# ---- sample_ringbuf ----
==> sample_ringbuf/clock_map.png <==
Scale bar: 100 um.
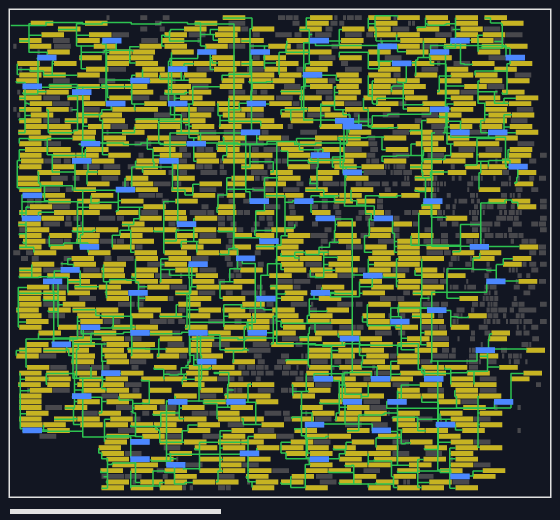
==> sample_ringbuf/port_nets.png <==
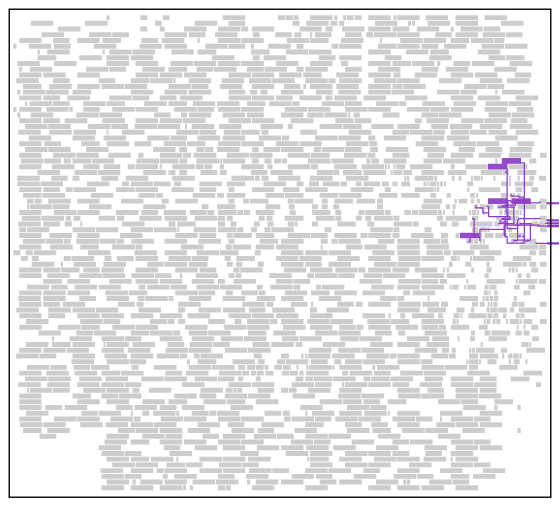
**src/rtl/sample_ringbuf.sv**
```systemverilog
// Two-channel (L/R) audio sample ring buffer with per-channel pointers, fill levels and sticky error flags.
// A pop is answered one cycle later, and an empty buffer answers with silence; data_o is zero whenever there is no ack.
module sample_ringbuf #(
  parameter int DATA_W     = 24,
  parameter int DEPTH_LOG2 = 4
) (
  input  logic                  clk,
  input  logic                  rst,
  input  logic                  clear_i,
  input  logic [1:0]            push_i,
  input  logic [DATA_W-1:0]     wdata_i,
  output logic [1:0]            full_o,
  input  logic [1:0]            pop_i,
  output logic [DATA_W-1:0]     data_o,
  output logic [1:0]            ack_o,
  output logic [DEPTH_LOG2:0]   level0_o,
  output logic [DEPTH_LOG2:0]   level1_o,
  output logic [1:0]            underrun_o,
  output logic [1:0]            overflow_o
);

  localparam int                  DEPTH     = 1 << DEPTH_LOG2;
  localparam logic [DEPTH_LOG2:0] DEPTH_CNT = DEPTH[DEPTH_LOG2:0];
  localparam logic [DEPTH_LOG2:0] CNT_ONE   = 1;
  localparam logic [DEPTH_LOG2-1:0] PTR_ONE = 1;

  logic [DATA_W-1:0]     mem [2][DEPTH];
  logic [DEPTH_LOG2-1:0] rptr [2];
  logic [DEPTH_LOG2-1:0] wptr [2];
  logic [DEPTH_LOG2:0]   cnt [2];
  logic [DEPTH_LOG2:0]   cnt_nxt [2];

  logic [1:0]        push_c;
  logic [1:0]        pop_c;
  logic [1:0]        empty;
  logic [1:0]        full_now;
  logic [1:0]        wr_ok;
  logic [1:0]        rd_ok;
  logic [DATA_W-1:0] rd_dat;

  // Both strobes high resolves to channel 0 only.
  assign push_c = {push_i[1] & ~push_i[0], push_i[0]};
  assign pop_c  = {pop_i[1] & ~pop_i[0], pop_i[0]};

  always_comb begin
    for (int c = 0; c < 2; c++) begin
      empty[c]    = (cnt[c] == '0);
      full_now[c] = (cnt[c] == DEPTH_CNT);
      rd_ok[c]    = pop_c[c] & ~empty[c];
      // A pop in the same cycle frees the slot a full-buffer push needs.
      wr_ok[c]    = push_c[c] & (~full_now[c] | pop_c[c]);
      cnt_nxt[c]  = cnt[c];
      if (wr_ok[c] && !rd_ok[c]) begin
        cnt_nxt[c] = cnt[c] + CNT_ONE;
      end else if (rd_ok[c] && !wr_ok[c]) begin
        cnt_nxt[c] = cnt[c] - CNT_ONE;
      end
    end
  end

  always_comb begin
    rd_dat = '0;
    if (rd_ok[0]) begin
      rd_dat = mem[0][rptr[0]];
    end else if (rd_ok[1]) begin
      rd_dat = mem[1][rptr[1]];
    end
  end

  always_ff @(posedge clk or negedge rst) begin
    if (!rst) begin
      for (int c = 0; c < 2; c++) begin
        rptr[c] <= '0;
        wptr[c] <= '0;
        cnt[c]  <= '0;
      end
      full_o     <= '0;
      ack_o      <= '0;
      data_o     <= '0;
      underrun_o <= '0;
      overflow_o <= '0;
    end else if (clear_i) begin
      for (int c = 0; c < 2; c++) begin
        rptr[c] <= '0;
        wptr[c] <= '0;
        cnt[c]  <= '0;
      end
      full_o     <= '0;
      ack_o      <= pop_c;
      data_o     <= '0;
      underrun_o <= '0;
      overflow_o <= '0;
    end else begin
      for (int c = 0; c < 2; c++) begin
        if (rd_ok[c]) rptr[c] <= rptr[c] + PTR_ONE;
        if (wr_ok[c]) wptr[c] <= wptr[c] + PTR_ONE;
        cnt[c]    <= cnt_nxt[c];
        full_o[c] <= (cnt_nxt[c] == DEPTH_CNT);
      end
      ack_o      <= pop_c;
      data_o     <= rd_dat;
      underrun_o <= underrun_o | (pop_c & empty);
      overflow_o <= overflow_o | (push_c & full_now & ~pop_c);
    end
  end

  // Storage is not reset; its contents are only observable through valid entries.
  always_ff @(posedge clk) begin
    if (rst && !clear_i) begin
      for (int c = 0; c < 2; c++) begin
        if (wr_ok[c]) mem[c][wptr[c]] <= wdata_i;
      end
    end
  end

  assign level0_o = cnt[0];
  assign level1_o = cnt[1];

endmodule

```
**config.mk**
```make
export PLATFORM = sky130hd
export DESIGN_NAME = sample_ringbuf
export DESIGN_NICKNAME = d
export VERILOG_FILES = /design/src/rtl/sample_ringbuf.sv
export SDC_FILE = /design/constraint.sdc
export NUM_CORES = 1
export LEC_CHECK = 0
export CAP_MARGIN = 20
export CELL_PAD_IN_SITES_DETAIL_PLACEMENT = 0
export CELL_PAD_IN_SITES_GLOBAL_PLACEMENT = 1
export CORE_ASPECT_RATIO = 0.9
export CORE_UTILIZATION = 55
export DETAILED_ROUTE_END_ITERATION = 10
export PLACE_DENSITY_LB_ADDON = 0.1
export SETUP_SLACK_MARGIN = 0.5
export SLEW_MARGIN = 30
export SYNTH_ARGS = -nofsm -noshare
export SYNTH_HDL_FRONTEND = slang
export SYNTH_SLANG_ARGS = --single-unit
```
**constraint.sdc**
```tcl
create_clock -name clk -period 9.65 [get_ports clk]
set_clock_uncertainty 0.1 [all_clocks]
set_input_delay 1.4475 -clock clk [delete_from_list [all_inputs] [get_ports clk]]
set_output_delay 1.4475 -clock clk [all_outputs]
set_load 0.05 [all_outputs]
```
==> GITHUB_STEP_SUMMARY <==
## PnR job results

| Metric | Value |
|---|---|
| Clk sinks | `826` |
| Met3 usage | `5.58%` |
| Non-clock buffer share | `2.23%` |
| Initial antenna violation count | `1` |
| Design area | `36200 um^2` |
| Nets | `1608` |
| Well-tap cell count | `765` |
| # resized after CTS | `0` |
| Max Fclk | `230 MHz` |
| DRT antenna net count | `0` |
| Top pwr grp | `sequential cells` |
| Comb pwr | `1.17 mW` |
| Normalized max-slew margin | `35.0%` |
| Hpwl dp | `45400 um` |
| # setup viols final | `0` |
| Outcome | `finished clean` |
| CP top delay family | `simple AND/OR/NAND/NOR gates` |
| Vias in the first global route | `14900` |
## Picture notes: sample_ringbuf/clock_map.png
Yellow shows flip-flops, count 826. Blue shows cells driving clock nets, count 82. Green shows clock wires, length 9020 um.
There are 83 routed clock nets. Position of the flops: spread over the die.

## Picture notes: sample_ringbuf/port_nets.png
Purple shows level0_o, bits 5, direction output, end cells 5, wire 328 um.

worst register-to-register path, cell delays in order, from the launching register on:
cell and delay [ns]:
dfrtp_4 0.76, buf_4 0.67, buf_4 0.82, mux4_2 0.69
mux2i_1 0.45, o221ai_1 0.22
flip-flops by register name, indices dropped and copies added, names as in the netlist:
name	cells
ack_o	2
level0_o	5
level1_o	5
mem	768
wptr	8
data_o	24
rptr	8
underrun_o	2
full_o	2
overflow_o	2

# ---- pipeline_hazard_controller ----
==> pipeline_hazard_controller/final_clocks.png <==
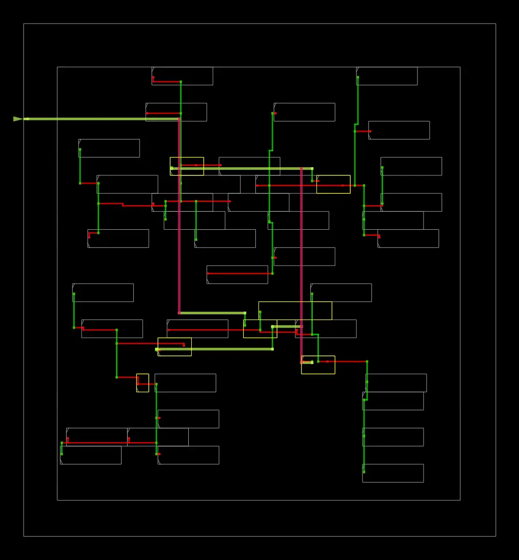
==> pipeline_hazard_controller/clock_map.png <==
Scale bar: 20 um.
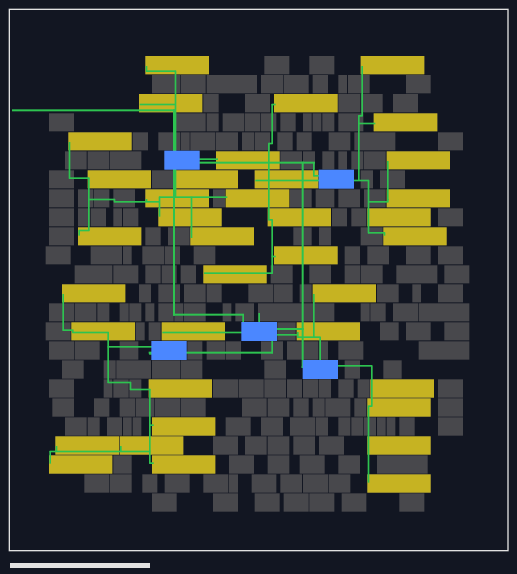
--- src/rtl/pipeline_hazard_controller.sv ---
// Pipeline hazard controller: load-use / flag stalls, redirect flushes,
// EX-operand forward-select generation, debug halt/step FSM and
// saturating stall/flush performance counters.
module pipeline_hazard_controller #(
  parameter int REG_ID_LEN = 3,
  parameter int CNT_LEN    = 16
) (
  input  logic                  clk,
  input  logic                  rst,
  input  logic [REG_ID_LEN-1:0] id_rs1,
  input  logic [REG_ID_LEN-1:0] id_rs2,
  input  logic                  id_uses_rs1,
  input  logic                  id_uses_rs2,
  input  logic                  id_redirect,
  input  logic                  id_flag_branch,
  input  logic [REG_ID_LEN-1:0] ex_rd,
  input  logic                  ex_rf_write_en,
  input  logic                  ex_mem_read,
  input  logic                  ex_sets_flags,
  input  logic [REG_ID_LEN-1:0] mem_rd,
  input  logic                  mem_rf_write_en,
  input  logic [REG_ID_LEN-1:0] wb_rd,
  input  logic                  wb_rf_write_en,
  input  logic                  dbg_halt_req,
  input  logic                  dbg_step,
  output logic                  pc_ld,
  output logic                  pr1_ld,
  output logic                  pr1_flush,
  output logic                  pr2_flush,
  output logic [1:0]            fwd_a_sel,
  output logic [1:0]            fwd_b_sel,
  output logic                  halted,
  output logic [CNT_LEN-1:0]    stall_count,
  output logic [CNT_LEN-1:0]    flush_count
);

  typedef enum logic {RUN = 1'b0, HALT = 1'b1} state_t;

  localparam logic [1:0] SEL_RF  = 2'b00;
  localparam logic [1:0] SEL_MEM = 2'b01;
  localparam logic [1:0] SEL_WB  = 2'b10;

  state_t               state_q, state_d;
  logic [1:0]           fwd_a_q, fwd_a_d, fwd_b_q, fwd_b_d;
  logic [CNT_LEN-1:0]   stall_cnt_q, stall_cnt_d, flush_cnt_q, flush_cnt_d;
  logic                 load_use, flag_haz, halt_bubble, stall, redirect;
  logic [1:0]           fwd_a_id, fwd_b_id;

  // WB producers are covered by register-file write-before-read, so they
  // only appear here to keep every input observed.
  logic                 wb_unused;
  assign wb_unused = wb_rf_write_en & (|wb_rd);

  // Hazard detection in ID against the instruction currently in EX
  always_comb begin
    load_use = ex_mem_read & ex_rf_write_en &
               ((id_uses_rs1 & (id_rs1 == ex_rd)) |
                (id_uses_rs2 & (id_rs2 == ex_rd)));
    flag_haz = id_flag_branch & ex_sets_flags;
  end

  // Forward select per source: the EX producer (one stage younger) wins
  // over the MEM producer; loads in EX are excluded since they stall.
  always_comb begin
    fwd_a_id = SEL_RF;
    if (id_uses_rs1 & ex_rf_write_en & ~ex_mem_read & (id_rs1 == ex_rd))
      fwd_a_id = SEL_MEM;
    else if (id_uses_rs1 & mem_rf_write_en & (id_rs1 == mem_rd))
      fwd_a_id = SEL_WB;
    fwd_b_id = SEL_RF;
    if (id_uses_rs2 & ex_rf_write_en & ~ex_mem_read & (id_rs2 == ex_rd))
      fwd_b_id = SEL_MEM;
    else if (id_uses_rs2 & mem_rf_write_en & (id_rs2 == mem_rd))
      fwd_b_id = SEL_WB;
  end

  // FSM next state and cycle classification: halt bubble > stall > redirect > normal.
  // Reset forces the normal class so the front end free-runs while held.
  always_comb begin
    state_d = state_q;
    unique case (state_q)
      RUN:     if (dbg_halt_req)  state_d = HALT;
      HALT:    if (!dbg_halt_req) state_d = RUN;
      default: state_d = RUN;
    endcase

    halt_bubble = ~rst & (state_q == HALT) & ~dbg_step;
    stall       = ~rst & ~halt_bubble & (load_use | flag_haz);
    redirect    = ~rst & ~halt_bubble & ~stall & id_redirect;

    pc_ld     = ~(halt_bubble | stall);
    pr1_ld    = ~(halt_bubble | stall);
    pr1_flush = redirect;
    pr2_flush = halt_bubble | stall;
  end

  // Next values for registered selects and saturating counters
  always_comb begin
    fwd_a_d     = pr2_flush ? SEL_RF : fwd_a_id;
    fwd_b_d     = pr2_flush ? SEL_RF : fwd_b_id;
    stall_cnt_d = stall_cnt_q;
    flush_cnt_d = flush_cnt_q;
    if (stall & ~(&stall_cnt_q))    stall_cnt_d = stall_cnt_q + CNT_LEN'(1);
    if (redirect & ~(&flush_cnt_q)) flush_cnt_d = flush_cnt_q + CNT_LEN'(1);
  end

  // State, forward-select and counter registers
  always_ff @(posedge clk or posedge rst) begin
    if (rst) begin
      state_q     <= RUN;
      fwd_a_q     <= SEL_RF;
      fwd_b_q     <= SEL_RF;
      stall_cnt_q <= '0;
      flush_cnt_q <= '0;
    end else begin
      state_q     <= state_d;
      fwd_a_q     <= fwd_a_d;
      fwd_b_q     <= fwd_b_d;
      stall_cnt_q <= stall_cnt_d;
      flush_cnt_q <= flush_cnt_d;
    end
  end

  assign halted      = (state_q == HALT);
  assign fwd_a_sel   = fwd_a_q;
  assign fwd_b_sel   = fwd_b_q;
  assign stall_count = stall_cnt_q;
  assign flush_count = flush_cnt_q;

endmodule

--- config.mk ---
export PLATFORM = sky130hd
export DESIGN_NAME = pipeline_hazard_controller
export DESIGN_NICKNAME = d
export VERILOG_FILES = /design/src/rtl/pipeline_hazard_controller.sv
export SDC_FILE = /design/constraint.sdc
export NUM_CORES = 1
export LEC_CHECK = 0
export CAP_MARGIN = 10
export CORE_ASPECT_RATIO = 1.1
export CORE_MARGIN = 5
export CORE_UTILIZATION = 48
export CTS_CLUSTER_SIZE = 16
export DETAILED_ROUTE_END_ITERATION = 8
export PLACE_DENSITY_LB_ADDON = 0.25
export SLEW_MARGIN = 20
export SYNTH_ARGS = -nofsm -noshare
export SYNTH_HDL_FRONTEND = slang
export SYNTH_SLANG_ARGS = --single-unit
--- constraint.sdc ---
create_clock -name clk -period 4.9 [get_ports clk]
set_input_delay 1.47 -clock clk [delete_from_list [all_inputs] [get_ports clk]]
set_output_delay 1.47 -clock clk [all_outputs]
set_load 0.1 [all_outputs]
==> GITHUB_STEP_SUMMARY <==
## PnR job results

| Metric | Value |
|---|---|
| Hpwl dp | `3610 um` |
| Crit. Startpoint | `ex_rd[2]` |
| DR pass1 iterations | `4` |
| Min-Delay Startpoint | `stall_count[8]` |
| Outcome | `finished clean` |
| Cell count of the worst reg-to-reg path | `6` |
| RSZ-0062 raised after global routing | `no` |
| Gr usage total | `18.6%` |
| Flip-flops with a built-in enable | `0` |
| Synth async-reset ratio | `100%` |
| Fp_density | `49.8%` |
| Busiest layer in global routing | `met2` |
| Clk ins delay skew pair | `0.28 ns` |
| CP required | `3.43 ns` |
| Max_cap viols | `0` |
Notes on pipeline_hazard_controller/final_clocks.png above:
Clk. pwr: 0.249 mW
clkbuf count: 5
total CTS buffers: 5

Notes on pipeline_hazard_controller/clock_map.png above:
Blue shows cells driving clock nets, count 5. Yellow shows flip-flops, count 37. Green shows clock wires, length 442 um.
There are 6 routed clock nets.

## layout make-up
class	count	area, um^2
sequential	37	926
multi-input combinational	145	1020
clock inverter	2	35.0
clock buffer	5	68.8
fill	319	1120
tap	52	65.1
inverter	3	15.0
timing repair buffer	68	711
## power breakdown
group / leakage (nW) / total [mW] / switching [mW] / internal (mW)
clock network: 0.0540 / 0.249 / 0.101 / 0.148
logic: 0.646 / 0.579 / 0.429 / 0.150
registers: 0.490 / 0.412 / 0.0636 / 0.349
## registers in the layout, indices dropped and copies added, names as in the netlist
name,count
fwd_a_sel,2
fwd_b_sel,2
halted,1
flush_count,16
stall_count,16

# ---- apb_master_requester ----
==> apb_master_requester/metal_stack.png <==
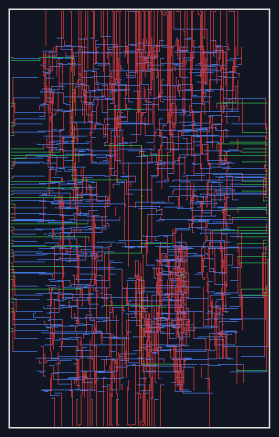
==> apb_master_requester/gate_families.png <==
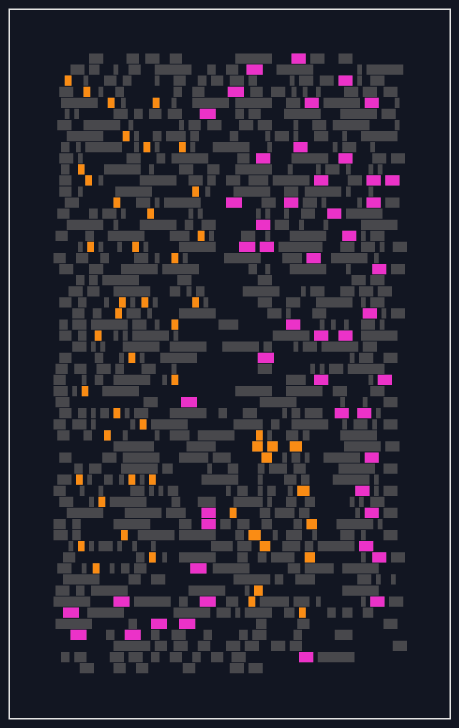
`config.mk`:
```
export PLATFORM = sky130hd
export DESIGN_NAME = apb_master_requester
export DESIGN_NICKNAME = d
export VERILOG_FILES = /design/src/rtl/apb_master_requester.sv
export SDC_FILE = /design/constraint.sdc
export NUM_CORES = 1
export LEC_CHECK = 0
export ABC_CLOCK_PERIOD_IN_PS = 2400
export CAP_MARGIN = 0
export CELL_PAD_IN_SITES_DETAIL_PLACEMENT = 1
export CELL_PAD_IN_SITES_GLOBAL_PLACEMENT = 1
export CORE_ASPECT_RATIO = 1.75
export CORE_MARGIN = 10
export CORE_UTILIZATION = 33
export CTS_BUF_LIST = sky130_fd_sc_hd__clkbuf_4 sky130_fd_sc_hd__clkbuf_8
export CTS_CLUSTER_SIZE = 20
export DETAILED_ROUTE_END_ITERATION = 8
export MAX_ROUTING_LAYER = met4
export PLACE_DENSITY_LB_ADDON = 0.1
export REMOVE_ABC_BUFFERS = 1
export SLEW_MARGIN = 10
export SYNTH_ARGS = -nofsm -noshare
export SYNTH_HDL_FRONTEND = slang
export SYNTH_SLANG_ARGS = --single-unit
```
`constraint.sdc`:
```
create_clock -name pclk -period 2.4 [get_ports pclk]
set_clock_uncertainty 0.15 [all_clocks]
set_input_delay 0.48 -clock pclk [delete_from_list [all_inputs] [get_ports pclk]]
set_output_delay 0.48 -clock pclk [all_outputs]
set_load 0.005 [all_outputs]
```
`src/rtl/apb_master_requester.sv`:
```
// APB4 requester: turns single-beat valid/ready commands into APB
// SETUP/ACCESS transfers and returns status on a valid/ready response port.
module apb_master_requester #(
  parameter  int N = 32,
  parameter  int A = 10,
  parameter  int B = N / 8,
  parameter  int O = 1,
  parameter  int T = 16,
  localparam int S = (O > 1) ? $clog2(O) : 1
) (
  input  logic         pclk,
  input  logic         presetn,
  input  logic         cmd_valid,
  output logic         cmd_ready,
  input  logic [A-1:0] cmd_addr,
  input  logic         cmd_write,
  input  logic [N-1:0] cmd_wdata,
  input  logic [B-1:0] cmd_strb,
  input  logic [2:0]   cmd_prot,
  input  logic [S-1:0] cmd_sel,
  output logic         rsp_valid,
  input  logic         rsp_ready,
  output logic [N-1:0] rsp_rdata,
  output logic         rsp_slverr,
  output logic         rsp_timeout,
  output logic [A-1:0] paddr,
  output logic [2:0]   pprot,
  output logic [O-1:0] pselx,
  output logic         penable,
  output logic         pwrite,
  output logic [N-1:0] pwdata,
  output logic [B-1:0] pstrb,
  input  logic         pready,
  input  logic [N-1:0] prdata,
  input  logic         pslverr
);

  localparam int CW = (T > 0) ? $clog2(T + 1) : 1;

  localparam logic [1:0] ST_IDLE   = 2'd0;
  localparam logic [1:0] ST_SETUP  = 2'd1;
  localparam logic [1:0] ST_ACCESS = 2'd2;
  localparam logic [1:0] ST_RESP   = 2'd3;

  localparam logic [S:0]    LP_O = (S + 1)'(O);
  localparam logic [CW-1:0] LP_T = CW'(T);

  logic [1:0]    r_state;
  logic [A-1:0]  r_addr;
  logic          r_write;
  logic [N-1:0]  r_wdata;
  logic [B-1:0]  r_strb;
  logic [2:0]    r_prot;
  logic [S-1:0]  r_sel;
  logic [CW-1:0] r_wait;
  logic [N-1:0]  r_rdata;
  logic          r_slverr;
  logic          r_timeout;

  logic w_sel_ok;
  logic w_active;
  logic w_timeout;

  assign w_sel_ok  = ({1'b0, cmd_sel} < LP_O);
  assign w_active  = (r_state == ST_SETUP) || (r_state == ST_ACCESS);
  assign w_timeout = (T > 0) && !pready && (r_wait == LP_T);

  // Transfer FSM, command capture, wait counter and response capture.
  always_ff @(posedge pclk or negedge presetn) begin
    if (!presetn) begin
      r_state   <= ST_IDLE;
      r_addr    <= '0;
      r_write   <= 1'b0;
      r_wdata   <= '0;
      r_strb    <= '0;
      r_prot    <= '0;
      r_sel     <= '0;
      r_wait    <= '0;
      r_rdata   <= '0;
      r_slverr  <= 1'b0;
      r_timeout <= 1'b0;
    end else begin
      case (r_state)
        ST_IDLE: begin
          if (cmd_valid) begin
            r_addr    <= cmd_addr;
            r_write   <= cmd_write;
            // Read-side data/strobes are stored as zero so the bus shows 0.
            r_wdata   <= cmd_write ? cmd_wdata : '0;
            r_strb    <= cmd_write ? cmd_strb  : '0;
            r_prot    <= cmd_prot;
            r_sel     <= cmd_sel;
            r_wait    <= '0;
            r_rdata   <= '0;
            r_timeout <= 1'b0;
            if (w_sel_ok) begin
              r_slverr <= 1'b0;
              r_state  <= ST_SETUP;
            end else begin
              r_slverr <= 1'b1;
              r_state  <= ST_RESP;
            end
          end
        end
        ST_SETUP: begin
          r_state <= ST_ACCESS;
        end
        ST_ACCESS: begin
          if (pready) begin
            r_slverr <= pslverr;
            r_rdata  <= (!r_write && !pslverr) ? prdata : '0;
            r_state  <= ST_RESP;
          end else if (w_timeout) begin
            r_slverr  <= 1'b1;
            r_timeout <= 1'b1;
            r_state   <= ST_RESP;
          end else begin
            r_wait <= r_wait + CW'(1);
          end
        end
        ST_RESP: begin
          if (rsp_ready) begin
            r_state <= ST_IDLE;
          end
        end
        default: r_state <= ST_IDLE;
      endcase
    end
  end

  // One-hot completer select, live only during SETUP and ACCESS.
  always_comb begin
    pselx = '0;
    for (int unsigned i = 0; i < O; i++) begin
      pselx[i] = w_active && (r_sel == S'(i));
    end
  end

  // cmd_ready is gated by presetn so it reads 0 while reset is held.
  assign cmd_ready   = presetn && (r_state == ST_IDLE);
  assign rsp_valid   = (r_state == ST_RESP);
  assign rsp_rdata   = r_rdata;
  assign rsp_slverr  = r_slverr;
  assign rsp_timeout = r_timeout;

  assign penable = (r_state == ST_ACCESS);
  assign paddr   = w_active ? r_addr  : '0;
  assign pprot   = w_active ? r_prot  : '0;
  assign pwrite  = w_active ? r_write : 1'b0;
  assign pwdata  = w_active ? r_wdata : '0;
  assign pstrb   = w_active ? r_strb  : '0;

endmodule

```
==> GITHUB_STEP_SUMMARY <==
## PnR job results

| Metric | Value |
|---|---|
| Core footprint | `13300 um^2` |
| Startpoint types | `register` |
| Wire per inst | `18.1 um` |
| Clk. pwr | `1.07 mW` |
| Die X | `108 um` |
| Global route overflow | `0` |
| Share of power burned in registers | `33.1%` |
| Flip-flops with a built-in enable | `0` |
| Hold depth | `2` |
| Area Growth Syn to Fin | `49.7%` |
| Clk ins delay skew pair | `0.36 ns` |
| Critical path arrival | `1.68 ns` |
| Outcome | `finished clean` |
| Antenna diode count | `0` |
| Hpwl dp | `11300 um` |
## Picture notes: apb_master_requester/metal_stack.png
Orange shows met4, wire length 132 um. Red shows met2, wire length 7960 um. Green shows met3, wire length 836 um. Blue shows met1, wire length 5780 um.

## Picture notes: apb_master_requester/gate_families.png
Orange shows inverting AOI/OAI gates, cells 50. Magenta shows multiplexers, cells 50.

==> per-stage QoR <==
stage / setup TNS, ns / cell area [um^2] / hold slack [ns] / setup WS [ns]
final: 0 / 6670 / 0.335 / 0.0895
after global routing: 0 / 6670 / 0.375 / 0.00148
after CTS: 0 / 6670 / 0.340 / 0.0137
after detailed placement: 0 / 6470 / 0.317 / 0.0415
after global placement: 0 / 6470 / 0.303 / 0.102
after floorplan: -22.19 / 4300 / 0.0344 / -0.532

# ---- spram_arbiter_4096_60bit_flat ----
==> src/rtl/spram_arbiter_4096_60bit_if.sv <==
// rtl/spram_arbiter_4096_60bit_if.sv - requester A/B, RAM command and read-return bundle
// Ports (signals): a_/b_ req, wren, addr, wdata, gnt, rvalid, rdata;
//   ram_address, ram_wren, ram_data, ram_out; init_done.
// Modports: slave = arbiter side, master = requester/RAM side.
interface spram_arbiter_4096_60bit_if #(
    parameter int AWIDTH = 12,
    parameter int DWIDTH = 60
);
    logic              a_req;
    logic              a_wren;
    logic [AWIDTH-1:0] a_addr;
    logic [DWIDTH-1:0] a_wdata;
    logic              a_gnt;
    logic              a_rvalid;
    logic [DWIDTH-1:0] a_rdata;

    logic              b_req;
    logic              b_wren;
    logic [AWIDTH-1:0] b_addr;
    logic [DWIDTH-1:0] b_wdata;
    logic              b_gnt;
    logic              b_rvalid;
    logic [DWIDTH-1:0] b_rdata;

    logic [AWIDTH-1:0] ram_address;
    logic              ram_wren;
    logic [DWIDTH-1:0] ram_data;
    logic [DWIDTH-1:0] ram_out;

    logic              init_done;

    modport slave (
        input  a_req, a_wren, a_addr, a_wdata,
        input  b_req, b_wren, b_addr, b_wdata,
        input  ram_out,
        output a_gnt, a_rvalid, a_rdata,
        output b_gnt, b_rvalid, b_rdata,
        output ram_address, ram_wren, ram_data,
        output init_done
    );

    modport master (
        output a_req, a_wren, a_addr, a_wdata,
        output b_req, b_wren, b_addr, b_wdata,
        output ram_out,
        input  a_gnt, a_rvalid, a_rdata,
        input  b_gnt, b_rvalid, b_rdata,
        input  ram_address, ram_wren, ram_data,
        input  init_done
    );
endinterface

==> src/rtl/spram_arbiter_4096_60bit.sv <==
// rtl/spram_arbiter_4096_60bit.sv - two-requester round-robin arbiter for a 4096 x 60 single-port RAM
// Optional feature macro: SPRAM_ARB_INIT_EN (zero-fill the whole RAM after reset before granting).
// Ports: clk   - rising-edge clock
//        reset - asynchronous active-high reset
//        bus   - slave modport: A/B command + combinational grant, registered read return,
//                RAM command port (address/wren/data) and read port (ram_out), init_done.
module spram_arbiter_4096_60bit #(
    parameter int AWIDTH    = 12,
    parameter int DWIDTH    = 60
`ifdef SPRAM_ARB_INIT_EN
    ,
    parameter int NUM_WORDS = 4096
`endif
) (
    input logic                      clk,
    input logic                      reset,
    spram_arbiter_4096_60bit_if.slave bus
);

    logic prio_b;    // 1: B wins a tie on the next contended cycle
    logic owner_b;   // requester that issued the read now in flight
    logic rd_valid;  // a read was granted at the previous edge
    logic arb_en;
    logic a_win;
    logic b_win;

`ifdef SPRAM_ARB_INIT_EN
    typedef enum logic {ST_INIT, ST_ARB} state_t;
    state_t            state;
    logic [AWIDTH-1:0] init_cnt;

    assign arb_en        = (state == ST_ARB);
    assign bus.init_done = (state == ST_ARB);
`else
    assign arb_en        = 1'b1;
    assign bus.init_done = 1'b1;
`endif

    always_comb begin
        a_win = bus.a_req && (!bus.b_req || !prio_b);
        b_win = bus.b_req && (!bus.a_req || prio_b);
    end

    assign bus.a_gnt = arb_en && a_win;
    assign bus.b_gnt = arb_en && b_win;

    // Idle cycles issue a read of word 0; it is harmless because no rvalid follows it.
    always_comb begin
        bus.ram_wren    = 1'b0;
        bus.ram_address = {AWIDTH{1'b0}};
        bus.ram_data    = {DWIDTH{1'b0}};
`ifdef SPRAM_ARB_INIT_EN
        if (state == ST_INIT) begin
            // Keep the RAM quiet while reset is held so no stray write reaches it.
            bus.ram_wren    = !reset;
            bus.ram_address = init_cnt;
        end else
`endif
        if (bus.a_gnt) begin
            bus.ram_wren    = bus.a_wren;
            bus.ram_address = bus.a_addr;
            bus.ram_data    = bus.a_wdata;
        end else if (bus.b_gnt) begin
            bus.ram_wren    = bus.b_wren;
            bus.ram_address = bus.b_addr;
            bus.ram_data    = bus.b_wdata;
        end
    end

    // The RAM output register feeds both requesters; rvalid tells whose word it is.
    assign bus.a_rdata  = bus.ram_out;
    assign bus.b_rdata  = bus.ram_out;
    assign bus.a_rvalid = rd_valid && !owner_b;
    assign bus.b_rvalid = rd_valid && owner_b;

    always_ff @(posedge clk or posedge reset) begin
        if (reset) begin
            prio_b   <= 1'b0;
            owner_b  <= 1'b0;
            rd_valid <= 1'b0;
`ifdef SPRAM_ARB_INIT_EN
            state    <= ST_INIT;
            init_cnt <= {AWIDTH{1'b0}};
`endif
        end else begin
`ifdef SPRAM_ARB_INIT_EN
            if (state == ST_INIT) begin
                init_cnt <= init_cnt + 1'b1;
                if (init_cnt == AWIDTH'(NUM_WORDS - 1))
                    state <= ST_ARB;
            end
`endif
            rd_valid <= (bus.a_gnt && !bus.a_wren) || (bus.b_gnt && !bus.b_wren);
            if (bus.a_gnt || bus.b_gnt) begin
                // Pointer hands priority to whoever was not just served.
                prio_b <= bus.a_gnt;
                if ((bus.a_gnt && !bus.a_wren) || (bus.b_gnt && !bus.b_wren))
                    owner_b <= bus.b_gnt;
            end
        end
    end

endmodule

==> src/flat_wrapper.sv <==
// flat-port wrapper written by rule: the top's interface ports become plain ports
module spram_arbiter_4096_60bit_flat 
#(
    parameter int AWIDTH    = 12,
    parameter int DWIDTH    = 60

)
  (clk, reset, bus_a_req, bus_a_wren, bus_a_addr, bus_a_wdata, bus_b_req, bus_b_wren, bus_b_addr, bus_b_wdata, bus_ram_out, bus_a_gnt, bus_a_rvalid, bus_a_rdata, bus_b_gnt, bus_b_rvalid, bus_b_rdata, bus_ram_address, bus_ram_wren, bus_ram_data, bus_init_done);
  spram_arbiter_4096_60bit_if #(.AWIDTH(AWIDTH), .DWIDTH(DWIDTH)) bus_i ();
  input logic clk;
  input logic reset;
  input wire logic [$bits(bus_i.a_req)-1:0] bus_a_req;
  input wire logic [$bits(bus_i.a_wren)-1:0] bus_a_wren;
  input wire logic [$bits(bus_i.a_addr)-1:0] bus_a_addr;
  input wire logic [$bits(bus_i.a_wdata)-1:0] bus_a_wdata;
  input wire logic [$bits(bus_i.b_req)-1:0] bus_b_req;
  input wire logic [$bits(bus_i.b_wren)-1:0] bus_b_wren;
  input wire logic [$bits(bus_i.b_addr)-1:0] bus_b_addr;
  input wire logic [$bits(bus_i.b_wdata)-1:0] bus_b_wdata;
  input wire logic [$bits(bus_i.ram_out)-1:0] bus_ram_out;
  output wire logic [$bits(bus_i.a_gnt)-1:0] bus_a_gnt;
  output wire logic [$bits(bus_i.a_rvalid)-1:0] bus_a_rvalid;
  output wire logic [$bits(bus_i.a_rdata)-1:0] bus_a_rdata;
  output wire logic [$bits(bus_i.b_gnt)-1:0] bus_b_gnt;
  output wire logic [$bits(bus_i.b_rvalid)-1:0] bus_b_rvalid;
  output wire logic [$bits(bus_i.b_rdata)-1:0] bus_b_rdata;
  output wire logic [$bits(bus_i.ram_address)-1:0] bus_ram_address;
  output wire logic [$bits(bus_i.ram_wren)-1:0] bus_ram_wren;
  output wire logic [$bits(bus_i.ram_data)-1:0] bus_ram_data;
  output wire logic [$bits(bus_i.init_done)-1:0] bus_init_done;
  assign bus_i.a_req = bus_a_req;
  assign bus_i.a_wren = bus_a_wren;
  assign bus_i.a_addr = bus_a_addr;
  assign bus_i.a_wdata = bus_a_wdata;
  assign bus_i.b_req = bus_b_req;
  assign bus_i.b_wren = bus_b_wren;
  assign bus_i.b_addr = bus_b_addr;
  assign bus_i.b_wdata = bus_b_wdata;
  assign bus_i.ram_out = bus_ram_out;
  assign bus_a_gnt = bus_i.a_gnt;
  assign bus_a_rvalid = bus_i.a_rvalid;
  assign bus_a_rdata = bus_i.a_rdata;
  assign bus_b_gnt = bus_i.b_gnt;
  assign bus_b_rvalid = bus_i.b_rvalid;
  assign bus_b_rdata = bus_i.b_rdata;
  assign bus_ram_address = bus_i.ram_address;
  assign bus_ram_wren = bus_i.ram_wren;
  assign bus_ram_data = bus_i.ram_data;
  assign bus_init_done = bus_i.init_done;
  spram_arbiter_4096_60bit #(.AWIDTH(AWIDTH), .DWIDTH(DWIDTH)) u_core (.clk(clk), .reset(reset), .bus(bus_i));
endmodule
==> config.mk <==
export PLATFORM = sky130hd
export DESIGN_NAME = spram_arbiter_4096_60bit_flat
export DESIGN_NICKNAME = d
export VERILOG_FILES = /design/src/rtl/spram_arbiter_4096_60bit_if.sv /design/src/rtl/spram_arbiter_4096_60bit.sv /design/src/flat_wrapper.sv
export SDC_FILE = /design/constraint.sdc
export NUM_CORES = 1
export LEC_CHECK = 0
export CAP_MARGIN = 20
export CORE_AREA = 2 2 157 159
export CTS_BUF_LIST = sky130_fd_sc_hd__clkbuf_4
export CTS_CLUSTER_DIAMETER = 100
export DETAILED_ROUTE_END_ITERATION = 10
export DIE_AREA = 0 0 159 161
export PLACE_DENSITY = 0.39
export SKIP_CTS_REPAIR_TIMING = 1
export SLEW_MARGIN = 20
export SYNTH_ARGS = -nofsm -noshare
export SYNTH_HDL_FRONTEND = slang
export SYNTH_SLANG_ARGS = --single-unit
==> constraint.sdc <==
create_clock -name clk -period 3.3 [get_ports clk]
set_input_delay 0.99 -clock clk [delete_from_list [all_inputs] [get_ports clk]]
set_output_delay 0.99 -clock clk [all_outputs]
set_load 0.005 [all_outputs]
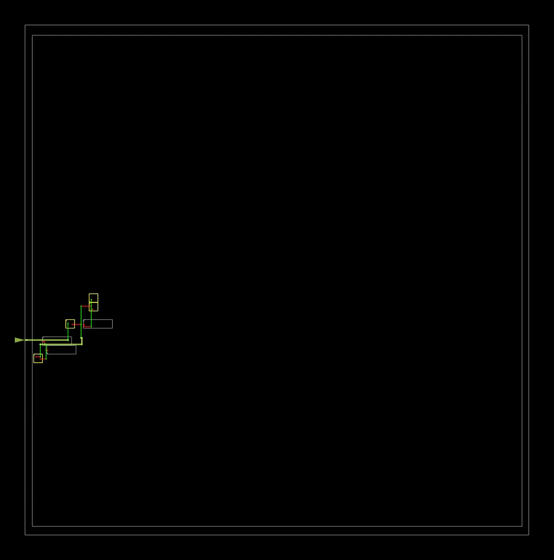
(spram_arbiter_4096_60bit_flat/final_clocks.png)
clk ins delay skew pair: 0.24 ns
clk sinks: 3
total CTS buffers: 3

==> GITHUB_STEP_SUMMARY <==
## PnR job results

| Metric | Value |
|---|---|
| Outcome | `finished, violations left` |
| Failing checks | `negative setup slack` |
| Min-Delay Startpoint | `u_core.owner_b` |
| Final WL | `9970 um` |
| Startpoint types | `input port` |
| Nets | `555` |
| Final worst-path setup slack | `-0.0294 ns` |
| YS chip area | `1840 um^2` |
| Fp_density | `7.67%` |
| # setup viols final | `12` |
| Busiest layer in global routing | `met2` |
| Internal power | `0.515 mW` |
| Commonest Layout Cell | `clkdlybuf4s50_1` |
| Clock Pin Slew Worst Setup and Hold Paths | `0.03 ns` |
| Gate Count Post-Synth | `230` |
| Initial antenna violation count | `0` |
| Vias | `2066` |
| Cell count of the worst reg-to-reg path | `6` |
| Design area | `3950 um^2` |
| LEAKAGE | `2.07 nW` |
| Top pwr grp | `combinational cells` |
| DR pass1 iterations | `4` |
| Post-Place Cell Area | `3570 um^2` |
| Main flop type | `dfrtp_1` |
| Registers, synthesis | `3` |
| Yosys adder share | `0%` |
==> critical path, stage by stage <==
cell	delay (ns)
clkbuf_2	0.14
a21boi_4	0.23
buf_12	0.17
buf_8	0.15
a22o_1	0.14
clkdlybuf4s50_1	0.50
==> layout make-up <==
| cell class | instances | area, um^2 |
|---|---|---|
| Fill cell | 2679 | 20000 |
| Sequential cell | 3 | 75.1 |
| Tap cell | 324 | 405 |
| Clock buffer | 4 | 30.0 |
| Multi-Input combinational cell | 86 | 721 |
| Inverter | 5 | 26.3 |
| Timing Repair Buffer | 246 | 2690 |

# ---- mem_stage_ctrl ----
==> mem_stage_ctrl/port_nets.png <==
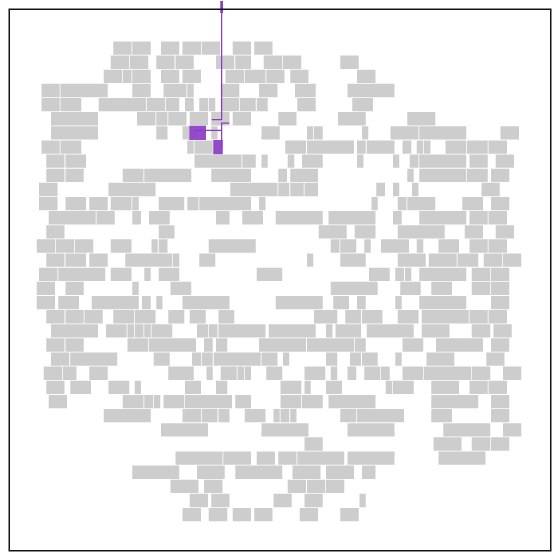
==> mem_stage_ctrl/gate_families.png <==
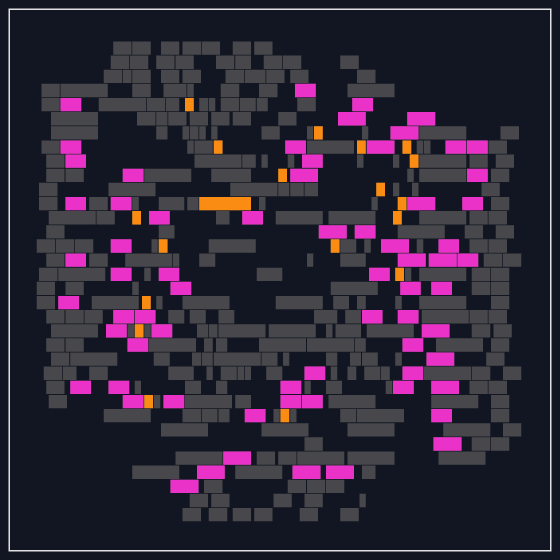
**src/rtl/mem_stage_ctrl_pkg.sv**
```systemverilog
// Shared types and MMIO address map for the RiSC-16 memory stage.
package mem_stage_pkg;

  typedef enum logic [1:0] {
    IDLE      = 2'd0,
    LOAD_WAIT = 2'd1,
    RSP_HOLD  = 2'd2
  } state_t;

  localparam logic [15:0] MMIO_BASE   = 16'hFF00;
  localparam logic [15:0] ADDR_LED    = 16'hFF00;
  localparam logic [15:0] ADDR_CYCLES = 16'hFF01;

endpackage

```
**src/rtl/mem_stage_ctrl_mmio.sv**
```systemverilog
// Memory-mapped I/O block: LED register, free-running cycle counter, read mux.
module mem_mmio
  import mem_stage_pkg::*;
#(
  parameter int p_WORD_LEN = 16,
  parameter int p_ADDR_LEN = 16
) (
  input  logic                  i_clk,
  input  logic                  i_rst,
  input  logic                  i_wr_en,
  input  logic [p_ADDR_LEN-1:0] i_addr,
  input  logic [p_WORD_LEN-1:0] i_wdata,
  output logic [p_WORD_LEN-1:0] o_rd_data,
  output logic [p_WORD_LEN-1:0] o_led
);

  logic [p_WORD_LEN-1:0] r_led;
  logic [p_WORD_LEN-1:0] r_cycles;
  logic                  w_sel_led;
  logic                  w_sel_cycles;

  assign w_sel_led    = (i_addr == p_ADDR_LEN'(ADDR_LED));
  assign w_sel_cycles = (i_addr == p_ADDR_LEN'(ADDR_CYCLES));

  always_ff @(posedge i_clk or posedge i_rst) begin
    if (i_rst) begin
      r_led    <= '0;
      r_cycles <= '0;
    end else begin
      r_cycles <= r_cycles + 1'b1;
      if (i_wr_en && w_sel_led) begin
        r_led <= i_wdata;
      end
    end
  end

  always_comb begin
    o_rd_data = '0;
    if (w_sel_led) begin
      o_rd_data = r_led;
    end else if (w_sel_cycles) begin
      o_rd_data = r_cycles;
    end
  end

  assign o_led = r_led;

endmodule

```
**src/rtl/mem_stage_ctrl.sv**
```systemverilog
// RiSC-16 memory-stage controller: request/response handshakes, RAM access,
// MMIO decode and sticky out-of-range fault.
module mem_stage_ctrl
  import mem_stage_pkg::*;
#(
  parameter int p_WORD_LEN     = 16,
  parameter int p_ADDR_LEN     = 16,
  parameter int p_MEM_ADDR_LEN = 10
) (
  input  logic                      i_clk,
  input  logic                      i_rst,
  input  logic                      i_req_valid,
  output logic                      o_req_ready,
  input  logic                      i_req_we,
  input  logic [p_ADDR_LEN-1:0]     i_req_addr,
  input  logic [p_WORD_LEN-1:0]     i_req_wdata,
  input  logic [2:0]                i_req_dest,
  output logic                      o_rsp_valid,
  input  logic                      i_rsp_ready,
  output logic [p_WORD_LEN-1:0]     o_rsp_data,
  output logic [2:0]                o_rsp_dest,
  output logic                      o_mem_wr_en,
  output logic [p_MEM_ADDR_LEN-1:0] o_mem_addr,
  output logic [p_WORD_LEN-1:0]     o_mem_wr_data,
  input  logic [p_WORD_LEN-1:0]     i_mem_rd_data,
  output logic [p_WORD_LEN-1:0]     o_led,
  output logic                      o_fault
);

  state_t                r_state;
  logic [p_WORD_LEN-1:0] r_rsp_data;
  logic [2:0]            r_rsp_dest;
  logic                  r_fault;

  logic                  w_is_ram;
  logic                  w_is_mmio;
  logic                  w_accept;
  logic                  w_mmio_wr;
  logic [p_WORD_LEN-1:0] w_mmio_rd_data;

  assign w_is_ram  = ((i_req_addr >> p_MEM_ADDR_LEN) == '0);
  assign w_is_mmio = !w_is_ram && (i_req_addr >= p_ADDR_LEN'(MMIO_BASE));
  assign w_accept  = (r_state == IDLE) && i_req_valid;
  assign w_mmio_wr = w_accept && i_req_we && w_is_mmio;

  mem_mmio #(
    .p_WORD_LEN (p_WORD_LEN),
    .p_ADDR_LEN (p_ADDR_LEN)
  ) u_mmio (
    .i_clk     (i_clk),
    .i_rst     (i_rst),
    .i_wr_en   (w_mmio_wr),
    .i_addr    (i_req_addr),
    .i_wdata   (i_req_wdata),
    .o_rd_data (w_mmio_rd_data),
    .o_led     (o_led)
  );

  assign o_req_ready   = (r_state == IDLE);
  assign o_mem_wr_en   = w_accept && i_req_we && w_is_ram;
  assign o_mem_addr    = i_req_addr[p_MEM_ADDR_LEN-1:0];
  assign o_mem_wr_data = i_req_wdata;
  assign o_rsp_valid   = (r_state != IDLE);
  // RAM data is passed straight through for one cycle; only a stalled response is captured.
  assign o_rsp_data    = (r_state == LOAD_WAIT) ? i_mem_rd_data : r_rsp_data;
  assign o_rsp_dest    = r_rsp_dest;
  assign o_fault       = r_fault;

  always_ff @(posedge i_clk or posedge i_rst) begin
    if (i_rst) begin
      r_state    <= IDLE;
      r_rsp_data <= '0;
      r_rsp_dest <= '0;
      r_fault    <= 1'b0;
    end else begin
      case (r_state)
        IDLE: begin
          if (w_accept) begin
            if (!w_is_ram && !w_is_mmio) begin
              r_fault <= 1'b1;
            end
            if (!i_req_we) begin
              r_rsp_dest <= i_req_dest;
              if (w_is_ram) begin
                r_state <= LOAD_WAIT;
              end else begin
                r_rsp_data <= w_is_mmio ? w_mmio_rd_data : '0;
                r_state    <= RSP_HOLD;
              end
            end
          end
        end
        LOAD_WAIT: begin
          if (i_rsp_ready) begin
            r_state <= IDLE;
          end else begin
            r_rsp_data <= i_mem_rd_data;
            r_state    <= RSP_HOLD;
          end
        end
        RSP_HOLD: begin
          if (i_rsp_ready) begin
            r_state <= IDLE;
          end
        end
        default: r_state <= IDLE;
      endcase
    end
  end

endmodule

```
**config.mk**
```make
export PLATFORM = sky130hd
export DESIGN_NAME = mem_stage_ctrl
export DESIGN_NICKNAME = d
export VERILOG_FILES = /design/src/rtl/mem_stage_ctrl_pkg.sv /design/src/rtl/mem_stage_ctrl_mmio.sv /design/src/rtl/mem_stage_ctrl.sv
export SDC_FILE = /design/constraint.sdc
export NUM_CORES = 1
export LEC_CHECK = 0
export CORE_MARGIN = 5
export CORE_UTILIZATION = 35
export CTS_CLUSTER_DIAMETER = 200
export DETAILED_ROUTE_END_ITERATION = 10
export PLACE_DENSITY = 0.71
export SLEW_MARGIN = 20
export SYNTH_ARGS = -nofsm -noshare
export SYNTH_HDL_FRONTEND = slang
export SYNTH_SLANG_ARGS = --single-unit
```
**constraint.sdc**
```tcl
create_clock -name i_clk -period 5.2 [get_ports i_clk]
set_clock_uncertainty 0.2 [all_clocks]
set_input_delay 1.04 -clock i_clk [delete_from_list [all_inputs] [get_ports i_clk]]
set_output_delay 1.04 -clock i_clk [all_outputs]
set_load 0.01 [all_outputs]
```
==> GITHUB_STEP_SUMMARY <==
## PnR job results

| Metric | Value |
|---|---|
| Outcome | `finished clean` |
| Min-Delay Startpoint | `o_fault` |
| Cell count of the worst reg-to-reg path | `4` |
| Hpwl dp | `5870 um` |
| Synth logic family | `multiplexers` |
| Dominant cell area share | `43.8%` |
| Yosys cell types | `29` |
| CTS tree | `done` |
| Global route overflow | `0` |
| LEAKAGE | `1.90 nW` |
| Clock power frac | `31.1%` |
| Power share of the combinational group | `16.3%` |
| # resized after CTS | `0` |
| Startpoint types | `input port` |
| Final GP Congestion | `0.759` |
| Highest routed layer | `met4` |
| Top pwr grp | `sequential cells` |
| Switching share of power | `25.7%` |
| Reg-to-reg critical path startpoint | `r_state[0]` |
| # fillers | `810` |
| Worst Hold Class | `register to register` |
## Picture notes: mem_stage_ctrl/port_nets.png
Purple shows i_req_valid, bits 1, direction input, end cells 3, wire 34.3 um.

## Picture notes: mem_stage_ctrl/gate_families.png
Orange shows inverting AOI/OAI gates, cells 19. Magenta shows multiplexers, cells 67.

## sequential cells by signal (all words and copies together) (netlist names)
name and cells:
r_state 2, o_fault 1, r_rsp_data 16, u_mmio.r_cycles 16, o_rsp_dest 3, u_mmio.o_led 16
## per-layer routing
layer	vias up	track usage (%)
li1	1110	-
met1	1122	17.7
met2	81	24.2
met3	9	4.84
met4	0	4.53
met5	-	0
## critical path: stages
cell and delay, ns:
clkdlybuf4s50_1 0.42, or4_4 0.56, or3_1 0.38, nor2_1 0.12, clkdlybuf4s50_1 0.54

# ---- acc_word_sequencer ----
==> acc_word_sequencer/port_nets.png <==
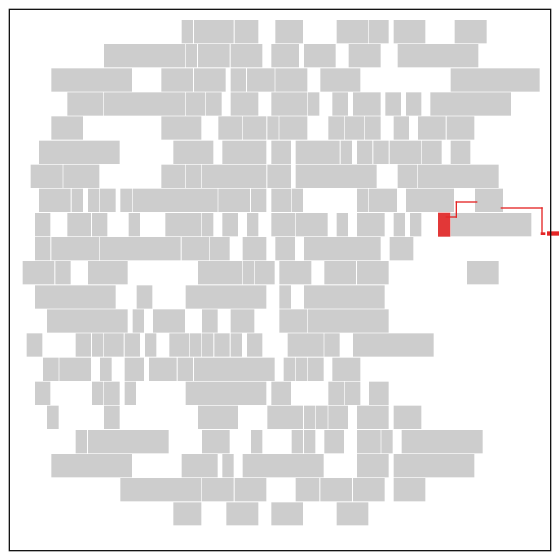
$ cat src/rtl/acc_word_sequencer.sv
// rtl/acc_word_sequencer.sv - G-15 accumulator word-time sequencer with drum bit/word timing
module acc_word_sequencer #(
    parameter int WORD_BITS  = 29,
    parameter int DRUM_WORDS = 108
) (
    input  logic       CLOCK,
    input  logic       rst_n,
    input  logic       bit_tick,
    input  logic       start,
    input  logic [1:0] op,
    input  logic [6:0] count,
    input  logic       abort,
    output logic       T1,
    output logic       T29,
    output logic       CE,
    output logic [6:0] word_num,
    output logic       TR,
    output logic       DU,
    output logic       KEY_RETURN,
    output logic       SHIFT_INC,
    output logic       busy,
    output logic       done,
    output logic       err
);

    localparam logic [4:0] LAST_BIT  = 5'(WORD_BITS - 1);
    localparam logic [6:0] LAST_WORD = 7'(DRUM_WORDS - 1);

    typedef enum logic [2:0] {
        S_IDLE,
        S_ALIGN,
        S_RUN,
        S_DONE,
        S_ERR
    } state_t;

    logic [4:0] bit_cnt;
    logic       word_end;
    state_t     state, state_n;
    logic [1:0] op_r, op_n;
    logic [6:0] remaining, rem_n;
    logic       in_run;

    assign word_end = bit_tick && (bit_cnt == LAST_BIT);

    // Drum timing: bit counter within the word and word number within the revolution
    always_ff @(posedge CLOCK or negedge rst_n) begin
        if (!rst_n) begin
            bit_cnt  <= 5'd0;
            word_num <= 7'd0;
        end else if (bit_tick) begin
            if (bit_cnt == LAST_BIT) begin
                bit_cnt  <= 5'd0;
                word_num <= (word_num == LAST_WORD) ? 7'd0 : word_num + 7'd1;
            end else begin
                bit_cnt <= bit_cnt + 5'd1;
            end
        end
    end

    // Sequencer state, latched operation and remaining word count
    always_ff @(posedge CLOCK or negedge rst_n) begin
        if (!rst_n) begin
            state     <= S_IDLE;
            op_r      <= 2'b00;
            remaining <= 7'd0;
        end else begin
            state     <= state_n;
            op_r      <= op_n;
            remaining <= rem_n;
        end
    end

    // Next-state logic: abort always beats a coincident final word end
    always_comb begin
        state_n = state;
        op_n    = op_r;
        rem_n   = remaining;
        case (state)
            S_IDLE: begin
                if (start) begin
                    if (count == 7'd0) begin
                        state_n = S_ERR;
                    end else begin
                        op_n    = op;
                        rem_n   = count;
                        state_n = word_end ? S_RUN : S_ALIGN;
                    end
                end
            end
            S_ALIGN: begin
                if (abort) begin
                    state_n = S_IDLE;
                    rem_n   = 7'd0;
                end else if (word_end) begin
                    state_n = S_RUN;
                end
            end
            S_RUN: begin
                if (abort) begin
                    state_n = S_IDLE;
                    rem_n   = 7'd0;
                end else if (word_end) begin
                    rem_n = remaining - 7'd1;
                    if (remaining == 7'd1) begin
                        state_n = S_DONE;
                    end
                end
            end
            S_DONE:  state_n = S_IDLE;
            S_ERR:   state_n = S_IDLE;
            default: state_n = S_IDLE;
        endcase
    end

    assign T1  = (bit_cnt == 5'd0);
    assign T29 = (bit_cnt == LAST_BIT);
    assign CE  = ~word_num[0];

    assign in_run     = (state == S_RUN);
    assign TR         = in_run && (op_r != 2'b11);
    assign DU         = in_run && (op_r == 2'b01);
    assign KEY_RETURN = in_run && (op_r == 2'b11);
    assign SHIFT_INC  = in_run && (op_r == 2'b10) && T29;
    assign busy       = (state == S_ALIGN) || in_run;
    assign done       = (state == S_DONE) || (state == S_ERR);
    assign err        = (state == S_ERR);

endmodule

$ cat config.mk
export PLATFORM = sky130hd
export DESIGN_NAME = acc_word_sequencer
export DESIGN_NICKNAME = d
export VERILOG_FILES = /design/src/rtl/acc_word_sequencer.sv
export SDC_FILE = /design/constraint.sdc
export NUM_CORES = 1
export LEC_CHECK = 0
export CAP_MARGIN = 30
export CORE_UTILIZATION = 45
export CTS_CLUSTER_DIAMETER = 30
export CTS_CLUSTER_SIZE = 28
export DETAILED_ROUTE_END_ITERATION = 10
export GPL_TIMING_DRIVEN = 0
export PLACE_DENSITY = 0.79
export SYNTH_ARGS = -nofsm -noshare
export SYNTH_HDL_FRONTEND = slang
export SYNTH_SLANG_ARGS = --single-unit
$ cat constraint.sdc
create_clock -name CLOCK -period 2.4 [get_ports CLOCK]
set_clock_uncertainty 0.1 [all_clocks]
set_input_delay 0.48 -clock CLOCK [delete_from_list [all_inputs] [get_ports CLOCK]]
set_output_delay 0.48 -clock CLOCK [all_outputs]
set_load 0.02 [all_outputs]
==> GITHUB_STEP_SUMMARY <==
## PnR job results

| Metric | Value |
|---|---|
| Rows | `21` |
| Outcome | `finished clean` |
| Clock root cell | `clkbuf_4` |
| Main flop type | `dfrtp_1` |
| Sequential logic power | `0.644 mW` |
| OpenROAD warning count | `28` |
| Power share of the combinational group | `53.9%` |
| Tcrit/Tclk final | `97.6%` |
| Synth async-reset ratio | `100%` |
| YS chip area | `1560 um^2` |
| Post-layout min period | `2.34 ns` |
| Antenna diode count | `0` |
| Flop count | `24` |
| Core footprint | `3340 um^2` |
| Non-CTS buffers | `35` |
| Yosys simple share | `27.9%` |
## Picture notes: acc_word_sequencer/port_nets.png
Red shows busy, bits 1, direction output, end cells 1, wire 12.9 um.

-- worst max-delay path: stages (launching register included) --
cell and delay, ns:
dfrtp_1 0.43, buf_6 0.16, or3b_4 0.43, nor2_1 0.11, clkdlybuf4s15_1 0.30
-- worst paths after layout --
kind,start,endpoint,slack (ns),cells after the start
min in group CLOCK,bit_tick,bit_cnt[1],0.36,2
worst min register to register,remaining[5],remaining[5],0.42,1
worst max register to register,bit_cnt[0],word_num[6],0.40,6
worst max-delay path,state[0],KEY_RETURN,0.06,4
max in group asynchronous,rst_n,bit_cnt[0],1.39,2
worst min-delay path,rst_n,remaining[3],0.35,1

# ---- pi_write_fifo_flat ----
==> pi_write_fifo_flat/final_clocks.png <==
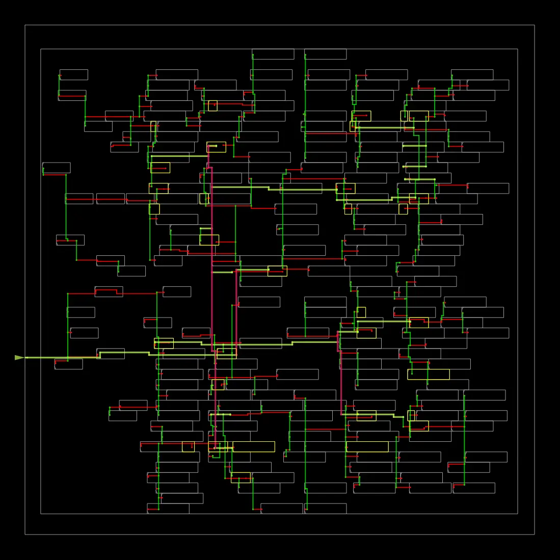
### config.mk
export PLATFORM = sky130hd
export DESIGN_NAME = pi_write_fifo_flat
export DESIGN_NICKNAME = d
export VERILOG_FILES = /design/src/rtl/pi_write_fifo_if.sv /design/src/rtl/pi_write_fifo.sv /design/src/flat_wrapper.sv
export SDC_FILE = /design/constraint.sdc
export NUM_CORES = 1
export LEC_CHECK = 0
export ABC_AREA = 1
export CELL_PAD_IN_SITES_DETAIL_PLACEMENT = 0
export CELL_PAD_IN_SITES_GLOBAL_PLACEMENT = 1
export CORE_MARGIN = 4
export CORE_UTILIZATION = 47
export CTS_BUF_LIST = sky130_fd_sc_hd__clkbuf_8
export CTS_CLUSTER_SIZE = 10
export DETAILED_ROUTE_END_ITERATION = 16
export GPL_TIMING_DRIVEN = 0
export PLACE_DENSITY = 0.87
export SLEW_MARGIN = 20
export SYNTH_ARGS = -nofsm -noshare
export SYNTH_HDL_FRONTEND = slang
export SYNTH_SLANG_ARGS = --single-unit
### constraint.sdc
create_clock -name c7m -period 4.8 [get_ports c7m]
set_input_delay 0.48 -clock c7m [delete_from_list [all_inputs] [get_ports c7m]]
set_output_delay 0.48 -clock c7m [all_outputs]
set_load 0.01 [all_outputs]
### src/rtl/pi_write_fifo_if.sv
// Pi-to-sequencer command queue bus: push side, head-of-queue side and read-return.
interface pi_write_fifo_if;
  logic        push;
  logic [22:0] push_addr;
  logic        push_a0;
  logic        push_sz;
  logic        push_rw;
  logic [15:0] push_data;
  logic        full;
  logic        empty;
  logic        txn_in_progress;
  logic        overflow;
  logic        op_req;
  logic [22:0] op_addr;
  logic        op_a0;
  logic        op_sz;
  logic        op_rw;
  logic [15:0] op_data;
  logic        op_ack;
  logic [15:0] rd_data_in;
  logic [15:0] rd_data;
  logic        rd_valid;

  // Environment side: Pi pushes requests, sequencer acks the head
  modport master (
    output push, push_addr, push_a0, push_sz, push_rw, push_data,
    output op_ack, rd_data_in,
    input  full, empty, txn_in_progress, overflow,
    input  op_req, op_addr, op_a0, op_sz, op_rw, op_data,
    input  rd_data, rd_valid
  );

  // Queue side
  modport slave (
    input  push, push_addr, push_a0, push_sz, push_rw, push_data,
    input  op_ack, rd_data_in,
    output full, empty, txn_in_progress, overflow,
    output op_req, op_addr, op_a0, op_sz, op_rw, op_data,
    output rd_data, rd_valid
  );
endinterface

### src/rtl/pi_write_fifo.sv
// Ordered queue of Pi bus requests feeding the 68K bus-cycle sequencer;
// retires the head on op_ack and holds captured read data for the Pi.
module pi_write_fifo #(
  parameter int unsigned DEPTH = 4
) (
  input logic            c7m,
  input logic            reset,
  pi_write_fifo_if.slave bus
);

  localparam int unsigned PTR_W = $clog2(DEPTH);
  localparam int unsigned CNT_W = PTR_W + 1;

  typedef struct packed {
    logic [22:0] addr;
    logic        a0;
    logic        sz;
    logic        rw;
    logic [15:0] data;
  } entry_t;

  entry_t            mem [DEPTH];
  entry_t            head;
  entry_t            push_entry;
  logic [PTR_W-1:0]  wr_ptr;
  logic [PTR_W-1:0]  rd_ptr;
  logic [CNT_W-1:0]  count;
  logic              overflow_q;
  logic              rd_valid_q;
  logic [15:0]       rd_data_q;
  logic              is_full;
  logic              is_empty;
  logic              do_push;
  logic              do_pop;
  logic              drop;

  // Accept/retire decisions; a full queue still accepts when the head retires this cycle
  always_comb begin
    is_full    = (count == CNT_W'(DEPTH));
    is_empty   = (count == CNT_W'(0));
    do_pop     = !reset && bus.op_ack && !is_empty;
    do_push    = !reset && bus.push && (!is_full || do_pop);
    drop       = !reset && bus.push && is_full && !do_pop;
    head       = mem[rd_ptr];
    push_entry = '{addr: bus.push_addr, a0: bus.push_a0, sz: bus.push_sz,
                   rw: bus.push_rw, data: bus.push_data};
  end

  // Entry storage; contents are intentionally left unreset
  always_ff @(posedge c7m) begin
    if (do_push) mem[wr_ptr] <= push_entry;
  end

  // Pointers and occupancy
  always_ff @(posedge c7m) begin
    if (reset) begin
      wr_ptr <= '0;
      rd_ptr <= '0;
      count  <= '0;
    end else begin
      if (do_push) wr_ptr <= wr_ptr + PTR_W'(1);
      if (do_pop)  rd_ptr <= rd_ptr + PTR_W'(1);
      case ({do_push, do_pop})
        2'b10:   count <= count + CNT_W'(1);
        2'b01:   count <= count - CNT_W'(1);
        default: count <= count;
      endcase
    end
  end

  // Sticky drop flag and read-return capture; a read retiring wins over a read being queued
  always_ff @(posedge c7m) begin
    if (reset) begin
      overflow_q <= 1'b0;
      rd_valid_q <= 1'b0;
      rd_data_q  <= 16'h0000;
    end else begin
      if (drop) overflow_q <= 1'b1;
      if (do_pop && head.rw) begin
        rd_data_q  <= bus.rd_data_in;
        rd_valid_q <= 1'b1;
      end else if (do_push && bus.push_rw) begin
        rd_valid_q <= 1'b0;
      end
    end
  end

  assign bus.full            = is_full;
  assign bus.empty           = is_empty;
  assign bus.txn_in_progress = !is_empty;
  assign bus.op_req          = !is_empty;
  assign bus.overflow        = overflow_q;
  assign bus.op_addr         = head.addr;
  assign bus.op_a0           = head.a0;
  assign bus.op_sz           = head.sz;
  assign bus.op_rw           = head.rw;
  assign bus.op_data         = head.data;
  assign bus.rd_data         = rd_data_q;
  assign bus.rd_valid        = rd_valid_q;

endmodule

### src/flat_wrapper.sv
// flat-port wrapper written by rule: the top's interface ports become plain ports
module pi_write_fifo_flat 
#(
  parameter int unsigned DEPTH = 4
)
  (c7m, reset, bus_push, bus_push_addr, bus_push_a0, bus_push_sz, bus_push_rw, bus_push_data, bus_op_ack, bus_rd_data_in, bus_full, bus_empty, bus_txn_in_progress, bus_overflow, bus_op_req, bus_op_addr, bus_op_a0, bus_op_sz, bus_op_rw, bus_op_data, bus_rd_data, bus_rd_valid);
  pi_write_fifo_if bus_i ();
  input logic c7m;
  input logic reset;
  input wire logic [$bits(bus_i.push)-1:0] bus_push;
  input wire logic [$bits(bus_i.push_addr)-1:0] bus_push_addr;
  input wire logic [$bits(bus_i.push_a0)-1:0] bus_push_a0;
  input wire logic [$bits(bus_i.push_sz)-1:0] bus_push_sz;
  input wire logic [$bits(bus_i.push_rw)-1:0] bus_push_rw;
  input wire logic [$bits(bus_i.push_data)-1:0] bus_push_data;
  input wire logic [$bits(bus_i.op_ack)-1:0] bus_op_ack;
  input wire logic [$bits(bus_i.rd_data_in)-1:0] bus_rd_data_in;
  output wire logic [$bits(bus_i.full)-1:0] bus_full;
  output wire logic [$bits(bus_i.empty)-1:0] bus_empty;
  output wire logic [$bits(bus_i.txn_in_progress)-1:0] bus_txn_in_progress;
  output wire logic [$bits(bus_i.overflow)-1:0] bus_overflow;
  output wire logic [$bits(bus_i.op_req)-1:0] bus_op_req;
  output wire logic [$bits(bus_i.op_addr)-1:0] bus_op_addr;
  output wire logic [$bits(bus_i.op_a0)-1:0] bus_op_a0;
  output wire logic [$bits(bus_i.op_sz)-1:0] bus_op_sz;
  output wire logic [$bits(bus_i.op_rw)-1:0] bus_op_rw;
  output wire logic [$bits(bus_i.op_data)-1:0] bus_op_data;
  output wire logic [$bits(bus_i.rd_data)-1:0] bus_rd_data;
  output wire logic [$bits(bus_i.rd_valid)-1:0] bus_rd_valid;
  assign bus_i.push = bus_push;
  assign bus_i.push_addr = bus_push_addr;
  assign bus_i.push_a0 = bus_push_a0;
  assign bus_i.push_sz = bus_push_sz;
  assign bus_i.push_rw = bus_push_rw;
  assign bus_i.push_data = bus_push_data;
  assign bus_i.op_ack = bus_op_ack;
  assign bus_i.rd_data_in = bus_rd_data_in;
  assign bus_full = bus_i.full;
  assign bus_empty = bus_i.empty;
  assign bus_txn_in_progress = bus_i.txn_in_progress;
  assign bus_overflow = bus_i.overflow;
  assign bus_op_req = bus_i.op_req;
  assign bus_op_addr = bus_i.op_addr;
  assign bus_op_a0 = bus_i.op_a0;
  assign bus_op_sz = bus_i.op_sz;
  assign bus_op_rw = bus_i.op_rw;
  assign bus_op_data = bus_i.op_data;
  assign bus_rd_data = bus_i.rd_data;
  assign bus_rd_valid = bus_i.rd_valid;
  pi_write_fifo #(.DEPTH(DEPTH)) u_core (.c7m(c7m), .reset(reset), .bus(bus_i));
endmodule
==> GITHUB_STEP_SUMMARY <==
## PnR job results

| Metric | Value |
|---|---|
| Outcome | `finished clean` |
| Registers, synthesis | `195` |
| Clock power frac | `31.1%` |
| Xor/xnor share | `0.117%` |
| Yosys cell types | `25` |
| Stages on worst setup path | `5` |
| Sequential logic power | `1.91 mW` |
| Initial DRC Count | `423` |
| Largest incremental delay on the critical path | `0.58 ns` |
| Dominant cell area share | `67.4%` |
| Post-Synth AOI/OAI Area | `9.97%` |
| Clock skew | `0.00966 ns` |
| Gate Count Post-Synth | `594` |
| Internal power | `2.61 mW` |
| Area Growth Syn to Fin | `28.0%` |
| # fillers | `1204` |
| Syn nets | `662` |
| DR pass1 iterations | `5` |
| Critical-path cell list | `buf_6, clkbuf_1, o21ai_0, o22ai_1, clkdlybuf4s50_1` |
| Pin count of the biggest net entering global routing | `23` |
| Flop count | `195` |
| Max-slew violations | `0` |
| Postcts setup bufs | `0` |
| Nets | `812` |
| Logic share of the area | `17.0%` |
| Crit path buffers/inverters | `3` |
| Clock Pin Slew Worst Setup and Hold Paths | `0.09 ns` |
## Picture notes: pi_write_fifo_flat/final_clocks.png
clk sinks: 195
total CTS buffers: 17

stage by stage:
stage               area (um^2)  utilization [%]  setup slack [ns]  cells
global route               9570             62.3              1.66    968
global placement           8990             58.5            -0.487    930
finish                     9570             62.3              1.81    968
floorplan                  7480                -              1.69    594
CTS                        9570             62.3              1.81    968
detailed placement         9180             59.7              1.74    936
cell usage after synthesis (all sizes together):
cell type  instances
dfxtp             27
inv               36
a31oi              1
a21oi              8
o22ai             41
buf                8
clkbuf            25
nor2             124
nand3             24
ha                 5
nor3               1
fa                 1
edfxtp           168
xor2               1
nand2             37
o21ai             87


==> notes/layouts.md <==
Pictures saved along the way, in no particular order.

Routed clock nets over the placement.
panel A
Scale bar: 20 um.
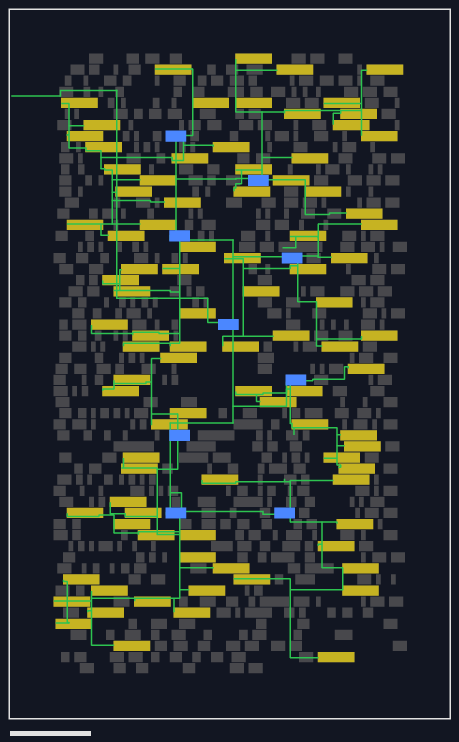
panel B
Scale bar: 50 um.
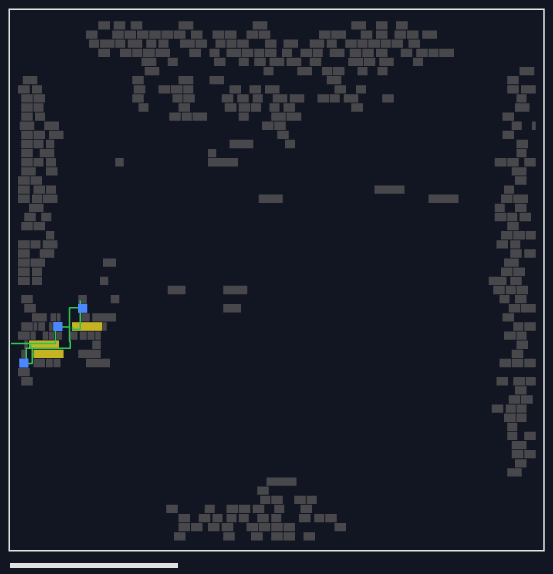
panel C
Scale bar: 50 um.
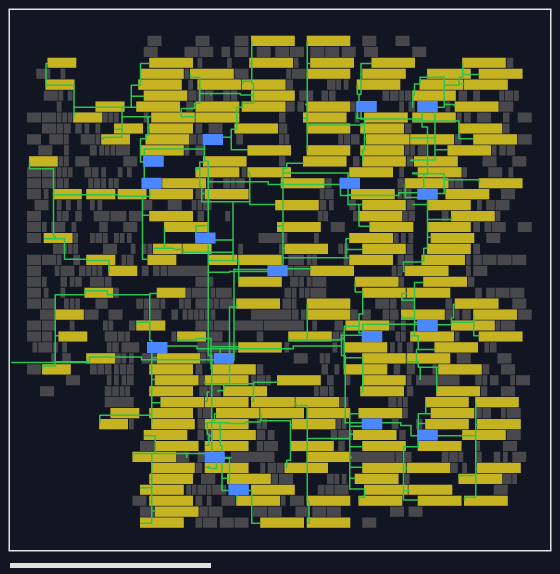
panel D
Scale bar: 20 um.
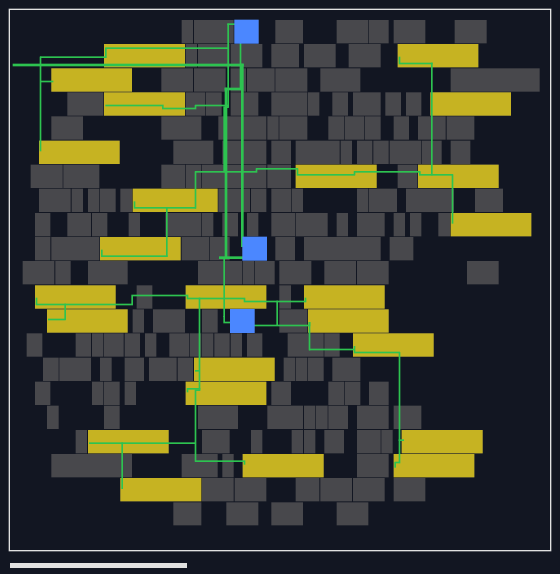
panel E
Scale bar: 20 um.
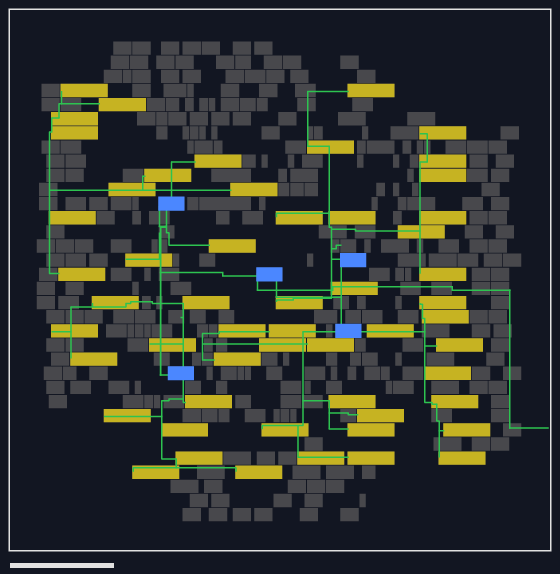
| picture | from |
|---|---|
| panel E | mem_stage_ctrl |
| panel C | pi_write_fifo_flat |
| panel B | spram_arbiter_4096_60bit_flat |
| panel D | acc_word_sequencer |
| panel A | apb_master_requester |


==> layout pictures side by side <==
Metal layers overlaid.
(a)
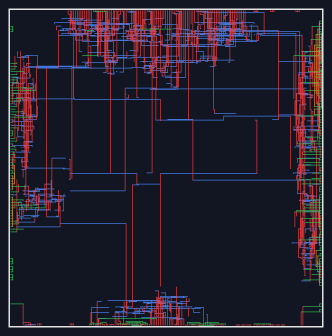
(b)
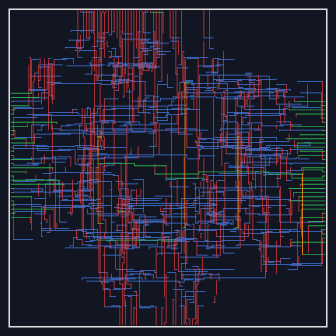
(c)
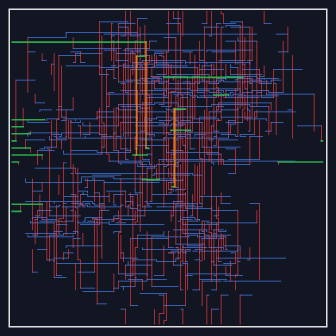
(d)
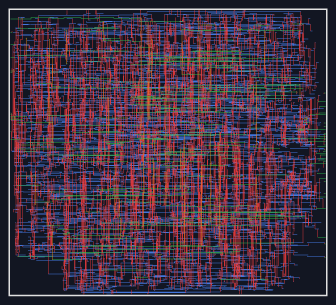
(e)
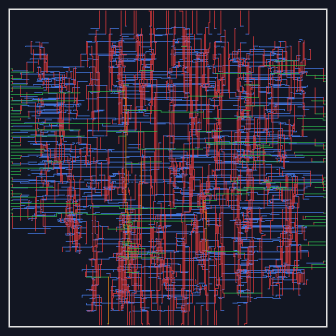
(f)
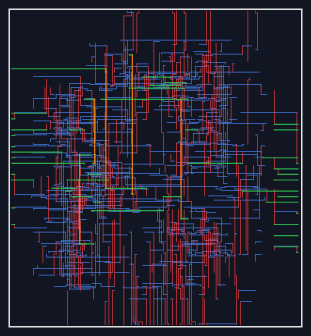
(e) -> pi_write_fifo_flat
(c) -> acc_word_sequencer
(a) -> spram_arbiter_4096_60bit_flat
(f) -> pipeline_hazard_controller
(d) -> sample_ringbuf
(b) -> mem_stage_ctrl

Key to (e):
Blue shows met1, wire length 7000 um. Orange shows met4, wire length 148 um. Red shows met2, wire length 8360 um. Green shows met3, wire length 1270 um.

Power figures rest on the tool's default switching activity, not on a simulated workload.
